==================== block 1
Block 1, placed standard cells:
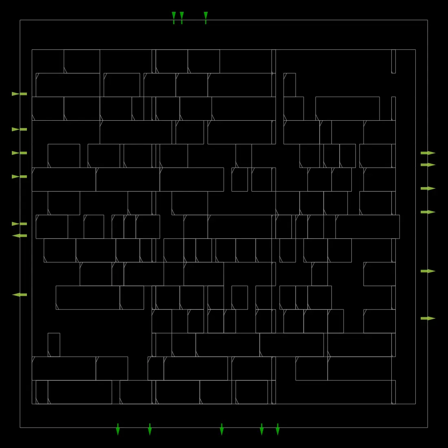
Block 1, cell sizes after repair:
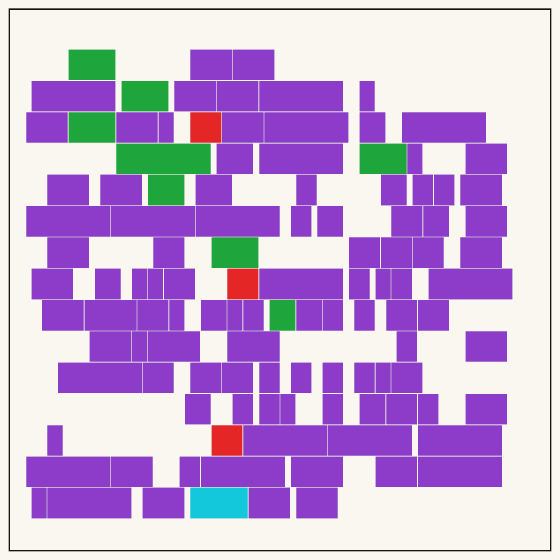
## config.mk

```make
export PLATFORM = sky130hd
export DESIGN_NAME = seq_match_fsm
export DESIGN_NICKNAME = d
export VERILOG_FILES = /design/src/rtl/seq_match_fsm.sv
export SDC_FILE = /design/constraint.sdc
export NUM_CORES = 1
export LEC_CHECK = 0
export CORE_UTILIZATION = 45
export CTS_CLUSTER_DIAMETER = 30
export CTS_CLUSTER_SIZE = 40
export DETAILED_ROUTE_END_ITERATION = 12
export PLACE_DENSITY = 0.73
export RECOVER_POWER = 100
export SYNTH_ARGS = -nofsm -noshare
export SYNTH_HDL_FRONTEND = slang
export SYNTH_SLANG_ARGS = --single-unit
```

## constraint.sdc

```tcl
create_clock -name Clock -period 7.8 [get_ports Clock]
set_input_delay 1.95 -clock Clock [delete_from_list [all_inputs] [get_ports Clock]]
set_output_delay 1.95 -clock Clock [all_outputs]
set_load 0.005 [all_outputs]
```

## src/rtl/seq_match_fsm.sv

```systemverilog
// Level-sequence detector: walks a LEN-step pattern on input A, with per-step hold
// qualification, optional per-step timeout, a sticky completion flag and a saturating match count.
module seq_match_fsm #(
    parameter int unsigned LEN     = 4,
    parameter int unsigned HOLD    = 1,
    parameter int unsigned TIMEOUT = 0,
    parameter int unsigned CNT_W   = 8
) (
    input  logic                    Clock,
    input  logic                    Reset,
    input  logic                    En,
    input  logic                    A,
    input  logic [LEN-1:0]          Pattern,
    output logic                    F,
    output logic                    G,
    output logic                    Err,
    output logic [$clog2(LEN)-1:0]  Step,
    output logic [CNT_W-1:0]        Count
);

    localparam int unsigned StepW     = $clog2(LEN);
    localparam int unsigned HoldW     = (HOLD > 1) ? $clog2(HOLD) : 1;
    localparam int unsigned TmoW      = (TIMEOUT > 1) ? $clog2(TIMEOUT) : 1;
    localparam int unsigned TmoLastI  = (TIMEOUT > 0) ? TIMEOUT - 1 : 0;

    localparam logic [StepW-1:0] LastStep = StepW'(LEN - 1);
    localparam logic [HoldW-1:0] HoldLast = HoldW'(HOLD - 1);
    localparam logic [TmoW-1:0]  TmoLast  = TmoW'(TmoLastI);

    typedef enum logic [2:0] {
        ActWait,
        ActAdvance,
        ActTimeout,
        ActAbort,
        ActIllegal
    } action_e;

    logic [StepW-1:0] step_q, step_d;
    logic [HoldW-1:0] hold_q, hold_d;
    logic [TmoW-1:0]  tmo_q, tmo_d;
    logic [LEN-1:0]   pat_q, pat_d;
    logic             f_q, f_d;
    logic             g_q, g_d;
    logic             err_q, err_d;
    logic [CNT_W-1:0] cnt_q, cnt_d;

    logic             capture;
    logic [LEN-1:0]   pat_eff;
    logic             match;
    logic             advance;
    logic             timeout;
    logic             illegal;
    logic [StepW-1:0] step_inc;
    action_e          action;

    // Only reachable when LEN is not a power of two.
    if ((2 ** StepW) > LEN) begin : g_illegal
        assign illegal = (step_q > LastStep);
    end else begin : g_no_illegal
        assign illegal = 1'b0;
    end

    always_ff @(posedge Clock) begin
        if (Reset) begin
            step_q <= '0;
            hold_q <= '0;
            tmo_q  <= '0;
            pat_q  <= Pattern;
            f_q    <= 1'b0;
            g_q    <= 1'b0;
            err_q  <= 1'b0;
            cnt_q  <= '0;
        end else begin
            step_q <= step_d;
            hold_q <= hold_d;
            tmo_q  <= tmo_d;
            pat_q  <= pat_d;
            f_q    <= f_d;
            g_q    <= g_d;
            err_q  <= err_d;
            cnt_q  <= cnt_d;
        end
    end

    always_comb begin
        step_d = step_q;
        hold_d = hold_q;
        tmo_d  = tmo_q;
        pat_d  = pat_q;
        f_d    = f_q;
        g_d    = g_q;
        err_d  = 1'b0;
        cnt_d  = cnt_q;

        // The live Pattern is used on the capture cycle so step 0 sees the value being latched.
        capture  = (step_q == '0) && (hold_q == '0);
        pat_eff  = capture ? Pattern : pat_q;
        if (capture) begin
            pat_d = Pattern;
        end
        match    = (A == pat_eff[step_q]);
        advance  = match && (hold_q == HoldLast);
        timeout  = (TIMEOUT != 0) && (step_q != '0) && (tmo_q == TmoLast);
        step_inc = step_q + 1'b1;

        if (!En) begin
            action = ActAbort;
        end else if (illegal) begin
            action = ActIllegal;
        end else if (advance) begin
            action = ActAdvance;
        end else if (timeout) begin
            action = ActTimeout;
        end else begin
            action = ActWait;
        end

        unique case (action)
            ActAbort, ActIllegal: begin
                step_d = '0;
                hold_d = '0;
                tmo_d  = '0;
                f_d    = 1'b0;
            end
            ActAdvance: begin
                hold_d = '0;
                tmo_d  = '0;
                if (step_q == LastStep) begin
                    step_d = '0;
                    f_d    = 1'b0;
                    g_d    = 1'b1;
                    if (cnt_q != '1) begin
                        cnt_d = cnt_q + 1'b1;
                    end
                end else begin
                    step_d = step_inc;
                    f_d    = (step_inc == LastStep);
                    if (step_q == '0) begin
                        g_d = 1'b0;
                    end
                end
            end
            ActTimeout: begin
                step_d = '0;
                hold_d = '0;
                tmo_d  = '0;
                f_d    = 1'b0;
                err_d  = 1'b1;
            end
            default: begin
                hold_d = match ? hold_q + 1'b1 : '0;
                if ((TIMEOUT != 0) && (step_q != '0)) begin
                    tmo_d = tmo_q + 1'b1;
                end
            end
        endcase
    end

    assign Step  = step_q;
    assign F     = f_q;
    assign G     = g_q;
    assign Err   = err_q;
    assign Count = cnt_q;

endmodule

```

==> flow_summary.yaml <==
# implementation run metrics
die:
  die_w_um: 46.93
grt:
  top_usage_layer: "met2"
synthesis:
  synth_cells: 95
  most_common_cell: "dfxtp_1"
  yosysTopAreaCellShare_pct: 39.67
  area_leaders: "dfxtp_1 (40%), mux2_2 (6.2%), o31ai_1 (5.8%)"
run_status:
  status: "completed"
sta:
  setup_viol: 0
  skew_ps: 10.84
power:
  total_power_mw: 0.1771
  power.density_mw_per_mm2: 156.0
placement:
  place.gp.congestion: 0.7785
cts:
  cts_max_level: 1
final_layout:
  layout.cells.most_common: "dfxtp_1"
  nNetsFinal: 128
run:
  warnings: 28
  maxCapViolations: 0
routing:
  drc_errors: 0
  vias: 763
  antenna_left: 0
  via_per_inst: 5.450
critical_path:
  cpPeakStageDelay_ps: 1070
Notes on 'placed standard cells' of block 1 above:
Core Region: 0.001802 mm2
Layout fillers: 156
Final Core Density: 62.99%

Notes on 'cell sizes after repair' of block 1 above:
x1 and smaller -> purple  # cells 103, share 90%
x2 -> green  # cells 8, share 7.0%
x6 and larger -> cyan  # cells 1, share 0.87%
x3 and x4 -> red  # cells 3, share 2.6%
final worst slack: 3359 ps
Final Instance Area: 0.001135 mm2
bufs w/o clock: 20
P&R area growth vs syn: 24.93%

## per-stage QoR
stage               setup slack, ps  util (%)
floorplan                      4253         -
global placement               3612     61.39
detailed placement             3579     61.39
CTS                            3897     63.40
global route                   3127     62.99
finish                         3359     62.99
## area by class of cell
| type | instances | area [um2] |
|---|---|---|
| clock buffer | 4 | 36.28 |
| fill | 156 | 666.9 |
| inverter | 4 | 15.01 |
| multi-input combinational | 69 | 491.7 |
| sequential | 18 | 360.3 |
| tap | 25 | 31.28 |
| timing repair buffer | 20 | 200.2 |
## sequential cells by signal, indices dropped and copies added (netlist names)
register and cells:
Count 8, pat_q 4, Step 2, Err 1, F 1, G 1, hold_q 1
## final timing paths
kind | from | endpoint | slack, ps | cells past startpoint
min reg2reg | G | G | 480 | 2
min | G | G | 480 | 2
max reg2reg | Step[0] | Count[6] | 4530 | 8
max | Pattern[2] | Count[6] | 3360 | 6
## where the power goes
group	leakage, nW	total (mW)	switching [mW]	internal [mW]
logic	0.274	0.0233	0.0127	0.0106
clock network	0.0210	0.0567	0.0283	0.0285
registers	0.147	0.0970	0.00215	0.0948
total	0.443	0.177	0.0432	0.134

==================== block 2
[src/rtl/seg_pkg.sv]
// seg_pkg: scan FSM states, digit count and active-low CA..CG glyph table for 0..F
package seg_pkg;
  typedef enum logic {BLANK, SHOW} state_t;
  localparam int N_DIGITS = 4;
  localparam logic [6:0] SEG_LUT [16] = '{
    7'b0000001, 7'b1001111, 7'b0010010, 7'b0000110,
    7'b1001100, 7'b0100100, 7'b0100000, 7'b0001111,
    7'b0000000, 7'b0000100, 7'b0001000, 7'b1100000,
    7'b0110001, 7'b1000010, 7'b0110000, 7'b0111000
  };
endpackage

[src/rtl/seg_hex_decoder.sv]
// seg_hex_decoder: combinational hex nibble val -> active-low segments seg {CA..CG}
module seg_hex_decoder
  import seg_pkg::*;
(
  input  logic [3:0] val,
  output logic [6:0] seg
);
  assign seg = SEG_LUT[val];
endmodule

[src/rtl/seg_scan_ctrl.sv]
// seg_scan_ctrl: 4-digit 7-seg scanner; i_w_clk/i_w_reset, i_w_wr_* shadow write port, o_r_AN0..3/CA..CG/DP active-low, o_r_frame_tick on commit; SEG_LEADING_ZERO_BLANK_EN darkens leading zeros
module seg_scan_ctrl
  import seg_pkg::*;
#(
  parameter int P_DIV   = 50000,
  parameter int P_GUARD = 500
) (
  input  logic       i_w_clk,
  input  logic       i_w_reset,
  input  logic       i_w_wr_en,
  input  logic [1:0] i_w_wr_idx,
  input  logic [3:0] i_w_wr_val,
  input  logic       i_w_wr_dp,
  output logic       o_r_AN0,
  output logic       o_r_AN1,
  output logic       o_r_AN2,
  output logic       o_r_AN3,
  output logic       o_r_CA,
  output logic       o_r_CB,
  output logic       o_r_CC,
  output logic       o_r_CD,
  output logic       o_r_CE,
  output logic       o_r_CF,
  output logic       o_r_CG,
  output logic       o_r_DP,
  output logic       o_r_frame_tick
);
  localparam int CW = $clog2((P_DIV > P_GUARD ? P_DIV : P_GUARD) + 1);
  state_t state, nstate;
  logic [CW-1:0] cnt;
  logic [1:0] idx, nidx;
  logic [N_DIGITS-1:0][3:0] sh_val, act_val, nx_val;
  logic [N_DIGITS-1:0] sh_dp, act_dp, nx_dp;
  logic done, commit, lz;
  logic [3:0] dval;
  logic [6:0] dseg;
  logic [3:0] an;
  logic [6:0] seg;
  logic dp, tick;
  always_comb begin
    done   = state == SHOW ? cnt == CW'(P_DIV - 1) : (P_GUARD == 0 || cnt == CW'(P_GUARD - 1));
    nstate = done ? ((state == SHOW && P_GUARD != 0) ? BLANK : SHOW) : state;
    nidx   = (done && state == SHOW) ? idx + 2'd1 : idx;
    commit = done && nstate == SHOW && nidx == 2'd0;
    nx_val = commit ? sh_val : act_val;
    nx_dp  = commit ? sh_dp : act_dp;
    dval   = nx_val[nidx];
  end
`ifdef SEG_LEADING_ZERO_BLANK_EN
  always_comb begin
    lz = nidx != 2'd0;
    for (int j = 1; j < N_DIGITS; j++) if (j >= int'(nidx) && nx_val[j] != 4'd0) lz = 1'b0;
  end
`else
  assign lz = 1'b0;
`endif
  seg_hex_decoder u_dec (.val(dval), .seg(dseg));
  always_ff @(posedge i_w_clk) begin
    if (i_w_reset) begin
      state   <= BLANK;
      cnt     <= '0;
      idx     <= '0;
      sh_val  <= '0;
      sh_dp   <= '0;
      act_val <= '0;
      act_dp  <= '0;
      an      <= '1;
      seg     <= '1;
      dp      <= 1'b1;
      tick    <= 1'b0;
    end else begin
      state <= nstate;
      cnt   <= done ? '0 : cnt + 1'b1;
      idx   <= nidx;
      if (i_w_wr_en) begin
        sh_val[i_w_wr_idx] <= i_w_wr_val;
        sh_dp[i_w_wr_idx]  <= i_w_wr_dp;
      end
      if (commit) begin
        act_val <= sh_val;
        act_dp  <= sh_dp;
      end
      an   <= nstate == SHOW ? ~(4'd1 << nidx) : '1;
      seg  <= nstate == SHOW && !lz ? dseg : '1;
      dp   <= nstate == SHOW ? ~nx_dp[nidx] : 1'b1;
      tick <= commit;
    end
  end
  assign {o_r_AN3, o_r_AN2, o_r_AN1, o_r_AN0} = an;
  assign {o_r_CA, o_r_CB, o_r_CC, o_r_CD, o_r_CE, o_r_CF, o_r_CG} = seg;
  assign o_r_DP = dp;
  assign o_r_frame_tick = tick;
endmodule
[config.mk]
export PLATFORM = sky130hd
export DESIGN_NAME = seg_scan_ctrl
export DESIGN_NICKNAME = d
export VERILOG_FILES = /design/src/rtl/seg_pkg.sv /design/src/rtl/seg_hex_decoder.sv /design/src/rtl/seg_scan_ctrl.sv
export SDC_FILE = /design/constraint.sdc
export NUM_CORES = 1
export LEC_CHECK = 0
export ABC_AREA = 1
export CAP_MARGIN = 20
export CORE_UTILIZATION = 25
export CTS_BUF_LIST = sky130_fd_sc_hd__clkbuf_8
export CTS_CLUSTER_SIZE = 28
export DETAILED_ROUTE_END_ITERATION = 16
export DONT_BUFFER_PORTS = 1
export SLEW_MARGIN = 0
export SYNTH_ARGS = -nofsm -noshare
export SYNTH_HDL_FRONTEND = slang
export SYNTH_SLANG_ARGS = --single-unit
[constraint.sdc]
create_clock -name i_w_clk -period 4.8 [get_ports i_w_clk]
set_input_delay 0.72 -clock i_w_clk [delete_from_list [all_inputs] [get_ports i_w_clk]]
set_output_delay 0.72 -clock i_w_clk [all_outputs]
set_load 0.05 [all_outputs]
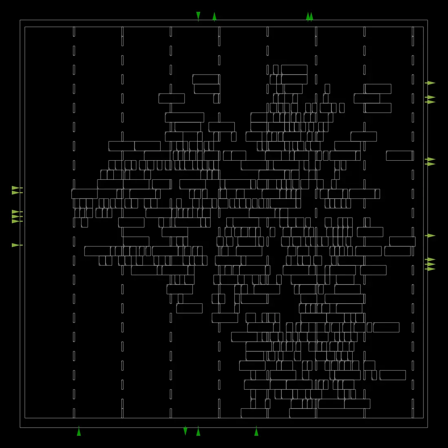
Block 2: placed standard cells
Core Region: 0.01267 mm2
Final Non-Filler Cells: 617
row cnt: 41
Layout fillers: 1,390
count of flip-flops and latches: 72

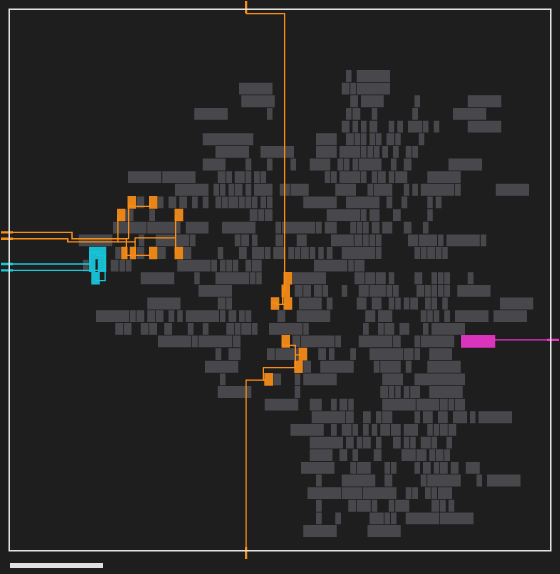
Block 2: nets reached from selected ports
The bar under the picture is 20 um long.
`i_w_wr_val` -> orange  # bits 4, direction input, end cells 16, buffers 0, wire 235 um
`i_w_wr_idx` -> cyan  # bits 2, direction input, end cells 5, buffers 0, wire 51.8 um
`o_r_AN3` -> magenta  # bits 1, direction output, end cells 1, buffers 0, wire 11.8 um
I/O pin count: 23
port buffer count: 0

==> flow_summary.yaml <==
# implementation run metrics
run_status:
  status: "completed"
synthesis:
  mux_share_pct: 0
  synth_area_mm2: 0.003261
  ys_cells: 443
  synth_seq_share_pct: 44.21
  synth_cells: 443
  yosys_warnings: 0
  top_logic_kind: "simple AND/OR/NAND/NOR gates"
critical_path:
  r2r_cells: 19
  arrival_ps: 3960
  rr_endpoint: "seg[6]"
  crit_cells: 19
cts:
  cts_buffers: 9
  cts_resized: 0
  clk_path_buf_depth: 2
  path_clk_slew_ps: 80
  cts_tree: "built"
  clock_sinks: 72
  hold_buffers: 0
final_layout:
  final-comb-area_mm2: 0.001490
  final_core_util_pct: 28.48
  nNetsFinal: 459
  layout-drive-gt1-share_pct: 8.989
routing:
  routed.top_layer: "met4"
  first_pass_iters: 6
  wl_per_cell_um: 11.36
  vias: 2684
  drc_errors: 0
  via_per_inst: 4.350
min_path:
  hold_path_end: "act_val[9]"
  hp-class: "in -> reg"
  whs_path_depth: 1
grt:
  top_usage_layer: "met2"
  antenna_found_initial: 0
  grt_pass1_wl_um: 11650
  grt_pass1_vias: 2423
  grtUsageTotal_pct: 11.42
sta:
  hold_viol_final: 0
  period_used_pct: 77.35
  final_max_slew_viol_count: 0
  fmax_mhz: 269.3
  rsz0062_at_grt: "false"
power:
  top_power_group: "sequential cells"
  p_comb_share_pct: 2.4
  pwr-share-clk_pct: 45.4
  p_leak_nw: 1.429
placement:
  place.gp.congestion: 0.8392
run:
  warnings: 32
die:
  die_y_um: 116.2
  initCoreUtil_pct: 25.73
  die-area_mm2: 0.01350
synth_stat cells, drive strengths merged:
library cell	instances	share of area, %
nor3	7	1.1
a21o	1	0.23
o211ai	3	0.69
xnor2	4	1.1
clkinv	1	0.12
ha	9	3.5
nor4	2	0.38
nand4	14	2.7
inv	63	7.3
nand2	103	13
clkbuf	6	0.69
xor2	3	0.81
nand3	36	5.7
nor2	55	7.5
o41ai	2	0.54
buf	8	2.0
or2	1	0.19
a31oi	2	0.38
a21oi	24	3.9
dfxtp	72	44
o21ai	27	4.1
cell families after synthesis:
| family | Yosys count |
|---|---|
| buffers and inverters | 78 |
| adders and majority gates | 9 |
| and+or+nand+nor | 218 |
| AOI/OAI and AO/OA | 59 |
| DFF | 72 |
| xor gates and xnor gates | 7 |
registers in the layout, indices dropped and copies added (netlist names):
register and count:
idx 2, o_r_frame_tick 1, act_val 16, sh_val 16
seg 7, sh_dp 4, an 4, cnt 16
state 1, act_dp 4, o_r_DP 1
cell type report:
type | instances | area share, %
Clock buffer | 10 | 3.814
Multi-Input combinational cell | 293 | 41.30
Tap cell | 172 | 5.964
Inverter | 64 | 6.657
Clock inverter | 6 | 2.323
Sequential cell | 72 | 39.94

==================== block 3
--- config.mk ---
export PLATFORM = sky130hd
export DESIGN_NAME = fwd_bypass_net
export DESIGN_NICKNAME = d
export VERILOG_FILES = /design/src/rtl/fwd_bypass_net.sv
export SDC_FILE = /design/constraint.sdc
export NUM_CORES = 1
export LEC_CHECK = 0
export CAP_MARGIN = 20
export CORE_AREA = 5 5 175 177
export CTS_CLUSTER_SIZE = 30
export DETAILED_ROUTE_END_ITERATION = 6
export DIE_AREA = 0 0 180 182
export PLACE_DENSITY = 0.65
export SYNTH_ARGS = -nofsm -noshare
export SYNTH_HDL_FRONTEND = slang
export SYNTH_SLANG_ARGS = --single-unit
--- constraint.sdc ---
create_clock -name clk -period 3.2 [get_ports clk]
set_input_delay 0.64 -clock clk [delete_from_list [all_inputs] [get_ports clk]]
set_output_delay 0.64 -clock clk [all_outputs]
set_load 0.02 [all_outputs]
--- src/rtl/fwd_bypass_net.sv ---
// Priority operand-bypass network: M > W > retired-write history > register file,
// with the higher lane winning inside a stage. History is built only with FWD_HIST_EN.
module fwd_bypass_net #(
    parameter int LANES      = 2,
    parameter int XLEN       = 32,
    parameter int REG_AW     = 5,
    parameter int HIST_DEPTH = 2
) (
    input  logic                      clk,
    input  logic                      reset_n,
    input  logic                      stall_i,
    input  logic                      flush_i,
    input  logic [LANES*2*REG_AW-1:0] rs_e,
    input  logic [LANES*2*XLEN-1:0]   rf_data_e,
    input  logic [LANES*REG_AW-1:0]   rd_m,
    input  logic [LANES-1:0]          regwrite_m,
    input  logic [LANES*XLEN-1:0]     aluresult_m,
    input  logic [LANES*REG_AW-1:0]   rd_w,
    input  logic [LANES-1:0]          regwrite_w,
    input  logic [LANES*XLEN-1:0]     result_w,
    output logic [LANES*2*XLEN-1:0]   opnd_e,
    output logic [LANES*2*2-1:0]      fwd_src_e,
    output logic [15:0]               fwd_hits_o
);

    localparam int NOPS = 2 * LANES;

    localparam logic [1:0] SRC_RF   = 2'b00;
    localparam logic [1:0] SRC_W    = 2'b01;
    localparam logic [1:0] SRC_M    = 2'b10;
    localparam logic [1:0] SRC_HIST = 2'b11;

`ifdef FWD_HIST_EN
    logic [LANES-1:0]  hist_vld_q  [HIST_DEPTH];
    logic [REG_AW-1:0] hist_rd_q   [HIST_DEPTH][LANES];
    logic [XLEN-1:0]   hist_data_q [HIST_DEPTH][LANES];

    // Only the valid bits need reset/flush; tags and data are meaningless without them.
    always_ff @(posedge clk or negedge reset_n) begin
        if (!reset_n) begin
            for (int h = 0; h < HIST_DEPTH; h++) begin
                hist_vld_q[h] <= '0;
            end
        end else if (flush_i) begin
            for (int h = 0; h < HIST_DEPTH; h++) begin
                hist_vld_q[h] <= '0;
            end
        end else if (!stall_i) begin
            hist_vld_q[0] <= regwrite_w;
            for (int h = 1; h < HIST_DEPTH; h++) begin
                hist_vld_q[h] <= hist_vld_q[h-1];
            end
        end
    end

    for (genvar gi = 0; gi < LANES; gi++) begin : g_hist_lane
        always_ff @(posedge clk) begin
            if (!stall_i && !flush_i) begin
                hist_rd_q[0][gi]   <= rd_w[gi*REG_AW +: REG_AW];
                hist_data_q[0][gi] <= result_w[gi*XLEN +: XLEN];
                for (int h = 1; h < HIST_DEPTH; h++) begin
                    hist_rd_q[h][gi]   <= hist_rd_q[h-1][gi];
                    hist_data_q[h][gi] <= hist_data_q[h-1][gi];
                end
            end
        end
    end
`else
    logic unused_cfg;
    assign unused_cfg = flush_i ^ (HIST_DEPTH > 0);
`endif

    // Candidates are scanned lowest priority first so the last match wins.
    for (genvar gi = 0; gi < NOPS; gi++) begin : g_opnd
        logic [REG_AW-1:0] rs;
        logic [1:0]        sel_src;
        logic [XLEN-1:0]   sel_data;

        assign rs = rs_e[gi*REG_AW +: REG_AW];

        always_comb begin
            sel_src  = SRC_RF;
            sel_data = rf_data_e[gi*XLEN +: XLEN];
            if (rs != '0) begin
`ifdef FWD_HIST_EN
                for (int h = HIST_DEPTH - 1; h >= 0; h--) begin
                    for (int l = 0; l < LANES; l++) begin
                        if (hist_vld_q[h][l] && hist_rd_q[h][l] == rs) begin
                            sel_src  = SRC_HIST;
                            sel_data = hist_data_q[h][l];
                        end
                    end
                end
`endif
                for (int l = 0; l < LANES; l++) begin
                    if (regwrite_w[l] && rd_w[l*REG_AW +: REG_AW] == rs) begin
                        sel_src  = SRC_W;
                        sel_data = result_w[l*XLEN +: XLEN];
                    end
                end
                for (int l = 0; l < LANES; l++) begin
                    if (regwrite_m[l] && rd_m[l*REG_AW +: REG_AW] == rs) begin
                        sel_src  = SRC_M;
                        sel_data = aluresult_m[l*XLEN +: XLEN];
                    end
                end
            end
        end

        assign opnd_e[gi*XLEN +: XLEN] = sel_data;
        assign fwd_src_e[gi*2 +: 2]    = sel_src;
    end

    logic        any_fwd;
    logic [15:0] hits_q;
    logic [15:0] hits_d;

    assign any_fwd = |fwd_src_e;

    always_comb begin
        hits_d = hits_q;
        if (!stall_i && any_fwd && hits_q != 16'hFFFF) begin
            hits_d = hits_q + 16'd1;
        end
    end

    always_ff @(posedge clk or negedge reset_n) begin
        if (!reset_n) begin
            hits_q <= '0;
        end else begin
            hits_q <= hits_d;
        end
    end

    assign fwd_hits_o = hits_q;

endmodule

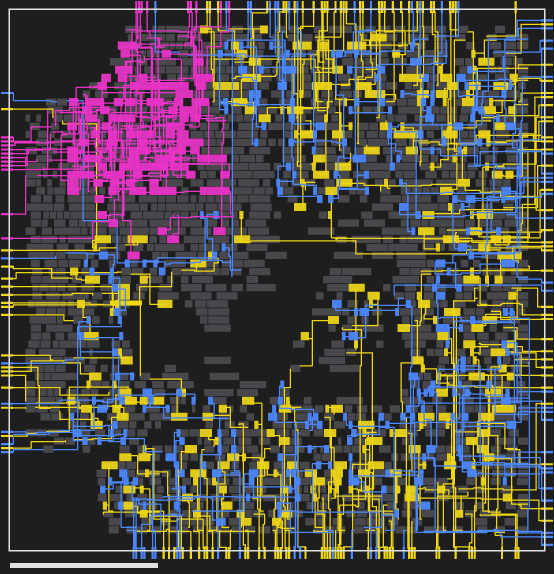
Block 3: nets reached from selected ports
The bar under the picture is 50 um long.
`rs_e` -> magenta  # bits 20, direction input, end cells 92, buffers 64, wire 2,630 um
`rf_data_e` -> yellow  # bits 128, direction input, end cells 256, buffers 128, wire 6,530 um
`aluresult_m` -> blue  # bits 64, direction input, end cells 256, buffers 64, wire 5,380 um
I/O pin count: 456
port buffer count: 454

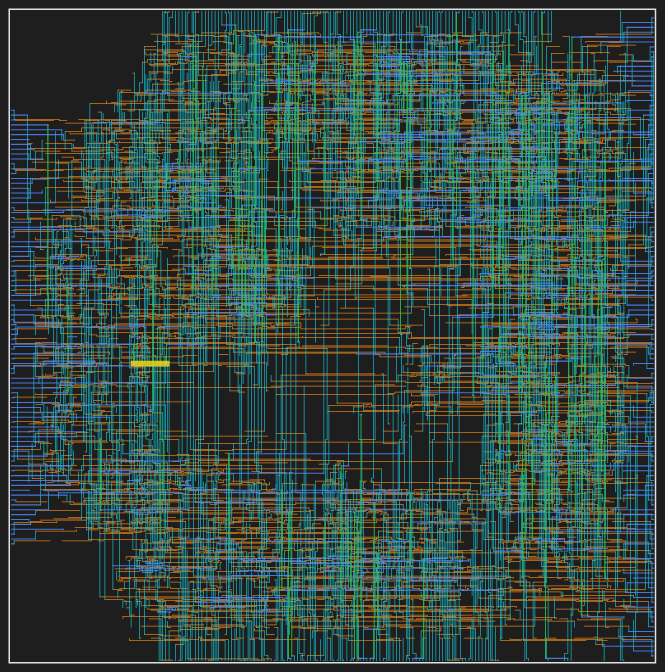
Block 3: signal wires by layer
M2 -> cyan  # wire length 29.5 mm
M1 -> orange  # wire length 24.6 mm
M5 -> yellow  # wire length 9.20 um
M3 -> blue  # wire length 5,790 um
M4 -> green  # wire length 4,310 um
DR WL/cell: 28.44 um
final WL: 64,210 um
Total Routing Usage GR: 33.85%
via count: 13,600

==> flow_summary.yaml <==
# implementation run metrics
run_status:
  status: "finished with violations"
  violations: "negative setup slack"
sta:
  setup_viol: 130
  skew_ps: 1.383
  rsz0062_at_grt: "true"
  setup_ws_ps: -278.6
  tightestPinTransition_ps: 728.0
critical_path:
  critPathCapture: "opnd_e[50]"
cts:
  insertion_delay_ps: 250
  cts_root_buffer: "clkbuf_16"
  hold_buffers: 0
min_path:
  hp-start: "fwd_hits_o[9]"
final_layout:
  area_growth_syn_to_layout_pct: 124.5
  layout-drive-gt1-share_pct: 44.63
die:
  core_region_area_mm2: 0.02909
  die-area_mm2: 0.03276
synthesis:
  yosys_warnings: 0
==> routing by layer <==
layer	share of wire (%)	global-route usage (%)	routed length [um]	up-vias
met1	38	41.90	24590	6529
met5	0.014	0	9	-
met2	46	56.19	29510	981
met4	6.7	17.71	4306	2
li1	-	-	-	5816
met3	9.0	6.030	5794	275
==> where the power goes <==
| part | switching [mW] | internal, mW |
|---|---|---|
| logic | 1.27 | 1.38 |
| registers | 0.0394 | 0.231 |
| clock network | 0.0793 | 0.190 |
| total | 1.39 | 1.80 |
==> cell type report <==
cell class | count | area, um2
fillers | 2301 | 10470
repair buffers | 766 | 8813
multi-input cells | 1075 | 8803
well taps | 390 | 488.0
flip-flops and latches | 16 | 400.4
clock buffers | 4 | 88.84
diodes | 6 | 15.01
inverters | 1 | 3.754
==> critical path, stage by stage <==
cell and delay (ps):
buf_8 100, buf_6 110, xor2_1 150, nor4_1 280, buf_4 180, nand3_4 130, buf_6 170, buf_12 140
clkbuf_16 180, nor2_4 110, a211oi_2 50, a21oi_1 170, a211oi_2 100, a21o_1 180, buf_6 130

==================== block 4
[src/rtl/write_flash_pkg.sv]
// Shared encodings for the NAND page-program sequencer: state codes and block-status codes.
// The page-read sequencer also uses the block-status codes.
package write_flash_pkg;

    localparam logic [3:0] S_INIT      = 4'd0;
    localparam logic [3:0] S_IDLE      = 4'd1;
    localparam logic [3:0] S_START     = 4'd2;
    localparam logic [3:0] S_CHK_BAD   = 4'd3;
    localparam logic [3:0] S_ECC_GEN   = 4'd4;
    localparam logic [3:0] S_PROGRAM   = 4'd5;
    localparam logic [3:0] S_WAIT_PROG = 4'd6;
    localparam logic [3:0] S_CHK_STAT  = 4'd7;
    localparam logic [3:0] S_RETRY     = 4'd8;
    localparam logic [3:0] S_MARK_BAD  = 4'd9;
    localparam logic [3:0] S_NEXT_BLK  = 4'd10;
    localparam logic [3:0] S_ERROR     = 4'd11;
    localparam logic [3:0] S_DONE      = 4'd12;
    localparam logic [3:0] S_END       = 4'd13;
    localparam logic [3:0] S_VERIFY    = 4'd14;

    localparam logic [1:0] ROW_PEND = 2'd0;
    localparam logic [1:0] ROW_GOOD = 2'd1;
    localparam logic [1:0] ROW_BAD  = 2'd2;

    // States in which the operation timer runs; it is held clear everywhere else.
    function automatic logic is_timed_state(input logic [3:0] st);
        return (st == S_WAIT_PROG) || (st == S_VERIFY);
    endfunction

endpackage

[src/rtl/flash_op_timer.sv]
// Saturating operation timer: held at zero while clear, counts while enabled,
// expire asserts on the last allowed cycle (count == TIMEOUT_CYCLES-1).
module flash_op_timer #(
    parameter int TIMEOUT_CYCLES = 200000
) (
    input  logic clk,
    input  logic rst,
    input  logic clear,
    input  logic enable,
    output logic expire
);

    localparam int W = (TIMEOUT_CYCLES > 1) ? $clog2(TIMEOUT_CYCLES) : 1;
    localparam logic [W-1:0] LAST = W'(TIMEOUT_CYCLES - 1);

    logic [W-1:0] count_r;

    // Cycle counter, saturates at LAST so it never wraps.
    always_ff @(posedge clk or posedge rst) begin
        if (rst) begin
            count_r <= {W{1'b0}};
        end else if (clear) begin
            count_r <= {W{1'b0}};
        end else if (enable && (count_r != LAST)) begin
            count_r <= count_r + W'(1);
        end else begin
            count_r <= count_r;
        end
    end

    assign expire = enable && (count_r == LAST);

endmodule

[src/rtl/write_flash_state_control.sv]
// Page-program sequencer: bad-block check, ECC, program, status check, retry or retire.
// Optional read-back verify after a good program status is enabled by defining WRITE_VERIFY_EN.
module write_flash_state_control #(
    parameter int MAX_RETRY      = 2,
    parameter int MAX_SKIP       = 4,
    parameter int TIMEOUT_CYCLES = 200000
) (
    input  logic       clk,
    input  logic       rst,
    input  logic       en_write,
    input  logic [1:0] write_addr_row_error,
    input  logic       ecc_gen_done,
    input  logic       prog_done,
    input  logic       prog_fail,
    input  logic       mark_done,
    input  logic       verify_done,
    input  logic       verify_ok,
    output logic       prog_start,
    output logic       mark_bad_start,
    output logic       next_block_req,
    output logic       verify_start,
    output logic       write_done,
    output logic       write_err,
    output logic [3:0] write_state
);

    import write_flash_pkg::*;

    localparam int RW = (MAX_RETRY > 0) ? $clog2(MAX_RETRY + 1) : 1;
    localparam int SW = (MAX_SKIP > 0) ? $clog2(MAX_SKIP + 1) : 1;
    localparam logic [RW-1:0] RETRY_MAX = RW'(MAX_RETRY);
    localparam logic [SW-1:0] SKIP_SAT  = SW'(MAX_SKIP);
    localparam logic [SW-1:0] SKIP_LAST = SW'((MAX_SKIP > 0) ? MAX_SKIP - 1 : 0);

    logic [3:0]    state_r, next_state_s;
    logic          dly_r, fail_r;
    logic [RW-1:0] retry_cnt_r;
    logic [SW-1:0] skip_cnt_r;
    logic          timer_expire_s;
    logic          prog_start_r, mark_bad_start_r, next_block_req_r;
    logic          verify_start_r, write_done_r, write_err_r;
    logic          prog_start_s, mark_bad_start_s, next_block_req_s;
    logic          verify_start_s, write_done_s, write_err_s;

    flash_op_timer #(.TIMEOUT_CYCLES(TIMEOUT_CYCLES)) u_timer (
        .clk    (clk),
        .rst    (rst),
        .clear  (!is_timed_state(state_r)),
        .enable (is_timed_state(state_r)),
        .expire (timer_expire_s)
    );

    // State register.
    always_ff @(posedge clk or posedge rst) begin
        if (rst) begin
            state_r <= S_INIT;
        end else begin
            state_r <= next_state_s;
        end
    end

    // Next-state decode.
    always_comb begin
        next_state_s = state_r;
        case (state_r)
            S_INIT:      next_state_s = S_IDLE;
            S_IDLE:      if (en_write) next_state_s = S_START; else next_state_s = S_IDLE;
            S_START:     next_state_s = S_CHK_BAD;
            S_CHK_BAD: begin
                // The first cycle only lets the block address settle.
                if (!dly_r || (write_addr_row_error == ROW_PEND)) next_state_s = S_CHK_BAD;
                else if (write_addr_row_error == ROW_GOOD)        next_state_s = S_ECC_GEN;
                else                                              next_state_s = S_NEXT_BLK;
            end
            S_ECC_GEN:   if (ecc_gen_done) next_state_s = S_PROGRAM; else next_state_s = S_ECC_GEN;
            S_PROGRAM:   next_state_s = S_WAIT_PROG;
            S_WAIT_PROG: begin
                if (prog_done)           next_state_s = S_CHK_STAT;
                else if (timer_expire_s) next_state_s = S_RETRY;
                else                     next_state_s = S_WAIT_PROG;
            end
`ifdef WRITE_VERIFY_EN
            S_CHK_STAT:  if (fail_r) next_state_s = S_RETRY; else next_state_s = S_VERIFY;
            S_VERIFY: begin
                if (verify_done && verify_ok)        next_state_s = S_DONE;
                else if (verify_done || timer_expire_s) next_state_s = S_RETRY;
                else                                 next_state_s = S_VERIFY;
            end
`else
            S_CHK_STAT:  if (fail_r) next_state_s = S_RETRY; else next_state_s = S_DONE;
`endif
            S_RETRY:     if (retry_cnt_r < RETRY_MAX) next_state_s = S_PROGRAM; else next_state_s = S_MARK_BAD;
            S_MARK_BAD:  if (mark_done) next_state_s = S_NEXT_BLK; else next_state_s = S_MARK_BAD;
            S_NEXT_BLK:  if (skip_cnt_r < SKIP_LAST) next_state_s = S_START; else next_state_s = S_ERROR;
            S_ERROR:     next_state_s = S_END;
            S_DONE:      next_state_s = S_END;
            S_END:       next_state_s = S_IDLE;
            default:     next_state_s = S_INIT;
        endcase
    end

    // Strobe decode: each strobe is registered so it lines up with the state it belongs to.
    always_comb begin
        prog_start_s     = (next_state_s == S_PROGRAM);
        mark_bad_start_s = (next_state_s == S_MARK_BAD) && (state_r != S_MARK_BAD);
        next_block_req_s = (next_state_s == S_NEXT_BLK);
        write_done_s     = (next_state_s == S_DONE);
        write_err_s      = (next_state_s == S_ERROR);
`ifdef WRITE_VERIFY_EN
        verify_start_s   = (next_state_s == S_VERIFY) && (state_r != S_VERIFY);
`else
        verify_start_s   = 1'b0;
`endif
    end

`ifndef WRITE_VERIFY_EN
    logic verify_unused_s;
    assign verify_unused_s = verify_done ^ verify_ok;
`endif

    // Strobe registers.
    always_ff @(posedge clk or posedge rst) begin
        if (rst) begin
            prog_start_r     <= 1'b0;
            mark_bad_start_r <= 1'b0;
            next_block_req_r <= 1'b0;
            verify_start_r   <= 1'b0;
            write_done_r     <= 1'b0;
            write_err_r      <= 1'b0;
        end else begin
            prog_start_r     <= prog_start_s;
            mark_bad_start_r <= mark_bad_start_s;
            next_block_req_r <= next_block_req_s;
            verify_start_r   <= verify_start_s;
            write_done_r     <= write_done_s;
            write_err_r      <= write_err_s;
        end
    end

    // Retry/skip counters, settle delay and captured program status.
    always_ff @(posedge clk or posedge rst) begin
        if (rst) begin
            retry_cnt_r <= {RW{1'b0}};
            skip_cnt_r  <= {SW{1'b0}};
            dly_r       <= 1'b0;
            fail_r      <= 1'b0;
        end else begin
            dly_r <= (state_r == S_CHK_BAD);
            if (next_state_s == S_START)                               retry_cnt_r <= {RW{1'b0}};
            else if ((state_r == S_RETRY) && (retry_cnt_r < RETRY_MAX)) retry_cnt_r <= retry_cnt_r + RW'(1);
            else                                                       retry_cnt_r <= retry_cnt_r;
            if ((state_r == S_IDLE) && en_write)                       skip_cnt_r <= {SW{1'b0}};
            else if ((state_r == S_NEXT_BLK) && (skip_cnt_r != SKIP_SAT)) skip_cnt_r <= skip_cnt_r + SW'(1);
            else                                                       skip_cnt_r <= skip_cnt_r;
            // prog_fail is only valid alongside the prog_done pulse.
            if ((state_r == S_WAIT_PROG) && prog_done) fail_r <= prog_fail;
            else                                       fail_r <= fail_r;
        end
    end

    assign write_state    = state_r;
    assign prog_start     = prog_start_r;
    assign mark_bad_start = mark_bad_start_r;
    assign next_block_req = next_block_req_r;
    assign verify_start   = verify_start_r;
    assign write_done     = write_done_r;
    assign write_err      = write_err_r;

endmodule

[config.mk]
export PLATFORM = sky130hd
export DESIGN_NAME = write_flash_state_control
export DESIGN_NICKNAME = d
export VERILOG_FILES = /design/src/rtl/write_flash_pkg.sv /design/src/rtl/flash_op_timer.sv /design/src/rtl/write_flash_state_control.sv
export SDC_FILE = /design/constraint.sdc
export NUM_CORES = 1
export LEC_CHECK = 0
export ABC_AREA = 1
export CORE_MARGIN = 4
export CORE_UTILIZATION = 62
export DETAILED_ROUTE_END_ITERATION = 10
export GPL_ROUTABILITY_DRIVEN = 0
export HOLD_SLACK_MARGIN = 0.06
export PLACE_DENSITY = 0.88
export SLEW_MARGIN = 0
export SYNTH_ARGS = -nofsm -noshare
export SYNTH_HDL_FRONTEND = slang
export SYNTH_HIERARCHICAL = 1
export SYNTH_SLANG_ARGS = --single-unit
[constraint.sdc]
create_clock -name clk -period 2.9 [get_ports clk]
set_input_delay 0.87 -clock clk [delete_from_list [all_inputs] [get_ports clk]]
set_output_delay 0.87 -clock clk [all_outputs]
set_load 0.01 [all_outputs]
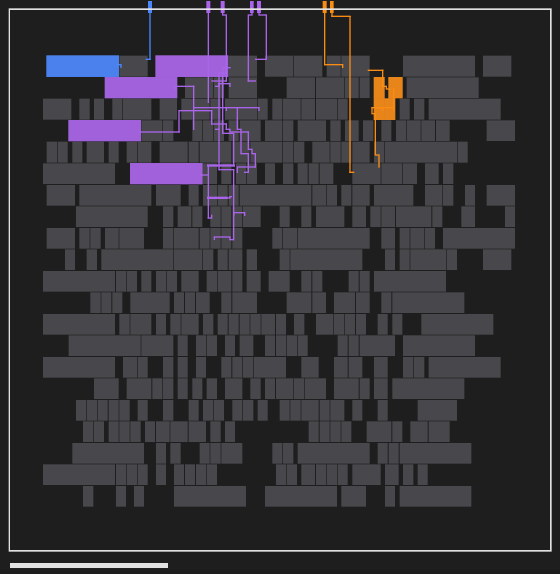
Block 4: nets reached from selected ports
The bar under the picture is 20 um long.
`write_addr_row_error` -> orange  # bits 2, direction input, end cells 4, buffers 2, wire 51.7 um
`next_block_req` -> blue  # bits 1, direction output, end cells 1, buffers 1, wire 7.30 um
`write_state` -> purple  # bits 4, direction output, end cells 4, buffers 4, wire 157 um
I/O pin count: 21
port buffer count: 17

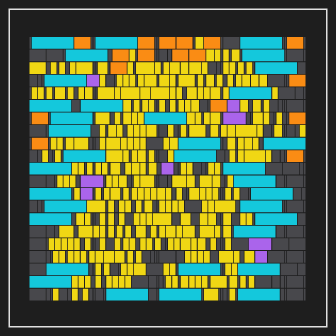
Block 4: placement by cell class
Fill, decap, tap and diode cells in gray.
remaining logic cells -> yellow  # cells 289
registers -> cyan  # cells 34
remaining buffers and delay cells -> orange  # cells 17
clock drivers and dummy loads -> purple  # cells 8
Final Instance Area: 0.002519 mm2
Final Core Density: 73.74%

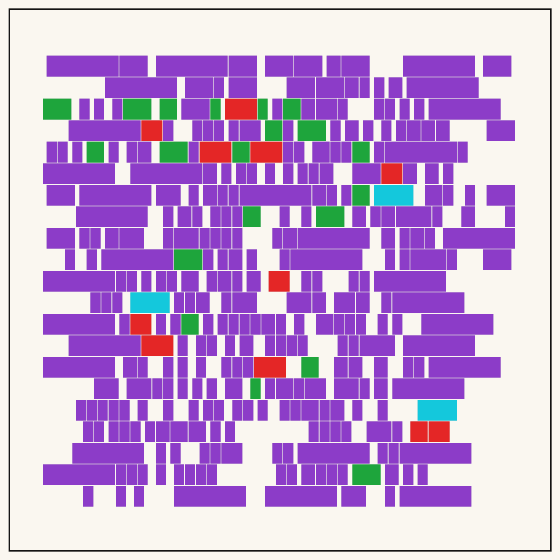
Block 4: cell sizes after repair
x1 and smaller -> purple  # cells 314, share 90%
x2 -> green  # cells 20, share 5.7%
x6 and larger -> cyan  # cells 3, share 0.86%
x3 and x4 -> red  # cells 11, share 3.2%
P&R area growth vs syn: 11.71%
bufs w/o clock: 17

==> flow_summary.yaml <==
# implementation run metrics
run_status:
  status: "completed"
sta:
  tns_ps: 0
  whs_ps: 528.1
  period_needed_ps: 2352
  setup_viol: 0
  setup_ws_ps: 547.9
  period_used_pct: 81.11
  slew_headroom_pct: 52.46
  skew_ps: 4.613
  tightestPinTransition_ps: 712.2
  fmax_mhz: 425.1
min_path:
  hp-class: "reg -> reg"
  hold_path_end: "write_done"
synthesis:
  yosysTopAreaCell: "dfrtp_1"
  yosys_warnings: 6
  synth_cells: 327
  top_cells_by_count: "nand2_1 (111), nor2_1 (48), inv_1 (35)"
  synth_seq_share_pct: 37.74
  yosys_register_bits: 34
  async_flop_share_pct: 100.0
  yosysTopAreaCellShare_pct: 37.74
  synth_area_mm2: 0.002255
  ys_area_mm2: 0.002255
  area_leaders: "dfrtp_1 (38%), nand2_1 (18%), nor2_1 (8.0%)"
  most_common_cell: "nand2_1"
power:
  top_power_group: "sequential cells"
  total_power_mw: 1.494
  p_int_mw: 0.8963
  power_frac_seq_pct: 40.0
  pwr-share-clk_pct: 21.8
  p_seq_mw: 0.598
routing:
  dr_wl_met2_um: 2395
  vias: 2122
  wl_um: 5109
  met1_length_um: 2336
critical_path:
  r2r_start: "u_timer/count_r[0]"
  arrival_ps: 2600
  start_kind: "flip-flop"
  cp-startpoint: "u_timer/count_r[0]"
  worstPathRequired_ps: 3150
  r2r_cells: 14
  critPathKind: "reg -> reg"
die:
  rows: 21
  initCoreUtil_pct: 66.01
  die-area_mm2: 0.004666
  die_w_um: 68.31
grt:
  grt_max_degree: 19
  top_usage_layer: "met2"
  overflow: 0
  grt_pass1_vias: 2010
  met2_usage_pct: 38.99
  grtUsageMet3_pct: 5.911
final_layout:
  nNetsFinal: 361
  final_cell_mix: "nand2_1 (111), nor2_1 (48), inv_1 (35)"
  finalNonFillerCells: 394
cts:
  clock_sinks: 34
  insertion_delay_ps: 350
  post_cts_buffers: 0
  cts_root_buffer: "clkbuf_4"
  hold_buffers: 0
  cts_max_level: 2
  cts_tree: "built"
run:
  warnings: 29
placement:
  placed_area_mm2: 0.002440
## cell families (layout without fill, tap and decap cells)
group	Yosys count	count (layout)	synth area share, %
adder cells (fa/ha/maj)	3	3	1.665
other	1	1	0.1663
flip-flops	34	34	37.74
buffers and inverters	44	65	8.657
XOR/XNOR	10	10	3.884
AND-OR/OR-AND	15	15	3.774
AND/OR/NAND/NOR	220	220	44.12
## layout make-up
cell class	count	area [um2]
Clock buffer	8	78.83
Fill cell	285	897.1
Inverter	40	152.6
Multi-Input combinational cell	249	1209
Sequential cell	34	850.8
Tap cell	46	57.56
Timing Repair Buffer	17	170.2
## worst max-delay path, stage by stage (launching register included)
cell and delay, ps:
dfrtp_1 430, ha_1 310, nand3_2 170, nor2_4 180, nand3_2 140, nor2_1 110, inv_1 50, nor2_1 130
o21ai_0 90, nand2_1 120, nand2_1 70, nor2_1 170, nand2_1 90, nor2_2 140, nor2_1 60
## sequential cells by signal (all words and copies together), names as in the netlist, 2 cells and up
register and count:
retry_cnt_r 2, write_state 4, u_timer/count_r 18, skip_cnt_r 3

==================== block 5
### config.mk
export PLATFORM = sky130hd
export DESIGN_NAME = if_id_stage
export DESIGN_NICKNAME = d
export VERILOG_FILES = /design/src/rtl/cpu_pkg.sv /design/src/rtl/sat_counter.sv /design/src/rtl/if_id_stage.sv
export SDC_FILE = /design/constraint.sdc
export NUM_CORES = 1
export LEC_CHECK = 0
export ABC_AREA = 1
export CORE_UTILIZATION = 45
export DETAILED_ROUTE_END_ITERATION = 8
export PLACE_DENSITY_LB_ADDON = 0.3
export SLEW_MARGIN = 20
export SYNTH_ARGS = -nofsm -noshare
export SYNTH_HDL_FRONTEND = slang
export SYNTH_SLANG_ARGS = --single-unit
### constraint.sdc
create_clock -name Clk -period 1.94 [get_ports Clk]
set_input_delay 0.388 -clock Clk [delete_from_list [all_inputs] [get_ports Clk]]
set_output_delay 0.388 -clock Clk [all_outputs]
set_load 0.02 [all_outputs]
### src/rtl/cpu_pkg.sv
// Shared fetch-side definitions: fetch state encodings, reset/bubble
// defaults and a helper that word-aligns redirect targets.
package cpu_pkg;

    typedef enum logic [1:0] {
        FETCH_RUN   = 2'd0,
        FETCH_STALL = 2'd1,
        FETCH_FLUSH = 2'd2
    } fetch_state_e;

    localparam logic [31:0] PC_RESET_DEFAULT = 32'h0000_0000;
    localparam logic [31:0] NOP_WORD_DEFAULT = 32'h0000_0000;
    localparam int          CNT_W_DEFAULT    = 16;

    // Instructions are word aligned, so the low two address bits of a
    // redirect target carry no information and are forced to zero.
    function automatic logic [31:0] alignPc(input logic [31:0] pc);
        return {pc[31:2], 2'b00};
    endfunction

endpackage

### src/rtl/sat_counter.sv
// Saturating up-counter for performance debug: counts cycles in which inc
// is high, sticks at all-ones instead of wrapping, clr wins over inc.
module sat_counter #(
    parameter int W = 16
) (
    input  logic         Clk,
    input  logic         clr,
    input  logic         inc,
    output logic [W-1:0] count
);

    logic [W-1:0] r_count;

    // Synchronous clear, otherwise increment until the all-ones ceiling.
    always_ff @(posedge Clk) begin
        if (clr) begin
            r_count <= '0;
        end else if (inc && (r_count != '1)) begin
            r_count <= r_count + 1'b1;
        end
    end

    assign count = r_count;

endmodule

### src/rtl/if_id_stage.sv
// Fetch stage plus IF/ID pipeline register. Consumes the hazard unit's
// stall/flush controls and downstream branch/jump redirects, drives the
// instruction memory address and presents the fetched word to decode.
module if_id_stage
    import cpu_pkg::*;
#(
    parameter logic [31:0] PC_RESET = PC_RESET_DEFAULT,
    parameter logic [31:0] NOP_WORD = NOP_WORD_DEFAULT,
    parameter int          CNT_W    = CNT_W_DEFAULT
) (
    input  logic             Clk,
    input  logic             Rst,
    input  logic             PCWrite,
    input  logic             FDWrite,
    input  logic             rstFD,
    input  logic             redirect,
    input  logic [31:0]      redirectPC,
    output logic [31:0]      imemAddr,
    input  logic [31:0]      imemData,
    output logic [31:0]      instructionD,
    output logic [31:0]      pcPlus4D,
    output logic             validD,
    output logic [1:0]       fetchState,
    output logic [CNT_W-1:0] stallCount,
    output logic [CNT_W-1:0] flushCount
);

    logic [31:0]  r_pc;
    logic [31:0]  r_instr;
    logic [31:0]  r_pcPlus4;
    logic         r_valid;
    fetch_state_e r_state;
    fetch_state_e w_nextState;
    logic [31:0]  w_pcPlus4;
    logic         w_flushFD;
    logic         w_stallInc;

    assign w_pcPlus4  = r_pc + 32'd4;
    assign w_flushFD  = rstFD | redirect;
    assign w_stallInc = ~redirect & ~PCWrite;

    // PC register: a redirect overrides a hazard stall, otherwise advance
    // (wrapping naturally at 2^32) when the hazard unit allows it.
    always_ff @(posedge Clk) begin
        if (Rst) begin
            r_pc <= PC_RESET;
        end else if (redirect) begin
            r_pc <= alignPc(redirectPC);
        end else if (PCWrite) begin
            r_pc <= w_pcPlus4;
        end
    end

    // IF/ID register: a redirect always squashes the wrong-path word
    // fetched this cycle, so it shares the bubble path with rstFD.
    always_ff @(posedge Clk) begin
        if (Rst || w_flushFD) begin
            r_instr   <= NOP_WORD;
            r_pcPlus4 <= 32'd0;
            r_valid   <= 1'b0;
        end else if (FDWrite) begin
            r_instr   <= imemData;
            r_pcPlus4 <= w_pcPlus4;
            r_valid   <= 1'b1;
        end
    end

    // Fetch state register.
    always_ff @(posedge Clk) begin
        if (Rst) begin
            r_state <= FETCH_RUN;
        end else begin
            r_state <= w_nextState;
        end
    end

    // Fetch state reflects what this cycle's controls did to the pipe:
    // any flush dominates, then any stall, otherwise free running.
    always_comb begin
        w_nextState = FETCH_RUN;
        if (w_flushFD) begin
            w_nextState = FETCH_FLUSH;
        end else if (!PCWrite || !FDWrite) begin
            w_nextState = FETCH_STALL;
        end
    end

    sat_counter #(.W(CNT_W)) u_stallCounter (
        .Clk   (Clk),
        .clr   (Rst),
        .inc   (w_stallInc),
        .count (stallCount)
    );

    sat_counter #(.W(CNT_W)) u_flushCounter (
        .Clk   (Clk),
        .clr   (Rst),
        .inc   (w_flushFD),
        .count (flushCount)
    );

    assign imemAddr     = r_pc;
    assign instructionD = r_instr;
    assign pcPlus4D     = r_pcPlus4;
    assign validD       = r_valid;
    assign fetchState   = r_state;

endmodule

==> flow_summary.yaml <==
# implementation run metrics
sta:
  period_needed_ps: 1905
  tightestPinTransition_ps: 531.5
  fmax_mhz: 525.0
  slew_headroom_pct: 64.57
  hold_viol_final: 0
  final_max_slew_viol_count: 0
cts:
  insertion_delay_ps: 410
  clock_sinks: 127
  cts_buffers: 17
  path_clk_slew_ps: 60
  cts_tree: "built"
  cts_max_level: 4
critical_path:
  r2r_cells: 10
  r2r_start: "imemAddr[2]"
  worstPathRequired_ps: 1550
  cp_slowest_cell: "clkdlybuf4s50_1"
  rr_endpoint: "pcPlus4D[22]"
power:
  power_switching_mw: 1.697
  p_int_mw: 4.980
  pwr-share-clk_pct: 47.0
  power_frac_seq_pct: 41.4
  p_seq_mw: 2.76
  p_comb_share_pct: 11.6
die:
  die-area_mm2: 0.01437
  ioPinCount: 201
  n_tap_cell: 176
synthesis:
  synth_area_mm2: 0.006252
  yosysTopAreaCellShare_pct: 40.66
  ys_area_mm2: 0.006252
  area_leaders: "dfxtp_1 (41%), nand2_1 (18%), nor2_1 (6.5%)"
  ff_type: "dfxtp_1"
  yosys_warnings: 0
  ys_cells: 921
final_layout:
  final-comb-area_mm2: 0.003219
  final_cell_mix: "nand2_1 (297), clkdlybuf4s50_1 (170), dfxtp_1 (127)"
  n_clock_buffer: 20
routing:
  wl_um: 18300
  drt_iter0_markers: 409
  vias: 6497
min_path:
  hp-class: "in -> reg"
grt:
  met2_usage_pct: 43.82
  antenna_found_initial: 0
  grtUsageMet3_pct: 7.700
run_status:
  status: "completed"
[timing repair]
action | CTS | global route
hold buffers | 0 | 0
setup endpoints to repair | 2 | 22
buffers inserted | 0 | 0
gates resized | 2 | 22
[per-stage QoR]
step / cell area [um2] / setup WS [ps] / TNS (ps) / hold WS, ps / instances
2_1_floorplan: 6264 / 200.4 / 0 / 483.9 / 924
3_3_place_gp: 8414 / 53.78 / 0 / 446.6 / 1277
3_5_place_dp: 8414 / -5.332 / -8.436 / 454.1 / 1277
4_1_cts: 8996 / 5.192 / 0 / 412.9 / 1309
5_1_grt: 9054 / -2.463 / -2.463 / 428.8 / 1309
6_report: 9054 / 35.39 / 0 / 425.0 / 1309
[registers in the layout, indices dropped and copies added (netlist names)]
| register | count |
|---|---|
| fetchState | 2 |
| imemAddr | 30 |
| instructionD | 32 |
| pcPlus4D | 30 |
| u_flushCounter.count | 16 |
| u_stallCounter.count | 16 |
| validD | 1 |
[cells by family (layout without fill, tap and decap cells)]
family,Yosys count,in the layout
simple gates,486,486
fa+ha+maj,3,3
compound gates,148,148
xor+xnor,33,33
buf+inv,123,332
flops,127,127
other cells,1,4
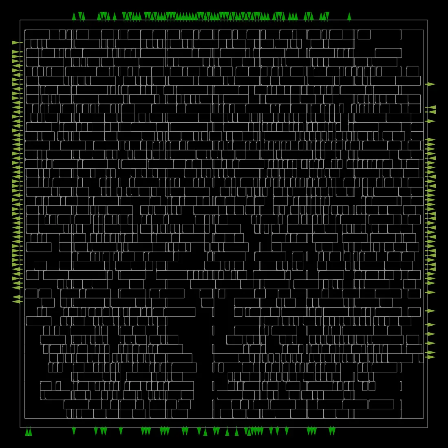
Block 5: placed standard cells
count of flip-flops and latches: 127
row cnt: 42
Layout fillers: 1,198
flop share of the area: 28.08%

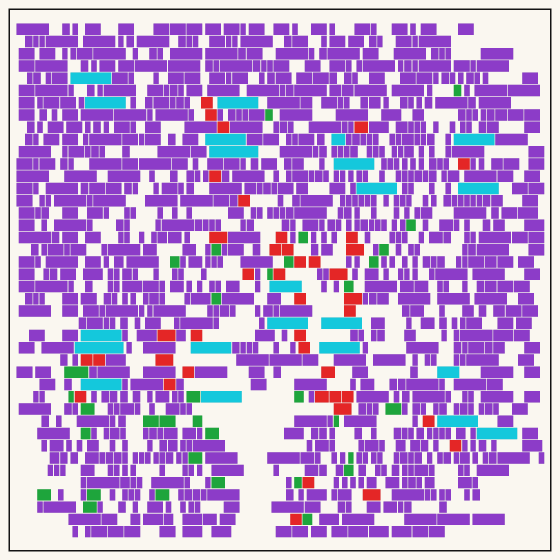
Block 5: cell sizes after repair
x2 -> green  # cells 34, share 3.0%
x3 and x4 -> red  # cells 41, share 3.6%
x6 and larger -> cyan  # cells 22, share 1.9%
x1 and smaller -> purple  # cells 1,036, share 91%
bufs w/o clock: 220
P&R area growth vs syn: 44.81%
final worst slack: 35.39 ps
Final Instance Area: 0.009054 mm2


==================== block 6
Block 6, placed standard cells:
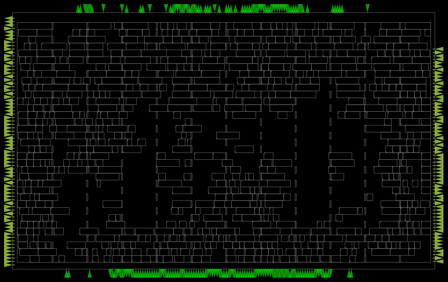
Block 6, placement by cell class:
Fill, decap, tap and diode cells in gray.
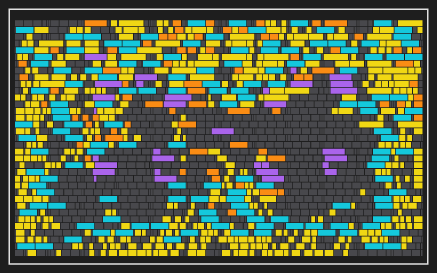
Block 6, signal wires by layer:
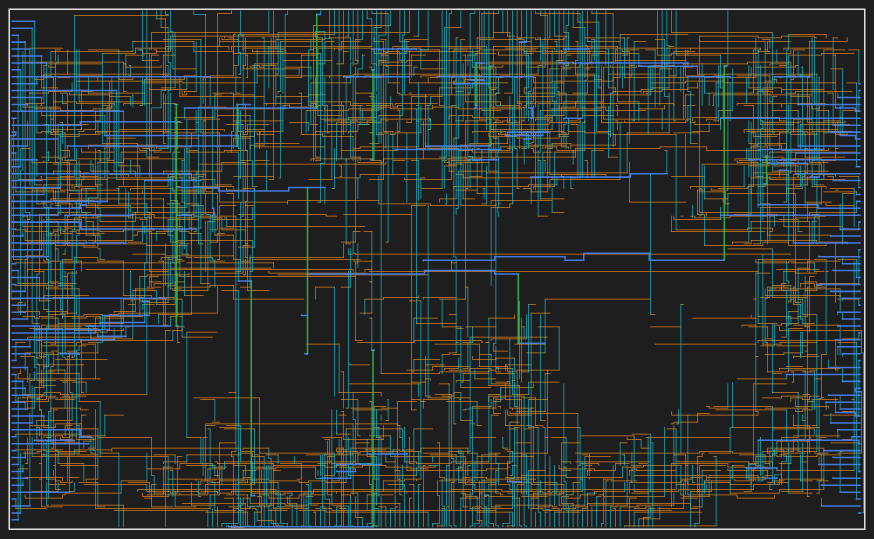
## src/rtl/mem_arbiter.sv

```systemverilog
// Two-port round-robin arbiter in front of a single combinational-read memory.
// Each access runs IDLE -> ACCESS -> DONE; ack/err/rdata are registered at the ACCESS->DONE edge.
`timescale 1ns/1ps
module mem_arbiter #(
    parameter logic [15:0] MEM_ADDR = 16'h1000
) (
    input  logic        clock,
    input  logic        reset,
    input  logic        p0_req,
    input  logic        p0_we,
    input  logic [1:0]  p0_size,
    input  logic [31:0] p0_addr,
    input  logic [31:0] p0_wdata,
    output logic        p0_ack,
    output logic        p0_err,
    output logic [31:0] p0_rdata,
    input  logic        p1_req,
    input  logic        p1_we,
    input  logic [1:0]  p1_size,
    input  logic [31:0] p1_addr,
    input  logic [31:0] p1_wdata,
    output logic        p1_ack,
    output logic        p1_err,
    output logic [31:0] p1_rdata,
    output logic [31:0] mem_addr,
    output logic [31:0] mem_wdata,
    output logic [1:0]  mem_size,
    output logic        mem_we,
    output logic        mem_re,
    input  logic [31:0] mem_rdata,
    output logic        busy
);

    typedef enum logic [1:0] {
        IDLE,
        ACCESS,
        DONE
    } state_t;

    state_t      state;
    state_t      state_next;
    logic        last_grant;
    logic        grant;
    logic        win;
    logic        cap_we;
    logic [1:0]  cap_size;
    logic [31:0] cap_addr;
    logic [31:0] cap_wdata;
    logic        legal;
    logic [31:0] rd_val;

    // On a tie the requester that did not win last time is served.
    always_comb begin
        win = 1'b0;
        if (p0_req && p1_req) begin
            win = ~last_grant;
        end else if (p1_req) begin
            win = 1'b1;
        end
    end

    always_comb begin
        state_next = state;
        case (state)
            IDLE:    if (p0_req || p1_req) state_next = ACCESS;
            ACCESS:  state_next = DONE;
            DONE:    state_next = IDLE;
            default: state_next = IDLE;
        endcase
    end

    always_ff @(posedge clock) begin
        if (reset) begin
            state <= IDLE;
        end else begin
            state <= state_next;
        end
    end

    always_comb begin
        legal = 1'b0;
        if (cap_addr[31:16] == MEM_ADDR) begin
            case (cap_size)
                2'd0:    legal = 1'b1;
                2'd1:    legal = ~cap_addr[0];
                2'd3:    legal = (cap_addr[1:0] == 2'b00);
                default: legal = 1'b0;
            endcase
        end
    end

    always_comb begin
        mem_addr  = '0;
        mem_wdata = '0;
        mem_size  = '0;
        mem_we    = 1'b0;
        mem_re    = 1'b0;
        if (state == ACCESS) begin
            mem_addr  = cap_addr;
            mem_wdata = cap_wdata;
            mem_size  = cap_size;
            mem_we    = cap_we & legal & ~reset;
            mem_re    = ~cap_we & legal & ~reset;
        end
    end

    assign rd_val = (legal && !cap_we) ? mem_rdata : '0;
    assign busy   = (state != IDLE);

    always_ff @(posedge clock) begin
        if (reset) begin
            last_grant <= 1'b1;
            grant      <= 1'b0;
            cap_we     <= 1'b0;
            cap_size   <= '0;
            cap_addr   <= '0;
            cap_wdata  <= '0;
            p0_ack     <= 1'b0;
            p1_ack     <= 1'b0;
            p0_err     <= 1'b0;
            p1_err     <= 1'b0;
            p0_rdata   <= '0;
            p1_rdata   <= '0;
        end else begin
            p0_ack <= 1'b0;
            p1_ack <= 1'b0;
            p0_err <= 1'b0;
            p1_err <= 1'b0;
            if (state == IDLE && (p0_req || p1_req)) begin
                grant      <= win;
                last_grant <= win;
                cap_we     <= win ? p1_we    : p0_we;
                cap_size   <= win ? p1_size  : p0_size;
                cap_addr   <= win ? p1_addr  : p0_addr;
                cap_wdata  <= win ? p1_wdata : p0_wdata;
            end
            if (state == ACCESS) begin
                if (grant) begin
                    p1_ack   <= 1'b1;
                    p1_err   <= ~legal;
                    p1_rdata <= rd_val;
                end else begin
                    p0_ack   <= 1'b1;
                    p0_err   <= ~legal;
                    p0_rdata <= rd_val;
                end
            end
        end
    end

endmodule

```

## config.mk

```make
export PLATFORM = sky130hd
export DESIGN_NAME = mem_arbiter
export DESIGN_NICKNAME = d
export VERILOG_FILES = /design/src/rtl/mem_arbiter.sv
export SDC_FILE = /design/constraint.sdc
export NUM_CORES = 1
export LEC_CHECK = 0
export CAP_MARGIN = 0
export CORE_ASPECT_RATIO = 0.6
export CORE_MARGIN = 1.5
export CORE_UTILIZATION = 43
export CTS_CLUSTER_DIAMETER = 50
export DETAILED_ROUTE_END_ITERATION = 7
export DONT_BUFFER_PORTS = 1
export GPL_TIMING_DRIVEN = 1
export HOLD_SLACK_MARGIN = 0.05
export PLACE_DENSITY = 0.71
export SYNTH_ARGS = -nofsm -noshare
export SYNTH_HDL_FRONTEND = slang
export SYNTH_SLANG_ARGS = --single-unit
```

## constraint.sdc

```tcl
create_clock -name clock -period 2.1 [get_ports clock]
set_clock_uncertainty 0.2 [all_clocks]
set_input_delay 0.21 -clock clock [delete_from_list [all_inputs] [get_ports clock]]
set_output_delay 0.21 -clock clock [all_outputs]
set_load 0.01 [all_outputs]
```

==> flow_summary.yaml <==
# implementation run metrics
critical_path:
  cp_slowest_cell: "nor4_1"
  cpPeakStageDelay_ps: 360
  crit_path_cell_trace: "buf_4 -> nor4_1 -> and4_1 -> and4b_2"
  crit_path_end_kind: "primary output"
  cp_max_fo: 4
  worstPathRequired_ps: 1690
  critPathCapture: "mem_re"
  crit_family: "simple AND/OR/NAND/NOR gates"
  crit_cells: 4
cts:
  cts_tree: "built"
  clk_path_buf_depth: 2
  cts_buffers: 17
  post_cts_buffers: 1
  cts_root_buffer: "clkbuf_16"
  clock_sinks: 139
  insertion_delay_ps: 410
  cts_max_level: 4
  hold_buffers: 23
sta:
  setup_ws_ps: -217.4
  slew_headroom_pct: 43.62
  setup_viol: 66
  final_max_slew_viol_count: 0
  whs_ps: -253.8
  hold_viol_final: 133
  tightestPinTransition_ps: 845.7
  period_used_pct: 110.4
routing:
  routed.top_layer: "met4"
  met3_length_um: 1558
  drt_iter0_markers: 483
  first_pass_iters: 5
  antenna_left: 0
  drc_errors: 0
  dr_wl_met2_um: 10090
power:
  ir_drop_v: 0.0004887
  p_leak_nw: 3.805
  p_int_mw: 5.181
  power.density_mw_per_mm2: 827.0
  p_comb_share_pct: 16.8
synthesis:
  ff_type: "dfxtp_1"
  most_common_cell: "dfxtp_1"
  synth_cells: 685
  async_flop_share_pct: 0
  yosys_register_bits: 139
  synth_seq_share_pct: 39.74
  yosysUniqueCellTypes: 31
  syn_avg_cell_area_um2: 10.22
  synth_area_mm2: 0.007003
  syn_nets: 855
  top_cells_by_count: "dfxtp_1 (139), a21oi_1 (69), a211oi_1 (67), mux2i_1 (67), nand3b_1 (67)"
  yosys_warnings: 0
min_path:
  hp-start: "reset"
grt:
  top_usage_layer: "met2"
  grt_pass1_vias: 5142
  grt_use_met1_pct: 28.42
die:
  initCoreUtil_pct: 44.79
  die_y_um: 101.9
run_status:
  violations: "negative hold slack, negative setup slack"
  status: "finished with violations"
final_layout:
  antennaDiodeCount: 0
  area_growth_syn_to_layout_pct: 24.98
  final-comb-area_mm2: 0.004204
  nNetsFinal: 866
  layout-drive-gt1-share_pct: 21.02
placement:
  dp_hpwl_um: 13290
  post-place-ws_ps: -208.2
Notes on 'placed standard cells' of block 6 above:
Tapcells: 203
Core Region: 0.01563 mm2
Final Non-Filler Cells: 912
count of flip-flops and latches: 139

Notes on 'placement by cell class' of block 6 above:
clock drivers and dummy loads -> purple  # cells 32
remaining logic cells -> yellow  # cells 464
registers -> cyan  # cells 139
remaining buffers and delay cells -> orange  # cells 74
flop share of the area: 31.85%
Final Core Density: 55.98%
row cnt: 35
Final Instance Area: 0.008752 mm2

Notes on 'signal wires by layer' of block 6 above:
M1 -> orange  # wire length 9,200 um
M3 -> blue  # wire length 1,560 um
M4 -> green  # wire length 278 um
M2 -> cyan  # wire length 10,100 um
Total Routing Usage GR: 22.15%
DR WL/cell: 23.17 um
final WL: 21,130 um
via count: 5,699

==> area by class of cell <==
class                   count  share of cell area [%]
clock buffers              20                   5.104
clock inverters            12                   1.858
inverters                   1                 0.04289
multi-input cells         463                   48.03
flip-flops and latches    139                   31.85
well taps                 203                   2.902
repair buffers             74                   10.21
==> cell families after synthesis <==
group                  count (synthesis)  share of synthesized area (%)
AND/OR/NAND/NOR                      189                          18.15
flip-flops                           139                          39.74
AND-OR/OR-AND                        206                          27.18
multiplexers                          67                          9.577
buffers and inverters                 84                          5.360
==> worst register-to-register path: cells and delay by family (launching register included) <==
family / cells / cell delay, ps
compound gates: 2 / 810
buf+inv: 2 / 370
simple gates: 1 / 520
flops: 1 / 320
==> stage by stage <==
step	std cells	TNS, ps	area (um2)
finish	912	-9921	8752
global route	912	-12870	8752
CTS	887	-8753	8120
detailed placement	831	-7059	7206
global placement	831	-4857	7206
floorplan	685	0	7003
==> worst min path at each step <==
| stage | to | slack [ps] |
|---|---|---|
| after floorplan | p1_rdata[0] | 200 |
| after global placement | cap_size[0] | 100 |
| after detailed placement | grant | 100 |
| after CTS | cap_addr[29] | -340 |
| after global routing | cap_addr[29] | -340 |
| final | cap_wdata[28] | -250 |

==================== block 7
Block 7, nets reached from selected ports:
The bar under the picture is 20 um long.
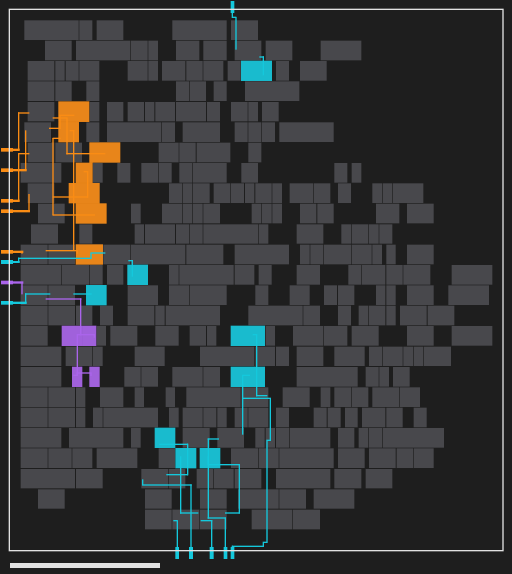
Block 7, signal wires by layer:
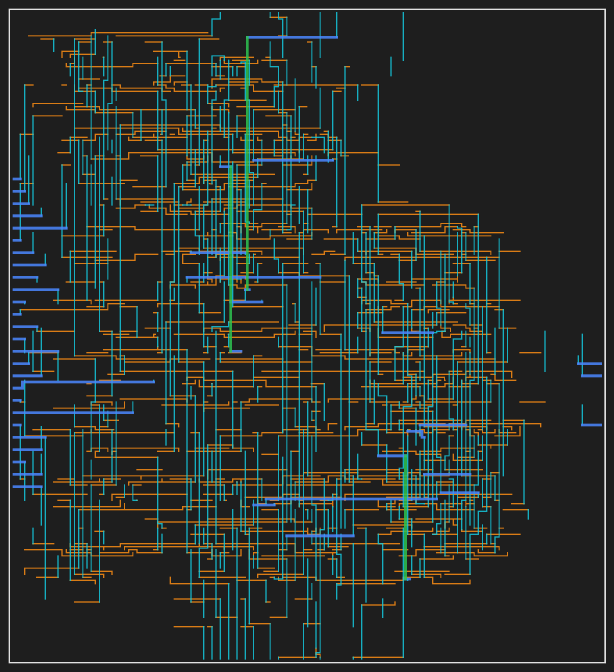
Block 7, placed standard cells:
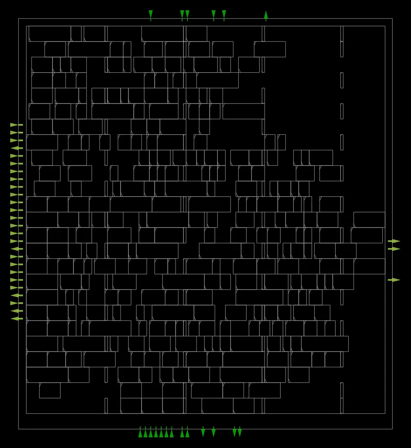
**src/rtl/shift_pkg.sv**
```systemverilog
// shift_pkg -- shared definitions for the shift scheduler.
//   state_e  : scheduler FSM states (IDLE / SHIFT / DONE)
//   DW       : operand width (only 8 is supported)
//   AMT_W    : request shift-amount width (amounts 0..31)
//   MAX_STEP : largest shift applied by one pass through the shifter
package shift_pkg;

  localparam int DW       = 8;
  localparam int AMT_W    = 5;
  localparam int MAX_STEP = 7;

  typedef enum logic [1:0] {
    IDLE  = 2'd0,
    SHIFT = 2'd1,
    DONE  = 2'd2
  } state_e;

endpackage

```
**src/rtl/barrel_shift8.sv**
```systemverilog
// barrel_shift8 -- purely combinational 8-bit shifter, 0..7 positions per use.
//   din   : operand
//   shamt : shift distance (0..7)
//   lr    : 1 = shift left, 0 = shift right
//   al    : 1 = arithmetic right shift (sign fill), 0 = logical (zero fill);
//           ignored for left shifts
//   dout  : shifted operand
module barrel_shift8 (
  input  logic [7:0] din,
  input  logic [2:0] shamt,
  input  logic       lr,
  input  logic       al,
  output logic [7:0] dout
);

  // Select direction and fill mode.
  always_comb begin
    dout = 8'h00;
    if (lr) begin
      dout = din << shamt;
    end else if (al) begin
      dout = $unsigned($signed(din) >>> shamt);
    end else begin
      dout = din >> shamt;
    end
  end

endmodule

```
**src/rtl/shift_sched.sv**
```systemverilog
// shift_sched -- two-requester shift scheduler sharing one 8-bit barrel shifter.
// A round-robin arbiter accepts one command at a time in IDLE; large shift
// amounts are applied over several SHIFT cycles of at most MAX_STEP positions,
// then the result is held in DONE until the consumer takes it.
//   clk, rst                : clock, synchronous active-high reset
//   reqN_valid / reqN_ready : command handshake for requester N (N = 0, 1)
//   reqN_data/amt/lr/al     : operand, total shift, direction, fill mode
//   resp_valid / resp_ready : result handshake
//   resp_data / resp_id     : shifted result and the issuing requester
//   busy                    : high whenever the FSM is not in IDLE
module shift_sched #(
  parameter int DW       = shift_pkg::DW,
  parameter int AMT_W    = shift_pkg::AMT_W,
  parameter int MAX_STEP = shift_pkg::MAX_STEP
) (
  input  logic             clk,
  input  logic             rst,
  input  logic             req0_valid,
  output logic             req0_ready,
  input  logic [DW-1:0]    req0_data,
  input  logic [AMT_W-1:0] req0_amt,
  input  logic             req0_lr,
  input  logic             req0_al,
  input  logic             req1_valid,
  output logic             req1_ready,
  input  logic [DW-1:0]    req1_data,
  input  logic [AMT_W-1:0] req1_amt,
  input  logic             req1_lr,
  input  logic             req1_al,
  output logic             resp_valid,
  input  logic             resp_ready,
  output logic [DW-1:0]    resp_data,
  output logic             resp_id,
  output logic             busy
);

  import shift_pkg::*;

  localparam logic [AMT_W-1:0] MAX_STEP_A = AMT_W'(MAX_STEP);

  state_e           state_q, state_d;
  logic [DW-1:0]    data_q, data_d;
  logic [AMT_W-1:0] rem_q, rem_d;
  logic             lr_q, lr_d;
  logic             al_q, al_d;
  logic             id_q, id_d;
  // Requester granted most recently; reset to 1 so req0 wins the first tie.
  logic             last_q, last_d;

  logic             grant0_s, grant1_s;
  logic [AMT_W-1:0] step_s;
  logic [DW-1:0]    shift_out_s;

  // Round-robin arbitration between the two requesters.
  always_comb begin
    grant0_s = 1'b0;
    grant1_s = 1'b0;
    if (req0_valid && req1_valid) begin
      grant0_s = last_q;
      grant1_s = ~last_q;
    end else if (req0_valid) begin
      grant0_s = 1'b1;
    end else if (req1_valid) begin
      grant1_s = 1'b1;
    end else begin
      grant0_s = 1'b0;
      grant1_s = 1'b0;
    end
  end

  // Per-pass step: min(remaining, MAX_STEP).
  always_comb begin
    step_s = rem_q;
    if (rem_q > MAX_STEP_A) begin
      step_s = MAX_STEP_A;
    end else begin
      step_s = rem_q;
    end
  end

  barrel_shift8 u_shifter (
    .din   (data_q),
    .shamt (step_s[2:0]),
    .lr    (lr_q),
    .al    (al_q),
    .dout  (shift_out_s)
  );

  // State and datapath registers.
  always_ff @(posedge clk) begin
    if (rst) begin
      state_q <= IDLE;
      data_q  <= 8'h00;
      rem_q   <= '0;
      lr_q    <= 1'b0;
      al_q    <= 1'b0;
      id_q    <= 1'b0;
      last_q  <= 1'b1;
    end else begin
      state_q <= state_d;
      data_q  <= data_d;
      rem_q   <= rem_d;
      lr_q    <= lr_d;
      al_q    <= al_d;
      id_q    <= id_d;
      last_q  <= last_d;
    end
  end

  // Next-state and datapath update.
  always_comb begin
    state_d = state_q;
    data_d  = data_q;
    rem_d   = rem_q;
    lr_d    = lr_q;
    al_d    = al_q;
    id_d    = id_q;
    last_d  = last_q;
    case (state_q)
      IDLE: begin
        // Readies are only raised in IDLE, so a grant here is an accept.
        if (grant0_s || grant1_s) begin
          id_d   = grant1_s;
          last_d = grant1_s;
          if (grant1_s) begin
            data_d = req1_data;
            rem_d  = req1_amt;
            lr_d   = req1_lr;
            al_d   = req1_al;
          end else begin
            data_d = req0_data;
            rem_d  = req0_amt;
            lr_d   = req0_lr;
            al_d   = req0_al;
          end
          if (rem_d == '0) begin
            state_d = DONE;
          end else begin
            state_d = SHIFT;
          end
        end else begin
          state_d = IDLE;
        end
      end
      SHIFT: begin
        // Repeated passes saturate naturally once the total reaches 8.
        data_d = shift_out_s;
        rem_d  = rem_q - step_s;
        if (rem_d == '0) begin
          state_d = DONE;
        end else begin
          state_d = SHIFT;
        end
      end
      DONE: begin
        if (resp_ready) begin
          state_d = IDLE;
        end else begin
          state_d = DONE;
        end
      end
      default: begin
        state_d = IDLE;
      end
    endcase
  end

  // Handshake and status outputs, decoded from registered state.
  always_comb begin
    req0_ready = 1'b0;
    req1_ready = 1'b0;
    if ((state_q == IDLE) && !rst) begin
      req0_ready = grant0_s;
      req1_ready = grant1_s;
    end else begin
      req0_ready = 1'b0;
      req1_ready = 1'b0;
    end
    resp_valid = (state_q == DONE);
    busy       = (state_q != IDLE);
    resp_data  = data_q;
    resp_id    = id_q;
  end

endmodule

```
**config.mk**
```make
export PLATFORM = sky130hd
export DESIGN_NAME = shift_sched
export DESIGN_NICKNAME = d
export VERILOG_FILES = /design/src/rtl/shift_pkg.sv /design/src/rtl/barrel_shift8.sv /design/src/rtl/shift_sched.sv
export SDC_FILE = /design/constraint.sdc
export NUM_CORES = 1
export LEC_CHECK = 0
export CAP_MARGIN = 40
export CORE_ASPECT_RATIO = 1.1
export CORE_UTILIZATION = 40
export DETAILED_ROUTE_END_ITERATION = 16
export GPL_TIMING_DRIVEN = 0
export PLACE_DENSITY = 0.75
export SLEW_MARGIN = 5
export SYNTH_ARGS = -nofsm -noshare
export SYNTH_HDL_FRONTEND = slang
export SYNTH_HIERARCHICAL = 1
export SYNTH_SLANG_ARGS = --single-unit
```
**constraint.sdc**
```tcl
create_clock -name clk -period 3 [get_ports clk]
set_input_delay 0.6 -clock clk [delete_from_list [all_inputs] [get_ports clk]]
set_output_delay 0.6 -clock clk [all_outputs]
set_load 0.1 [all_outputs]
```
==> flow_summary.yaml <==
# implementation run metrics
final_layout:
  combAreaFraction_pct: 49.37
  buffers: 79
  clk_share_pct: 1.798
  area_growth_syn_to_layout_pct: 44.32
run_status:
  status: "completed"
die:
  die-area_mm2: 0.004732
  die_w_um: 65.68
  die_y_um: 72.05
sta:
  rsz0062_at_grt: "false"
  fmax_mhz: 345.6
  final_max_slew_viol_count: 0
cts:
  clock_sinks: 19
routing:
  drc_errors: 0
critical_path:
  critPathKind: "in -> out"
  crit_path_end_kind: "primary output"
  cp_slowest_cell: "clkdlybuf4s50_1"
min_path:
  hp-class: "reg -> reg"
synthesis:
  syn_avg_cell_area_um2: 7.658
  syn_nets: 270
power:
  p_leak_nw: 0.9997
Notes on 'nets reached from selected ports' of block 7 above:
`req1_data` -> cyan  # bits 8, direction input, end cells 8, buffers 8, wire 156 um
`req0_valid` -> purple  # bits 1, direction input, end cells 4, buffers 1, wire 23.1 um
`req0_amt` -> orange  # bits 5, direction input, end cells 7, buffers 5, wire 90.4 um
port buffer count: 47
I/O pin count: 48

Notes on 'signal wires by layer' of block 7 above:
M2 -> cyan  # wire length 2,480 um
M1 -> orange  # wire length 2,310 um
M4 -> green  # wire length 61.9 um
M3 -> blue  # wire length 191 um
via count: 2,004
final WL: 5042 um
DR WL/cell: 14.36 um

Notes on 'placed standard cells' of block 7 above:
flop share of the area: 14.77%
count of flip-flops and latches: 19
Core Region: 0.004285 mm2
row cnt: 25
Tapcells: 54

==> power by group <==
part	internal, mW	switching (mW)	leakage (nW)
clock network	0.0925	0.0942	0.0255
registers	0.356	0.134	0.157
logic	1.01	1.44	0.817
total	1.46	1.67	1.00
==> critical path: cells and delay by family <==
| kind | cells | cell delay [ps] |
|---|---|---|
| simple gates | 1 | 260 |
| buf+inv | 4 | 1430 |
==> stage by stage <==
stage	setup WS (ps)	power (mW)	std cells	util, %
after floorplan	335.5	2.231	233	-
after global placement	-381.0	2.697	334	54.42
after detailed placement	35.57	2.914	347	58.98
after CTS	16.22	3.104	351	60.06
after global routing	44.98	3.320	351	60.09
final	106.6	3.127	351	60.09
==> kinds of logic after synthesis <==
logic type / after synthesis
AOI/OAI and AO/OA: 62
adders and majority gates: 2
buffers and inverters: 24
DFF: 19
muxes: 24
and+or+nand+nor: 102
==> layer usage <==
metal	up-vias	track usage, %	wire length [um]	share of wire [%]
met1	944	28.39	2310	46
met5	-	0	0	0
li1	995	-	-	-
met3	7	1.730	190	3.8
met2	58	38.21	2479	49
met4	0	7.488	61	1.2

==================== block 8
## src/rtl/cnn_pkg.sv

```systemverilog
// Shared definitions for the CNN image loader: frame geometry, prediction
// width and the loader state encoding.
package cnn_pkg;

  localparam int PIX_W  = 8;
  localparam int N_PIX  = 144;
  localparam int IMG_W  = PIX_W * N_PIX;
  localparam int PRED_W = 32;

  typedef enum logic [1:0] {
    FILL = 2'd0,
    WAIT = 2'd1,
    DONE = 2'd2
  } state_t;

endpackage

```

## src/rtl/cnn_img_loader_pack.sv

```systemverilog
// Indexed pixel register bank: one PIX_W-bit lane per pixel, written by index.
// The assembled lanes form the packed image vector handed to the network.
module cnn_img_loader_pack #(
  parameter int PIX_W = cnn_pkg::PIX_W,
  parameter int N_PIX = cnn_pkg::N_PIX,
  parameter int IDX_W = 8
) (
  input  logic                     clk,
  input  logic                     rst,
  input  logic                     we,
  input  logic [IDX_W-1:0]         idx,
  input  logic [PIX_W-1:0]         data,
  output logic [PIX_W*N_PIX-1:0]   img
);

  // Write the addressed pixel lane; all other lanes hold.
  always_ff @(posedge clk or posedge rst) begin
    if (rst) begin
      img <= '0;
    end else if (we) begin
      img[PIX_W*idx +: PIX_W] <= data;
    end
  end

endmodule

```

## src/rtl/cnn_img_loader.sv

```systemverilog
// Upstream feeder for top_cnn. Packs a frame of pixels into one wide vector,
// presents it to the network, waits for a fresh ready and returns the
// captured prediction as a one-cycle strobe. One frame buffer, no overlap.
module cnn_img_loader
  import cnn_pkg::*;
#(
  parameter  int PIX_W   = cnn_pkg::PIX_W,
  parameter  int N_PIX   = cnn_pkg::N_PIX,
  parameter  int TIMEOUT = 65535,
  localparam int IMG_W   = PIX_W * N_PIX
) (
  input  logic              clk,
  input  logic              rst,
  input  logic              pix_valid,
  input  logic              pix_sof,
  input  logic [PIX_W-1:0]  pix_data,
  output logic              pix_ready,
  output logic [IMG_W-1:0]  img_out,
  output logic              img_valid,
  input  logic              cnn_ready,
  input  logic [PRED_W-1:0] cnn_predict,
  output logic              result_valid,
  output logic [PRED_W-1:0] result_number,
  output logic [15:0]       frame_cnt,
  output logic              err_timeout
);

  localparam int IDX_W = (N_PIX > 1) ? $clog2(N_PIX) : 1;
  localparam int CNT_W = $clog2(TIMEOUT + 1);

  state_t             state;
  state_t             state_nxt;
  logic [IDX_W-1:0]   pix_idx;
  logic [IDX_W-1:0]   wr_idx;
  logic               accept;
  logic               last_pix;
  logic               go_done;
  logic               armed;
  logic [CNT_W-1:0]   wait_cnt;

  // A start-of-frame pixel always lands at index 0, resyncing a partial frame.
  assign accept   = pix_valid & pix_ready;
  assign wr_idx   = pix_sof ? '0 : pix_idx;
  assign last_pix = (wr_idx == IDX_W'(N_PIX - 1));
  // Ready only counts once it has been seen low during this WAIT, so a ready
  // left high from the previous frame cannot complete the new one.
  assign go_done  = (state == WAIT) & armed & cnn_ready;

  cnn_img_loader_pack #(
    .PIX_W (PIX_W),
    .N_PIX (N_PIX),
    .IDX_W (IDX_W)
  ) u_pack (
    .clk  (clk),
    .rst  (rst),
    .we   (accept),
    .idx  (wr_idx),
    .data (pix_data),
    .img  (img_out)
  );

  // State register.
  always_ff @(posedge clk or posedge rst) begin
    if (rst) begin
      state <= FILL;
    end else begin
      state <= state_nxt;
    end
  end

  // Next-state logic: fill the frame, wait for a qualified ready, report once.
  always_comb begin
    state_nxt = state;
    case (state)
      FILL:    if (accept && last_pix) state_nxt = WAIT;
      WAIT:    if (go_done)            state_nxt = DONE;
      DONE:                            state_nxt = FILL;
      default:                         state_nxt = FILL;
    endcase
  end

  // Outputs decoded from state; pix_ready is held low while reset is asserted.
  always_comb begin
    pix_ready    = 1'b0;
    img_valid    = 1'b0;
    result_valid = 1'b0;
    case (state)
      FILL:    pix_ready    = ~rst;
      WAIT:    img_valid    = 1'b1;
      DONE:    result_valid = 1'b1;
      default: ;
    endcase
  end

  // Pixel write pointer: advances per accepted pixel, rewinds after the last.
  always_ff @(posedge clk or posedge rst) begin
    if (rst) begin
      pix_idx <= '0;
    end else if (state == FILL && accept) begin
      pix_idx <= last_pix ? '0 : wr_idx + 1'b1;
    end
  end

  // Ready qualification and WAIT watchdog; both clear when the frame retires.
  always_ff @(posedge clk or posedge rst) begin
    if (rst) begin
      armed       <= 1'b0;
      wait_cnt    <= '0;
      err_timeout <= 1'b0;
    end else if (state == WAIT) begin
      if (!cnn_ready) armed <= 1'b1;
      if (wait_cnt != CNT_W'(TIMEOUT)) wait_cnt <= wait_cnt + 1'b1;
      if (wait_cnt == CNT_W'(TIMEOUT - 1)) err_timeout <= 1'b1;
    end else if (state == DONE) begin
      armed    <= 1'b0;
      wait_cnt <= '0;
    end
  end

  // Capture the prediction and count the frame on the edge that enters DONE,
  // so both are already valid while result_valid is high.
  always_ff @(posedge clk or posedge rst) begin
    if (rst) begin
      result_number <= '0;
      frame_cnt     <= '0;
    end else if (go_done) begin
      result_number <= cnn_predict;
      frame_cnt     <= frame_cnt + 16'd1;
    end
  end

endmodule

```

## config.mk

```make
export PLATFORM = sky130hd
export DESIGN_NAME = cnn_img_loader
export DESIGN_NICKNAME = d
export VERILOG_FILES = /design/src/rtl/cnn_pkg.sv /design/src/rtl/cnn_img_loader_pack.sv /design/src/rtl/cnn_img_loader.sv
export SDC_FILE = /design/constraint.sdc
export NUM_CORES = 2
export LEC_CHECK = 0
export ABC_AREA = 1
export CORE_AREA = 2 2 493 495
export CTS_CLUSTER_DIAMETER = 50
export DETAILED_ROUTE_END_ITERATION = 16
export DIE_AREA = 0 0 495 497
export RECOVER_POWER = 25
export SLEW_MARGIN = 20
export SYNTH_ARGS = -nofsm -noshare
export SYNTH_HDL_FRONTEND = slang
export SYNTH_HIERARCHICAL = 1
export SYNTH_SLANG_ARGS = --single-unit
```

## constraint.sdc

```tcl
create_clock -name clk -period 55.7 [get_ports clk]
set_input_delay 11.14 -clock clk [delete_from_list [all_inputs] [get_ports clk]]
set_output_delay 11.14 -clock clk [all_outputs]
set_load 0.005 [all_outputs]
```

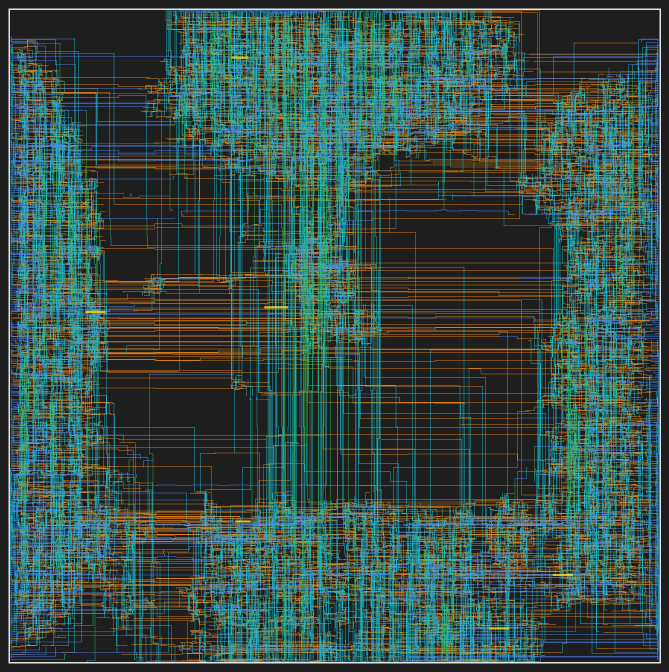
Block 8: signal wires by layer
M1 -> orange  # wire length 129 mm
M2 -> cyan  # wire length 142 mm
M4 -> green  # wire length 20.2 mm
M5 -> yellow  # wire length 79.1 um
M3 -> blue  # wire length 35.9 mm
via count: 56,410
DR WL/cell: 29.00 um

==> critical path, delay by kind of cell <==
kind / cells / cell delay [ps]
AND/OR/NAND/NOR: 1 / 250
buffers and inverters: 2 / 1150
==> report_power, final <==
part | leakage, nW | switching [mW] | internal [mW]
Sequential | 17.0 | 0.0131 | 0.908
Clock | 2.94 | 0.471 | 0.698
Combinational | 14.7 | 0.521 | 0.0756
==> final timing paths <==
check | startpoint | cells after the start | end
min | u_pack/img[89] | 2 | u_pack/img[89]
max in group asynchronous | rst | 8 | u_pack/img[1070]
max reg2reg | pix_idx[0] | 12 | u_pack/img[883]
min reg2reg | u_pack/img[89] | 2 | u_pack/img[89]
min in group asynchronous | rst | 2 | frame_cnt[8]
max | rst | 3 | pix_ready
==> state kept, by name, summed over array words and instances (netlist names) <==
name,count
state,2
result_number,32
pix_idx,8
wait_cnt,16
u_pack/img,1152
frame_cnt,16
armed,1
err_timeout,1
==> stage by stage <==
stage	utilization (%)	power, mW
6_report	32.15	2.687
3_5_place_dp	29.62	1.530
4_1_cts	32.16	2.704
2_1_floorplan	-	1.269
3_3_place_gp	29.60	1.521
5_1_grt	32.14	2.770
==> flow_summary.yaml <==
# implementation run metrics
final_layout:
  nNetsFinal: 8012
  n_clock_buffer: 209
  layout-drive-gt1-share_pct: 6.482
  clk_share_pct: 7.884
sta:
  rsz0062_at_grt: "false"
  final_max_slew_viol_count: 469
  hold_viol_final: 0
routing:
  met3_length_um: 35850
  met1_length_um: 129200
  wl_um: 327500
power:
  power.density_mw_per_mm2: 34.82
  p_leak_nw: 34.72
critical_path:
  reg2reg_slack_ps: 49660
  start_kind: "primary input"
  cp_slowest_cell: "dlygate4sd3_1"
run_status:
  status: "finished with violations"
  violations: "max-capacitance violations, max-slew violations"
grt:
  overflow: 0
  grt_pass1_wl_um: 446000
  antenna_found_initial: 33
run:
  maxCapViolations: 8
synthesis:
  yosysTopAreaCell: "dfrtp_1"
die:
  rows: 180
  die-area_mm2: 0.2460
cts:
  cts_max_level: 4

==================== block 9
Block 9, nets reached from selected ports:
The bar under the picture is 10 um long.
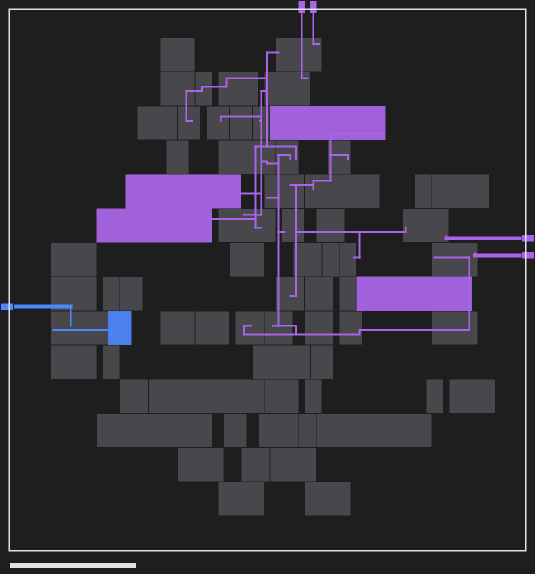
Block 9, cell sizes after repair:
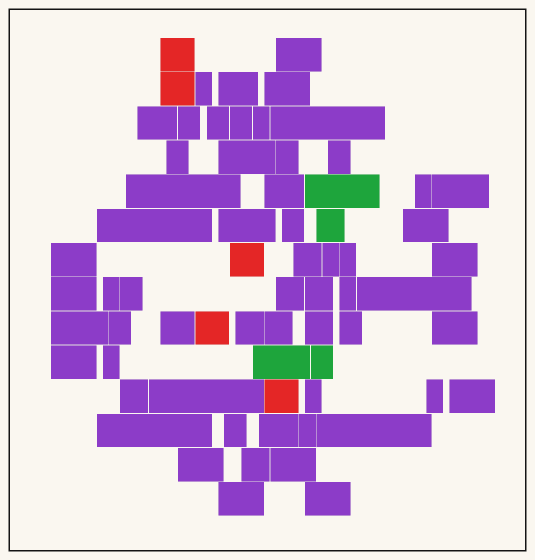
`config.mk`:
```
export PLATFORM = sky130hd
export DESIGN_NAME = shift_add_mult_ctrl
export DESIGN_NICKNAME = d
export VERILOG_FILES = /design/src/rtl/shift_add_mult_ctrl.sv
export SDC_FILE = /design/constraint.sdc
export NUM_CORES = 1
export LEC_CHECK = 0
export CAP_MARGIN = 25
export CORE_AREA = 2 2 39 41
export CTS_BUF_LIST = sky130_fd_sc_hd__clkbuf_4 sky130_fd_sc_hd__clkbuf_8 sky130_fd_sc_hd__clkbuf_16
export CTS_CLUSTER_SIZE = 25
export DETAILED_ROUTE_END_ITERATION = 16
export DIE_AREA = 0 0 41 43
export GPL_TIMING_DRIVEN = 0
export PLACE_DENSITY = 0.67
export SETUP_SLACK_MARGIN = 0.1
export SYNTH_ARGS = -nofsm -noshare
export SYNTH_HDL_FRONTEND = slang
export SYNTH_SLANG_ARGS = --single-unit
```
`constraint.sdc`:
```
create_clock -name clk -period 2.35 [get_ports clk]
set_input_delay 0.47 -clock clk [delete_from_list [all_inputs] [get_ports clk]]
set_output_delay 0.47 -clock clk [all_outputs]
set_load 0.02 [all_outputs]
```
`src/rtl/shift_add_mult_ctrl.sv`:
```
// ============================================================================
// Module  : shift_add_mult_ctrl
// Brief   : Sequencer for an N-bit shift-and-add multiplier datapath.
//           Optional early termination of adds: SHIFT_ADD_MULT_ZERO_SKIP_EN.
// Revision: 1.0 - initial release
// ============================================================================
`default_nettype none

module shift_add_mult_ctrl #(
    parameter int N     = 8,
    parameter int CNT_W = 4
) (
    input  logic             clk,
    input  logic             rst,
    input  logic             start,
    input  logic             abort,
    input  logic             ack,
    input  logic             q_lsb,
    input  logic             q_zero,
    output logic             ready,
    output logic             busy,
    output logic             load,
    output logic             add_en,
    output logic             shift_en,
    output logic             valid,
    output logic [CNT_W-1:0] iter
);

    localparam logic [2:0] c_S_IDLE  = 3'd0;
    localparam logic [2:0] c_S_LOAD  = 3'd1;
    localparam logic [2:0] c_S_ADD   = 3'd2;
    localparam logic [2:0] c_S_SHIFT = 3'd3;
    localparam logic [2:0] c_S_DONE  = 3'd4;

    localparam logic [CNT_W-1:0] c_LAST = CNT_W'(N - 1);
    localparam logic [CNT_W-1:0] c_FULL = CNT_W'(N);

    logic [2:0]       r_state;
    logic [2:0]       w_next;
    logic [CNT_W-1:0] r_iter;
    logic             r_skip;
    logic             w_zero_hit;

`ifdef SHIFT_ADD_MULT_ZERO_SKIP_EN
    assign w_zero_hit = (r_state == c_S_ADD) && q_zero;
`else
    logic w_unused_q_zero;
    assign w_unused_q_zero = q_zero;
    assign w_zero_hit      = 1'b0;
`endif

    always_comb begin
        w_next = r_state;
        if (abort) begin
            w_next = c_S_IDLE;
        end else begin
            case (r_state)
                c_S_IDLE:  if (start) w_next = c_S_LOAD;
                c_S_LOAD:  w_next = c_S_ADD;
                c_S_ADD:   w_next = c_S_SHIFT;
                c_S_SHIFT: begin
                    if (r_iter == c_LAST)
                        w_next = c_S_DONE;
                    else if (r_skip)
                        w_next = c_S_SHIFT;
                    else
                        w_next = c_S_ADD;
                end
                c_S_DONE:  if (ack) w_next = c_S_IDLE;
                default:   w_next = c_S_IDLE;
            endcase
        end
    end

    // The counter tracks shifts actually issued, so a SHIFT cycle that coincides
    // with abort still counts: shift_en was already presented to the datapath.
    always_ff @(posedge clk or posedge rst) begin
        if (rst) begin
            r_state <= c_S_IDLE;
            r_iter  <= '0;
            r_skip  <= 1'b0;
        end else begin
            r_state <= w_next;
            case (r_state)
                c_S_LOAD: begin
                    r_iter <= '0;
                    r_skip <= 1'b0;
                end
                c_S_ADD: begin
                    if (w_zero_hit) r_skip <= 1'b1;
                end
                c_S_SHIFT: begin
                    if (r_iter != c_FULL) r_iter <= r_iter + 1'b1;
                end
                default: ;
            endcase
        end
    end

    assign ready    = (r_state == c_S_IDLE);
    assign busy     = (r_state == c_S_LOAD) || (r_state == c_S_ADD) || (r_state == c_S_SHIFT);
    assign load     = (r_state == c_S_LOAD);
    assign shift_en = (r_state == c_S_SHIFT);
    assign valid    = (r_state == c_S_DONE);
    assign add_en   = (r_state == c_S_ADD) && q_lsb && !w_zero_hit;
    assign iter     = r_iter;

endmodule

`default_nettype wire

```
==> flow_summary.yaml <==
# implementation run metrics
run_status:
  status: "completed"
final_layout:
  fillCellCount: 141
  n_clock_buffer: 4
  comb_cells: 36
  seq_cell_count: 7
  seq_area_share_pct: 27.29
  dominant_cells: "logic gates"
  layout-drive-gt1-share_pct: 13.24
critical_path:
  critPathCapture: "ready"
  cp_num_buf_inv: 2
  crit_family: "buffers and inverters"
  start_kind: "flip-flop"
  cp-startpoint: "r_state[1]"
  crit_path_end_kind: "primary output"
  r2r_start: "iter[0]"
  cpPeakStageDelay_ps: 630
cts:
  cts_tree: "built"
  post_cts_buffers: 0
  path_clk_slew_ps: 50
  clock_sinks: 7
  insertion_delay_ps: 250
  cts_max_level: 1
  cts_resized: 0
routing:
  antenna_left: 0
  drc_errors: 0
  drt_iter0_markers: 2
  dr_wl_met2_um: 427
  met1_length_um: 442
  first_pass_iters: 4
  via_per_inst: 4.952
  wl_per_cell_um: 11.20
sta:
  fmax_mhz: 464.0
  period_needed_ps: 2155
  tns_ps: 0
  hold_viol_final: 0
  rsz0062_at_grt: "false"
synthesis:
  ff_type: "dfrtp_1"
  edf_count: 0
  synth_cells: 49
  yosysTopAreaCellShare_pct: 40.58
  yosys.area_share.xor_xnor_pct: 0
  yosysTopAreaCell: "dfrtp_1"
  syn_avg_cell_area_um2: 8.809
  synth-simple-area-share_pct: 35.94
  async_flop_share_pct: 100.0
  adder_share_pct: 5.797
  top_cells_by_count: "dfrtp_1 (7), nand3_1 (6), inv_1 (4), nor2_1 (4)"
  area_leaders: "dfrtp_1 (41%), nand3_1 (7.0%), ha_1 (5.8%)"
die:
  die_w_um: 41
  initCoreUtil_pct: 31.19
  die_y_um: 43
grt:
  grtUsageTotal_pct: 13.22
  grt_pass1_wl_um: 1497
  grt_max_degree: 11
min_path:
  hp-class: "in -> async"
placement:
  post-place-ws_ps: 158.9
  dp_hpwl_um: 688.5
power:
  power_frac_seq_pct: 40.1
  pwr-share-clk_pct: 36.2
  power.density_mw_per_mm2: 535.3
  p_int_mw: 0.2439
## Picture notes: 'nets reached from selected ports' of block 9
`add_en` -> blue  # bits 1, direction output, end cells 1, buffers 1, wire 10.8 um
`iter` -> purple  # bits 4, direction output, end cells 4, buffers 4, wire 152 um
I/O pin count: 17
port buffer count: 15

## Picture notes: 'cell sizes after repair' of block 9
x2 -> green  # cells 4, share 5.9%
x1 and smaller -> purple  # cells 59, share 87%
x3 and x4 -> red  # cells 5, share 7.4%
final worst slack: 194.9 ps
Final Instance Area: 641.9 um2

-- through the flow --
stage          instances  util, %  area [um2]
2_1_floorplan         49        -       431.7
3_3_place_gp          80    43.49       601.8
3_5_place_dp          80    43.49       601.8
4_1_cts               84    45.66       631.9
5_1_grt               84    46.38       641.9
6_report              84    46.38       641.9
-- cells in the final DEF (no fill, tap or decap), types with 2 or more instances in the layout --
cell and n:
a21oi_1 2, and3b_1 2, clkbuf_4 4, clkdlybuf4s50_1 13
dfrtp_1 7, dlymetal6s2s_1 2, ha_1 2, inv_1 4
nand2_1 3, nand2b_1 2, nand3_1 6, nand4_1 3
nor2_1 4, nor2b_1 2, nor3_1 2, o221ai_1 2
-- metal layers --
metal / track usage, % / vias to the layer above
li1: - / 212
met1: 16.34 / 188
met2: 16.88 / 14
met3: 6.283 / 2
met4: 10.00 / 0
met5: 0 / -
-- power by group through the flow --
stage	Clock, mW	Sequential, mW	Combinational (mW)
after floorplan	0	0.142	0.0410
after global placement	0	0.139	0.0810
after detailed placement	0	0.140	0.0818
after CTS	0.129	0.137	0.0823
after global routing	0.140	0.139	0.0875
final	0.124	0.138	0.0813
-- sequential cells by signal, indices dropped and copies added (netlist names) --
name and cells:
iter 4, r_state 3

==================== block 10
Block 10, cell sizes after repair:
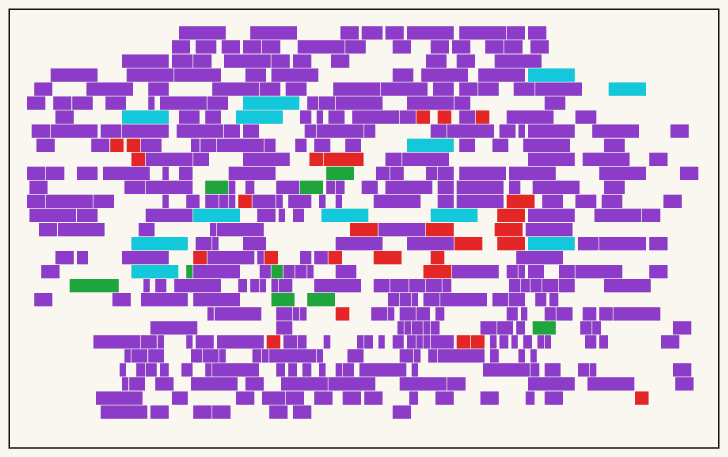
Block 10, placed standard cells:
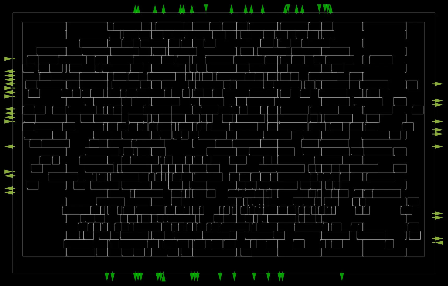
## config.mk

```make
export PLATFORM = sky130hd
export DESIGN_NAME = imem_loader
export DESIGN_NICKNAME = d
export VERILOG_FILES = /design/src/rtl/imem_loader_pkg.sv /design/src/rtl/imem_loader_byte_packer.sv /design/src/rtl/imem_loader.sv
export SDC_FILE = /design/constraint.sdc
export NUM_CORES = 1
export LEC_CHECK = 0
export CAP_MARGIN = 20
export CORE_ASPECT_RATIO = 0.6
export CORE_MARGIN = 3
export CORE_UTILIZATION = 40
export CTS_BUF_LIST = sky130_fd_sc_hd__clkbuf_16
export CTS_CLUSTER_SIZE = 14
export DETAILED_ROUTE_END_ITERATION = 8
export GPL_TIMING_DRIVEN = 1
export PLACE_DENSITY_LB_ADDON = 0.25
export SYNTH_ARGS = -nofsm -noshare
export SYNTH_HDL_FRONTEND = slang
export SYNTH_SLANG_ARGS = --single-unit
```

## constraint.sdc

```tcl
create_clock -name clk -period 2.6 [get_ports clk]
set_input_delay 0.26 -clock clk [delete_from_list [all_inputs] [get_ports clk]]
set_output_delay 0.26 -clock clk [all_outputs]
set_load 0.01 [all_outputs]
```

## src/rtl/imem_loader_pkg.sv

```systemverilog
// Shared types and constants for the instruction-memory loader.
// Covers the FSM state encoding and the byte-lane geometry of a 32-bit word.
package imem_loader_pkg;

  typedef enum logic [2:0] {
    IDLE,
    LEN,
    LOAD,
    DONE,
    ERR
  } state_e;

  localparam int WORD_BYTES = 4;
  localparam int LANE_W     = 2;

  typedef logic [LANE_W-1:0] lane_t;

endpackage

```

## src/rtl/imem_loader_byte_packer.sv

```systemverilog
// Packs a little-endian byte stream into 32-bit words.
// word_valid/word are combinational from the byte that completes a word.
module byte_packer
  import imem_loader_pkg::*;
(
  input  logic        clk,
  input  logic        reset,
  input  logic        clear,
  input  logic        byte_en,
  input  logic [7:0]  byte_data,
  output logic        word_valid,
  output logic [31:0] word
);

  lane_t       lane_q, lane_d;
  logic [31:0] asm_q, asm_d;

  always_comb begin
    lane_d = lane_q;
    asm_d  = asm_q;
    if (clear) begin
      lane_d = '0;
      asm_d  = '0;
    end else if (byte_en) begin
      // The lane counter wraps from 3 back to 0 on the word-completing byte.
      lane_d                         = lane_q + 1'b1;
      asm_d[{lane_q, 3'b000} +: 8]   = byte_data;
    end
  end

  assign word_valid = byte_en && !clear && (lane_q == lane_t'(WORD_BYTES - 1));
  assign word       = {byte_data, asm_q[23:0]};

  always_ff @(posedge clk or negedge reset) begin
    if (!reset) begin
      lane_q <= '0;
      asm_q  <= '0;
    end else begin
      lane_q <= lane_d;
      asm_q  <= asm_d;
    end
  end

endmodule

```

## src/rtl/imem_loader.sv

```systemverilog
// Loads a length-prefixed byte stream into instruction memory and holds
// the core in reset until the whole program has been written.
module imem_loader
  import imem_loader_pkg::*;
#(
  parameter int ADDR_W = 8
) (
  input  logic              clk,
  input  logic              reset,
  input  logic              start,
  input  logic              byte_valid,
  input  logic [7:0]        byte_data,
  output logic              byte_ready,
  output logic              imem_we,
  output logic [ADDR_W-1:0] imem_addr,
  output logic [31:0]       imem_wdata,
  output logic              cpu_hold,
  output logic              done,
  output logic              error,
  output logic [ADDR_W:0]   words_loaded
);

  localparam logic [ADDR_W:0] MAX_WORDS = {1'b1, {ADDR_W{1'b0}}};

  state_e            state_q, state_d;
  logic [ADDR_W:0]   len_q, len_d;
  logic              byte_ready_q, byte_ready_d;
  logic              imem_we_q, imem_we_d;
  logic [ADDR_W-1:0] imem_addr_q, imem_addr_d;
  logic [31:0]       imem_wdata_q, imem_wdata_d;
  logic              cpu_hold_q, cpu_hold_d;
  logic              done_q, done_d;
  logic              error_q, error_d;
  logic [ADDR_W:0]   words_loaded_q, words_loaded_d;

  logic              byte_en;
  logic              restart;
  logic              word_valid;
  logic [31:0]       word;
  logic [ADDR_W:0]   words_inc;

  function automatic logic len_ok(input logic [31:0] w);
    return (w[31:ADDR_W+1] == '0) && (w[ADDR_W:0] != '0) && (w[ADDR_W:0] <= MAX_WORDS);
  endfunction

  assign byte_en   = byte_valid && byte_ready_q;
  assign restart   = start && (state_q == IDLE || state_q == DONE || state_q == ERR);
  assign words_inc = words_loaded_q + 1'b1;

  byte_packer u_packer (
    .clk        (clk),
    .reset      (reset),
    .clear      (restart),
    .byte_en    (byte_en),
    .byte_data  (byte_data),
    .word_valid (word_valid),
    .word       (word)
  );

  always_comb begin
    state_d        = state_q;
    len_d          = len_q;
    imem_we_d      = 1'b0;
    imem_addr_d    = imem_addr_q;
    imem_wdata_d   = imem_wdata_q;
    words_loaded_d = words_loaded_q;
    case (state_q)
      IDLE, DONE, ERR: begin
        if (restart) begin
          state_d        = LEN;
          imem_addr_d    = '0;
          words_loaded_d = '0;
        end
      end
      LEN: begin
        if (word_valid) begin
          if (len_ok(word)) begin
            len_d   = word[ADDR_W:0];
            state_d = LOAD;
          end else begin
            state_d = ERR;
          end
        end
      end
      LOAD: begin
        if (word_valid) begin
          imem_we_d    = 1'b1;
          imem_wdata_d = word;
        end
        // Address advances at the end of the write cycle; after a full-memory
        // load it wraps to 0 without issuing any further write.
        if (imem_we_q) begin
          imem_addr_d    = imem_addr_q + 1'b1;
          words_loaded_d = words_inc;
          if (words_inc == len_q) state_d = DONE;
        end
      end
      default: state_d = IDLE;
    endcase
    byte_ready_d = (state_d == LEN) || (state_d == LOAD);
    cpu_hold_d   = (state_d != DONE);
    done_d       = (state_d == DONE);
    error_d      = (state_d == ERR);
  end

  always_ff @(posedge clk or negedge reset) begin
    if (!reset) begin
      state_q        <= IDLE;
      len_q          <= '0;
      byte_ready_q   <= 1'b0;
      imem_we_q      <= 1'b0;
      imem_addr_q    <= '0;
      imem_wdata_q   <= '0;
      cpu_hold_q     <= 1'b1;
      done_q         <= 1'b0;
      error_q        <= 1'b0;
      words_loaded_q <= '0;
    end else begin
      state_q        <= state_d;
      len_q          <= len_d;
      byte_ready_q   <= byte_ready_d;
      imem_we_q      <= imem_we_d;
      imem_addr_q    <= imem_addr_d;
      imem_wdata_q   <= imem_wdata_d;
      cpu_hold_q     <= cpu_hold_d;
      done_q         <= done_d;
      error_q        <= error_d;
      words_loaded_q <= words_loaded_d;
    end
  end

  assign byte_ready   = byte_ready_q;
  assign imem_we      = imem_we_q;
  assign imem_addr    = imem_addr_q;
  assign imem_wdata   = imem_wdata_q;
  assign cpu_hold     = cpu_hold_q;
  assign done         = done_q;
  assign error        = error_q;
  assign words_loaded = words_loaded_q;

endmodule

```

==> flow_summary.yaml <==
# implementation run metrics
sta:
  slew_headroom_pct: 58.57
  period_used_pct: 82.55
  skew_ps: 5.184
  tns_ps: 0
  whs_ps: 436.7
placement:
  post-place-cells: 538
  place.gp.congestion: 0.7993
die:
  die-area_mm2: 0.01161
  die_y_um: 84.69
  ioPinCount: 66
  rows: 28
  die_w_um: 137.1
  initCoreUtil_pct: 41.49
final_layout:
  n_clock_buffer: 9
  final_cell_mix: "dfrtp_1 (91), clkdlybuf4s50_1 (64), mux2_1 (32)"
  antennaDiodeCount: 0
  seq_area_share_pct: 43.28
  buffer_area_share_pct: 14.86
  clk_share_pct: 5.783
  dominant_cells: "sequential cells"
  combAreaFraction_pct: 32.56
  layout.cells.most_common: "dfrtp_1"
  inv_count: 5
cts:
  cts_max_level: 3
  clock_sinks: 92
  cts_tree: "built"
  cts_root_buffer: "clkbuf_16"
  post_cts_buffers: 0
  insertion_delay_ps: 340
  clk_path_buf_depth: 2
power:
  p_comb_share_pct: 17.5
  powerClk_mw: 1.35
  pwr-share-clk_pct: 36.1
  pg_comb_mw: 0.654
  p_seq_mw: 1.73
  p_int_mw: 2.676
  total_power_mw: 3.730
grt:
  grt_max_degree: 57
  grt_pass1_wl_um: 15610
  grt_pass1_vias: 2820
routing:
  antenna_left: 0
  vias: 2897
  via_per_inst: 5.220
  wl_per_cell_um: 16.93
  wl_um: 9395
critical_path:
  cp_num_buf_inv: 1
  reg2reg_slack_ps: 450
  rr_endpoint: "len_q[1]"
  arrival_ps: 2370
  crit_cells: 6
  crit_family: "simple AND/OR/NAND/NOR gates"
  critPathCapture: "len_q[1]"
synthesis:
  synthAoiAreaFrac_pct: 10.34
  area_leaders: "dfrtp_1 (55%), mux2_1 (8.7%), a22o_1 (4.5%)"
  synth_area_mm2: 0.004128
  adder_share_pct: 1.819
  mux_share_pct: 12.25
  edf_count: 0
  yosys.area_share.xor_xnor_pct: 4.668
  synth_seq_share_pct: 55.80
  yosysUniqueCellTypes: 49
  synth_cells: 336
  top_logic_kind: "simple AND/OR/NAND/NOR gates"
  yosys_warnings: 0
  ff_type: "dfrtp_1"
  yosysTopAreaCellShare_pct: 55.17
run_status:
  status: "completed"
run:
  maxCapViolations: 0
min_path:
  hp-class: "in -> async"
About 'cell sizes after repair' of block 10:
x6 and larger -> cyan  # cells 12, share 2.9%
x1 and smaller -> purple  # cells 372, share 89%
x2 -> green  # cells 9, share 2.1%
x3 and x4 -> red  # cells 27, share 6.4%
Final Instance Area: 0.005323 mm2
P&R area growth vs syn: 28.95%
final worst slack: 453.8 ps

About 'placed standard cells' of block 10:
Final Non-Filler Cells: 555
Tapcells: 135
Layout fillers: 874
Final Core Density: 53.50%

[per-stage QoR]
stage	instance area [um2]	util, %
final	5323	53.50
after global placement	5005	50.30
after global routing	5323	53.50
after detailed placement	5005	50.30
after CTS	5323	53.50
after floorplan	4128	-
[state kept, by name (all words and copies together), names as in the netlist]
register,count
byte_ready,1
cpu_hold,1
done,1
error,1
imem_addr,8
imem_wdata,32
imem_we,1
len_q,9
state_q,3
u_packer.asm_q,24
u_packer.lane_q,2
words_loaded,9
[synthesized netlist by cell type, types with 3 or more instances]
library cell  instances
xor2_1               10
xnor2_1              12
nand3b_1              3
o21ai_1              12
clkbuf_1              3
mux2_4                9
nor4_1                8
nand4_1               5
nand2b_1              4
a22oi_1               3
mux2_1               32
and3_1                3
a22o_1               21
nand3_1               7
nor2_1               23
nand2_1              22
and2_1                6
buf_2                10
nor3_1                3
a21oi_1               8
dfrtp_1              91
inv_1                 4
ha_1                  6
[metal layers]
layer / share of wire [%] / vias to the layer above / track usage, %
li1: - / 1374 / -
met1: 51 / 1409 / 28.42
met2: 39 / 106 / 21.92
met3: 9.0 / 8 / 5.808
met4: 0.87 / 0 / 4.348
met5: 0 / - / 0

==================== block 11
Block 11, nets reached from selected ports:
The bar under the picture is 20 um long.
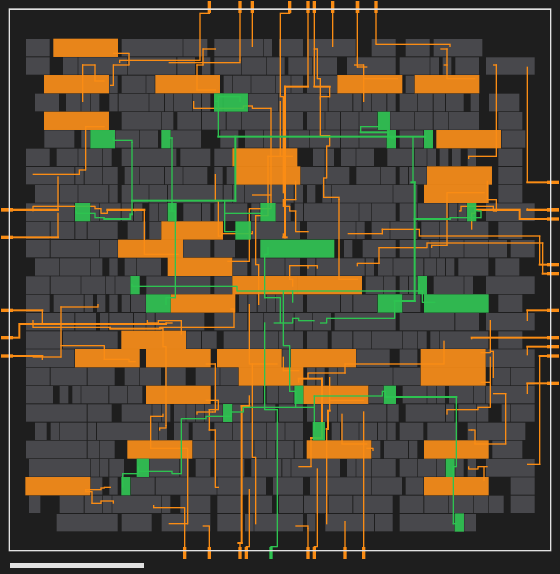
Block 11, placement by cell class:
Fill, decap, tap and diode cells in gray.
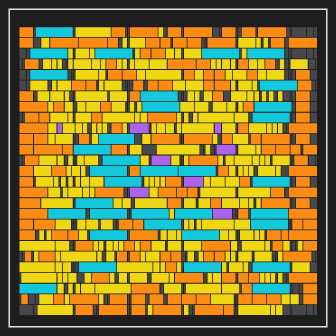
<file path="src/rtl/fa32_adder.sv">
// fa32_adder: registered WIDTH-bit adder built from grouped carry-lookahead
// cells. Ports: clk, rst_n, in_valid, a, b, cin -> out_valid, sum, cout, and
// mismatch only when FA32_SELFCHECK_EN is defined.
module fa32_adder #(
  parameter int WIDTH = 32,
  parameter int GROUP = 4
) (
  input  logic             clk,
  input  logic             rst_n,
  input  logic             in_valid,
  input  logic [WIDTH-1:0] a,
  input  logic [WIDTH-1:0] b,
  input  logic             cin,
  output logic             out_valid,
  output logic [WIDTH-1:0] sum,
`ifdef FA32_SELFCHECK_EN
  output logic             cout,
  output logic             mismatch
`else
  output logic             cout
`endif
);

  localparam int NG = WIDTH / GROUP;

  generate
    if (WIDTH % GROUP != 0) begin : g_bad_group
      $error("fa32_adder: WIDTH must be a multiple of GROUP");
    end
  endgenerate

  logic [WIDTH-1:0] p;
  logic [WIDTH-1:0] g;
  logic [WIDTH:0]   c;
  logic [WIDTH-1:0] sum_d;
  logic             cout_d;

  assign p = a ^ b;
  assign g = a & b;

  // Inside a group every carry is a flat sum of products of the
  // group's g/p and its carry-in; only group carries ripple.
  always_comb begin : carry_net
    logic gc;
    logic cl;
    logic prod;
    c    = '0;
    c[0] = cin;
    gc   = cin;
    cl   = 1'b0;
    prod = 1'b0;
    for (int grp = 0; grp < NG; grp++) begin
      for (int j = 0; j < GROUP; j++) begin
        prod = gc;
        for (int m = 0; m <= j; m++) begin
          prod = prod & p[grp*GROUP+m];
        end
        cl = prod;
        for (int k = 0; k <= j; k++) begin
          prod = g[grp*GROUP+k];
          for (int m = k + 1; m <= j; m++) begin
            prod = prod & p[grp*GROUP+m];
          end
          cl = cl | prod;
        end
        c[grp*GROUP+j+1] = cl;
      end
      gc = c[(grp+1)*GROUP];
    end
  end

  assign sum_d  = p ^ c[WIDTH-1:0];
  assign cout_d = c[WIDTH];

  // Operands are only sampled when valid, so X on idle inputs never lands.
  always_ff @(posedge clk or negedge rst_n) begin
    if (!rst_n) begin
      out_valid <= 1'b0;
      sum       <= '0;
      cout      <= 1'b0;
    end else begin
      out_valid <= in_valid;
      if (in_valid) begin
        sum  <= sum_d;
        cout <= cout_d;
      end
    end
  end

`ifdef FA32_SELFCHECK_EN
  logic [WIDTH:0] ref_d;
  logic [WIDTH:0] ref_q;

  assign ref_d = {1'b0, a} + {1'b0, b} + {{WIDTH{1'b0}}, cin};

  always_ff @(posedge clk or negedge rst_n) begin
    if (!rst_n) begin
      ref_q <= '0;
    end else if (in_valid) begin
      ref_q <= ref_d;
    end
  end

  assign mismatch = out_valid && ({cout, sum} != ref_q);
`endif

endmodule

</file>
<file path="config.mk">
export PLATFORM = sky130hd
export DESIGN_NAME = fa32_adder
export DESIGN_NICKNAME = d
export VERILOG_FILES = /design/src/rtl/fa32_adder.sv
export SDC_FILE = /design/constraint.sdc
export NUM_CORES = 1
export LEC_CHECK = 0
export ABC_AREA = 1
export CAP_MARGIN = 25
export CORE_MARGIN = 2
export CORE_UTILIZATION = 46
export CTS_BUF_LIST = sky130_fd_sc_hd__clkbuf_8
export DETAILED_ROUTE_END_ITERATION = 8
export PLACE_DENSITY = 0.82
export SKIP_CTS_REPAIR_TIMING = 1
export SLEW_MARGIN = 40
export SYNTH_ARGS = -nofsm -noshare
export SYNTH_HDL_FRONTEND = slang
export SYNTH_SLANG_ARGS = --single-unit
</file>
<file path="constraint.sdc">
create_clock -name clk -period 1.01 [get_ports clk]
set_clock_uncertainty 0.2 [all_clocks]
set_input_delay 0.303 -clock clk [delete_from_list [all_inputs] [get_ports clk]]
set_output_delay 0.303 -clock clk [all_outputs]
set_load 0.05 [all_outputs]
</file>
==> flow_summary.yaml <==
# implementation run metrics
cts:
  cts_max_level: 2
  path_clk_slew_ps: 70
  clock_sinks: 34
  clk_path_buf_depth: 2
grt:
  grt_pass1_wl_um: 12270
  met2_usage_pct: 47.83
  grtUsageTotal_pct: 24.26
  top_usage_layer: "met2"
run_status:
  violations: "negative setup slack"
  status: "finished with violations"
final_layout:
  fillCellCount: 215
  n_clock_buffer: 6
  inv_count: 35
  nNetsFinal: 594
  layout.cells.most_common: "nand2_1"
  flop_area_um2: 892.1
  antennaDiodeCount: 0
  seq_cell_count: 34
synthesis:
  synth_cells: 317
  async_flop_share_pct: 100.0
  ff_type: "dfrtp_1"
  yosysTopAreaCellShare_pct: 31.67
  syn_nets: 433
  most_common_cell: "nand2_1"
  top_cells_by_count: "nand2_1 (96), ha_1 (40), dfrtp_1 (34)"
  yosys_register_bits: 34
  ys_cells: 317
  area_leaders: "dfrtp_1 (32%), ha_1 (19%), nand2_1 (13%)"
min_path:
  hp-class: "in -> reg"
  hp-start: "in_valid"
critical_path:
  cp_num_buf_inv: 1
  start_kind: "primary input"
  arrival_ps: 4990
  cp_max_fo: 2
  crit_path_end_kind: "flip-flop"
sta:
  setup_ws_ps: -4006
  period_used_pct: 496.6
  setup_viol: 67
  final_max_slew_viol_count: 0
  tns_ps: -88460
  tightestPinTransition_ps: 217.0
  hold_viol_final: 0
routing:
  wl_per_cell_um: 17.52
  drc_errors: 0
  wl_um: 9653
power:
  p_leak_nw: 2.393
die:
  die_w_um: 80.42
placement:
  post-place-cells: 527
  dp_hpwl_um: 6005
  place.gp.congestion: 0.8669
run:
  maxCapViolations: 0
## Picture notes: 'nets reached from selected ports' of block 11
`in_valid` -> green  # bits 1, direction input, end cells 26, buffers 3, wire 411 um
`sum` -> orange  # bits 32, direction output, end cells 32, buffers 32, wire 1,100 um
I/O pin count: 102
port buffer count: 101

## Picture notes: 'placement by cell class' of block 11
clock drivers and dummy loads -> purple  # cells 8
remaining logic cells -> yellow  # cells 276
registers -> cyan  # cells 34
remaining buffers and delay cells -> orange  # cells 161
Final Core Density: 90.66%
row cnt: 27
flop share of the area: 17.65%
Core Region: 0.005574 mm2
Final Instance Area: 0.005054 mm2

cell families after synthesis:
family          synth area share, %
fa+ha+maj                     24.59
flops                         31.67
simple gates                  30.14
compound gates                3.353
buf+inv                       7.638
xor+xnor                      2.608
flip-flops by register name (all words and copies together), names as in the netlist:
register   cells
cout           1
out_valid      1
sum           32
stage by stage:
step           setup slack, ps  total power [mW]  cell area, um2
3_5_place_dp             -4490             5.435            4608
4_1_cts                  -4215             6.486            4700
6_report                 -4006             6.907            5054
5_1_grt                  -4225             7.171            5054
2_1_floorplan            -3558             3.568            2900
3_3_place_gp             -4232             5.326            4608
power by group:
part	internal, mW	switching [mW]
sequential	1.64	0.284
combinational	1.94	1.97
clock	0.541	0.537
final timing paths:
check	end	slack [ps]	depth (start not counted)
worst max-delay path	sum[31]	-4010	44
worst min-delay path	out_valid	220	2
worst max register to register	cout	-90	3
worst min register to register	sum[16]	330	2
max in group asynchronous	sum[2]	90	3
min in group asynchronous	sum[10]	320	3
layer usage:
layer | up-vias | wire length (um)
met2 | 165 | 5149
li1 | 1346 | -
met5 | - | 0
met3 | 44 | 647
met4 | 0 | 365
met1 | 1438 | 3491


==> layout pictures side by side <==
Nets reached from selected ports.
(a)
The bar under the picture is 50 um long.
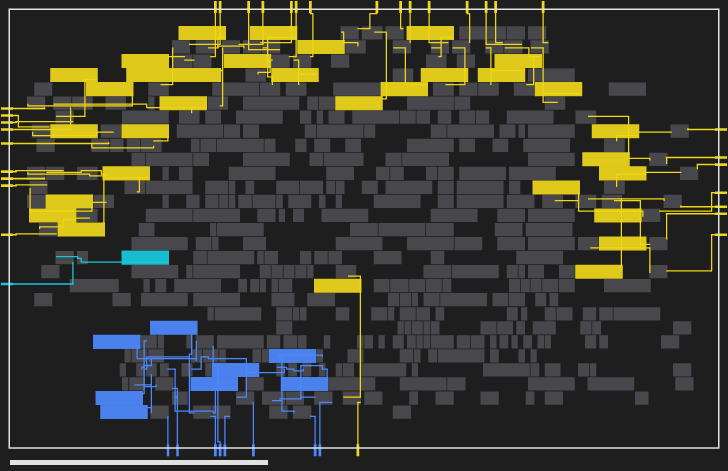
(b)
The bar under the picture is 100 um long.
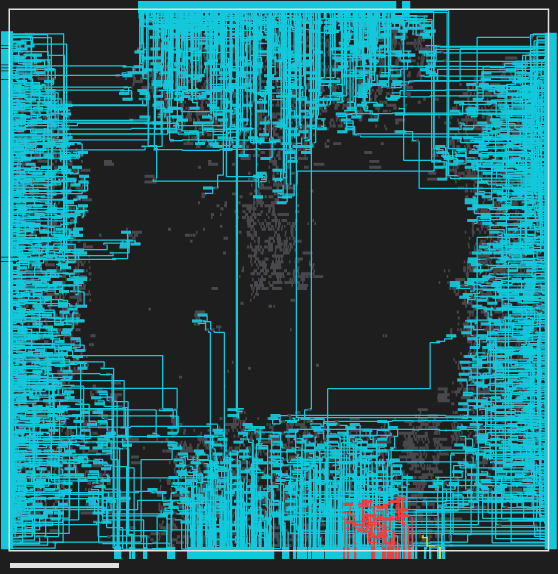
(c)
The bar under the picture is 20 um long.
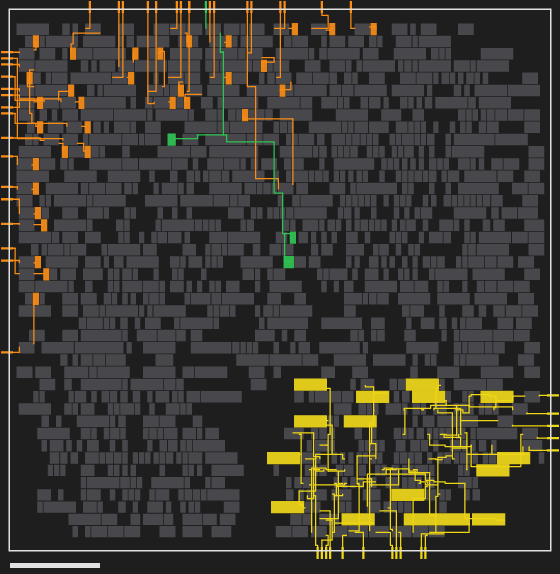
(d)
The bar under the picture is 10 um long.
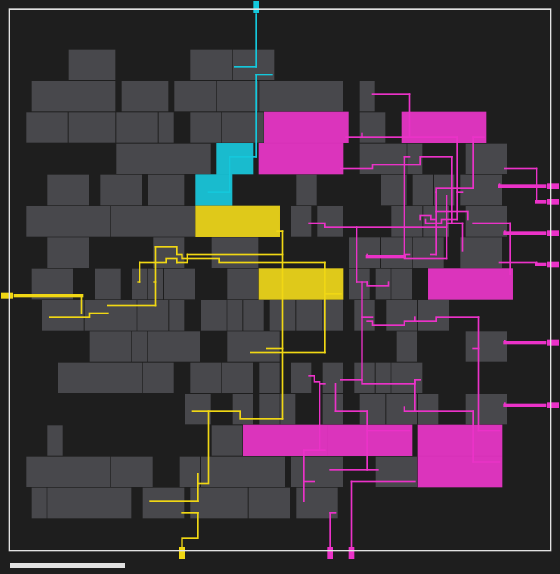
(e)
The bar under the picture is 50 um long.
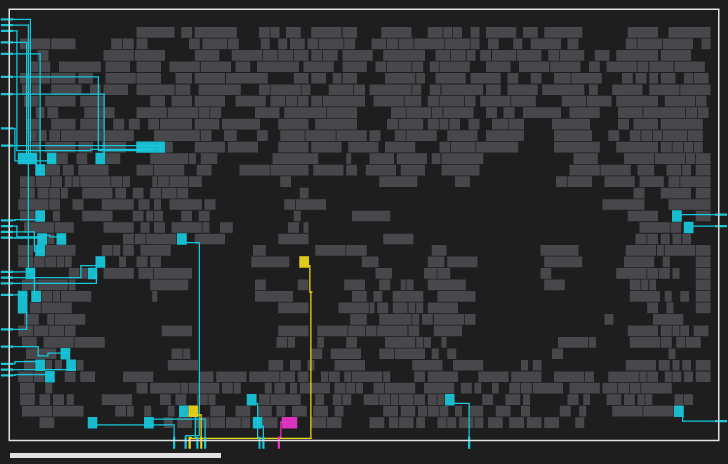
block 10 -> (a)
block 6 -> (e)
block 1 -> (d)
block 8 -> (b)
block 5 -> (c)
Of these, largest die: (b)


## Gallery

Placed standard cells.
shot_01.png
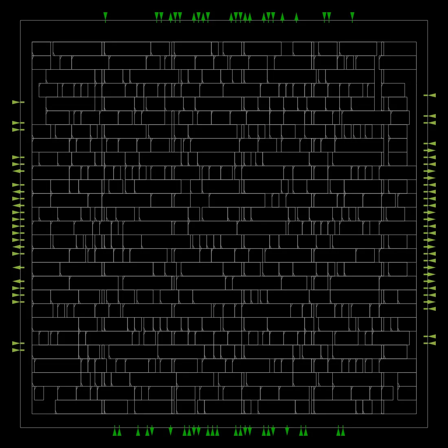
shot_02.png
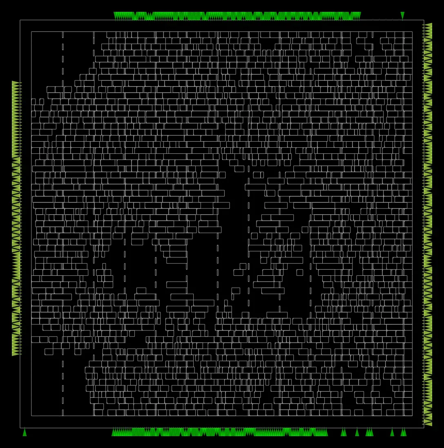
shot_03.png
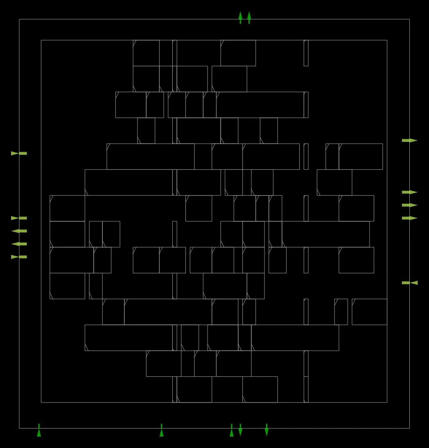
shot_04.png
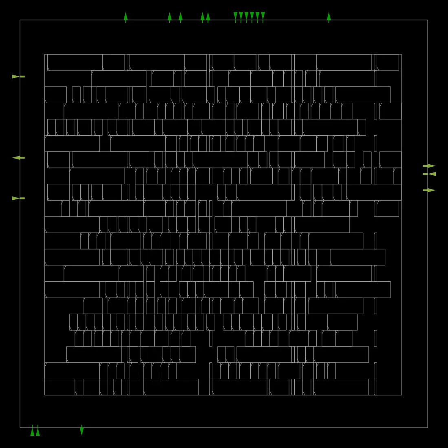
shot_05.png
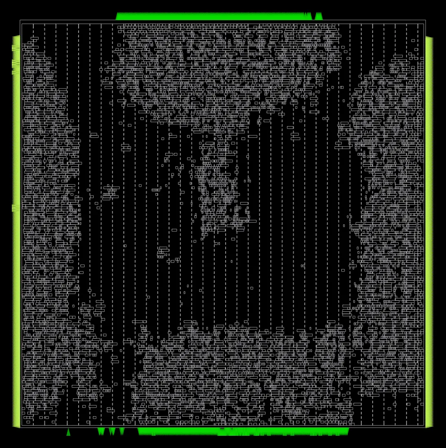
shot_02.png -> block 3
shot_01.png -> block 11
shot_03.png -> block 9
shot_04.png -> block 4
shot_05.png -> block 8
The one with the fewest cells is shot_03.png.
The one with the most sequential cells is shot_05.png.

Power is estimated from default activity; no workload was simulated.
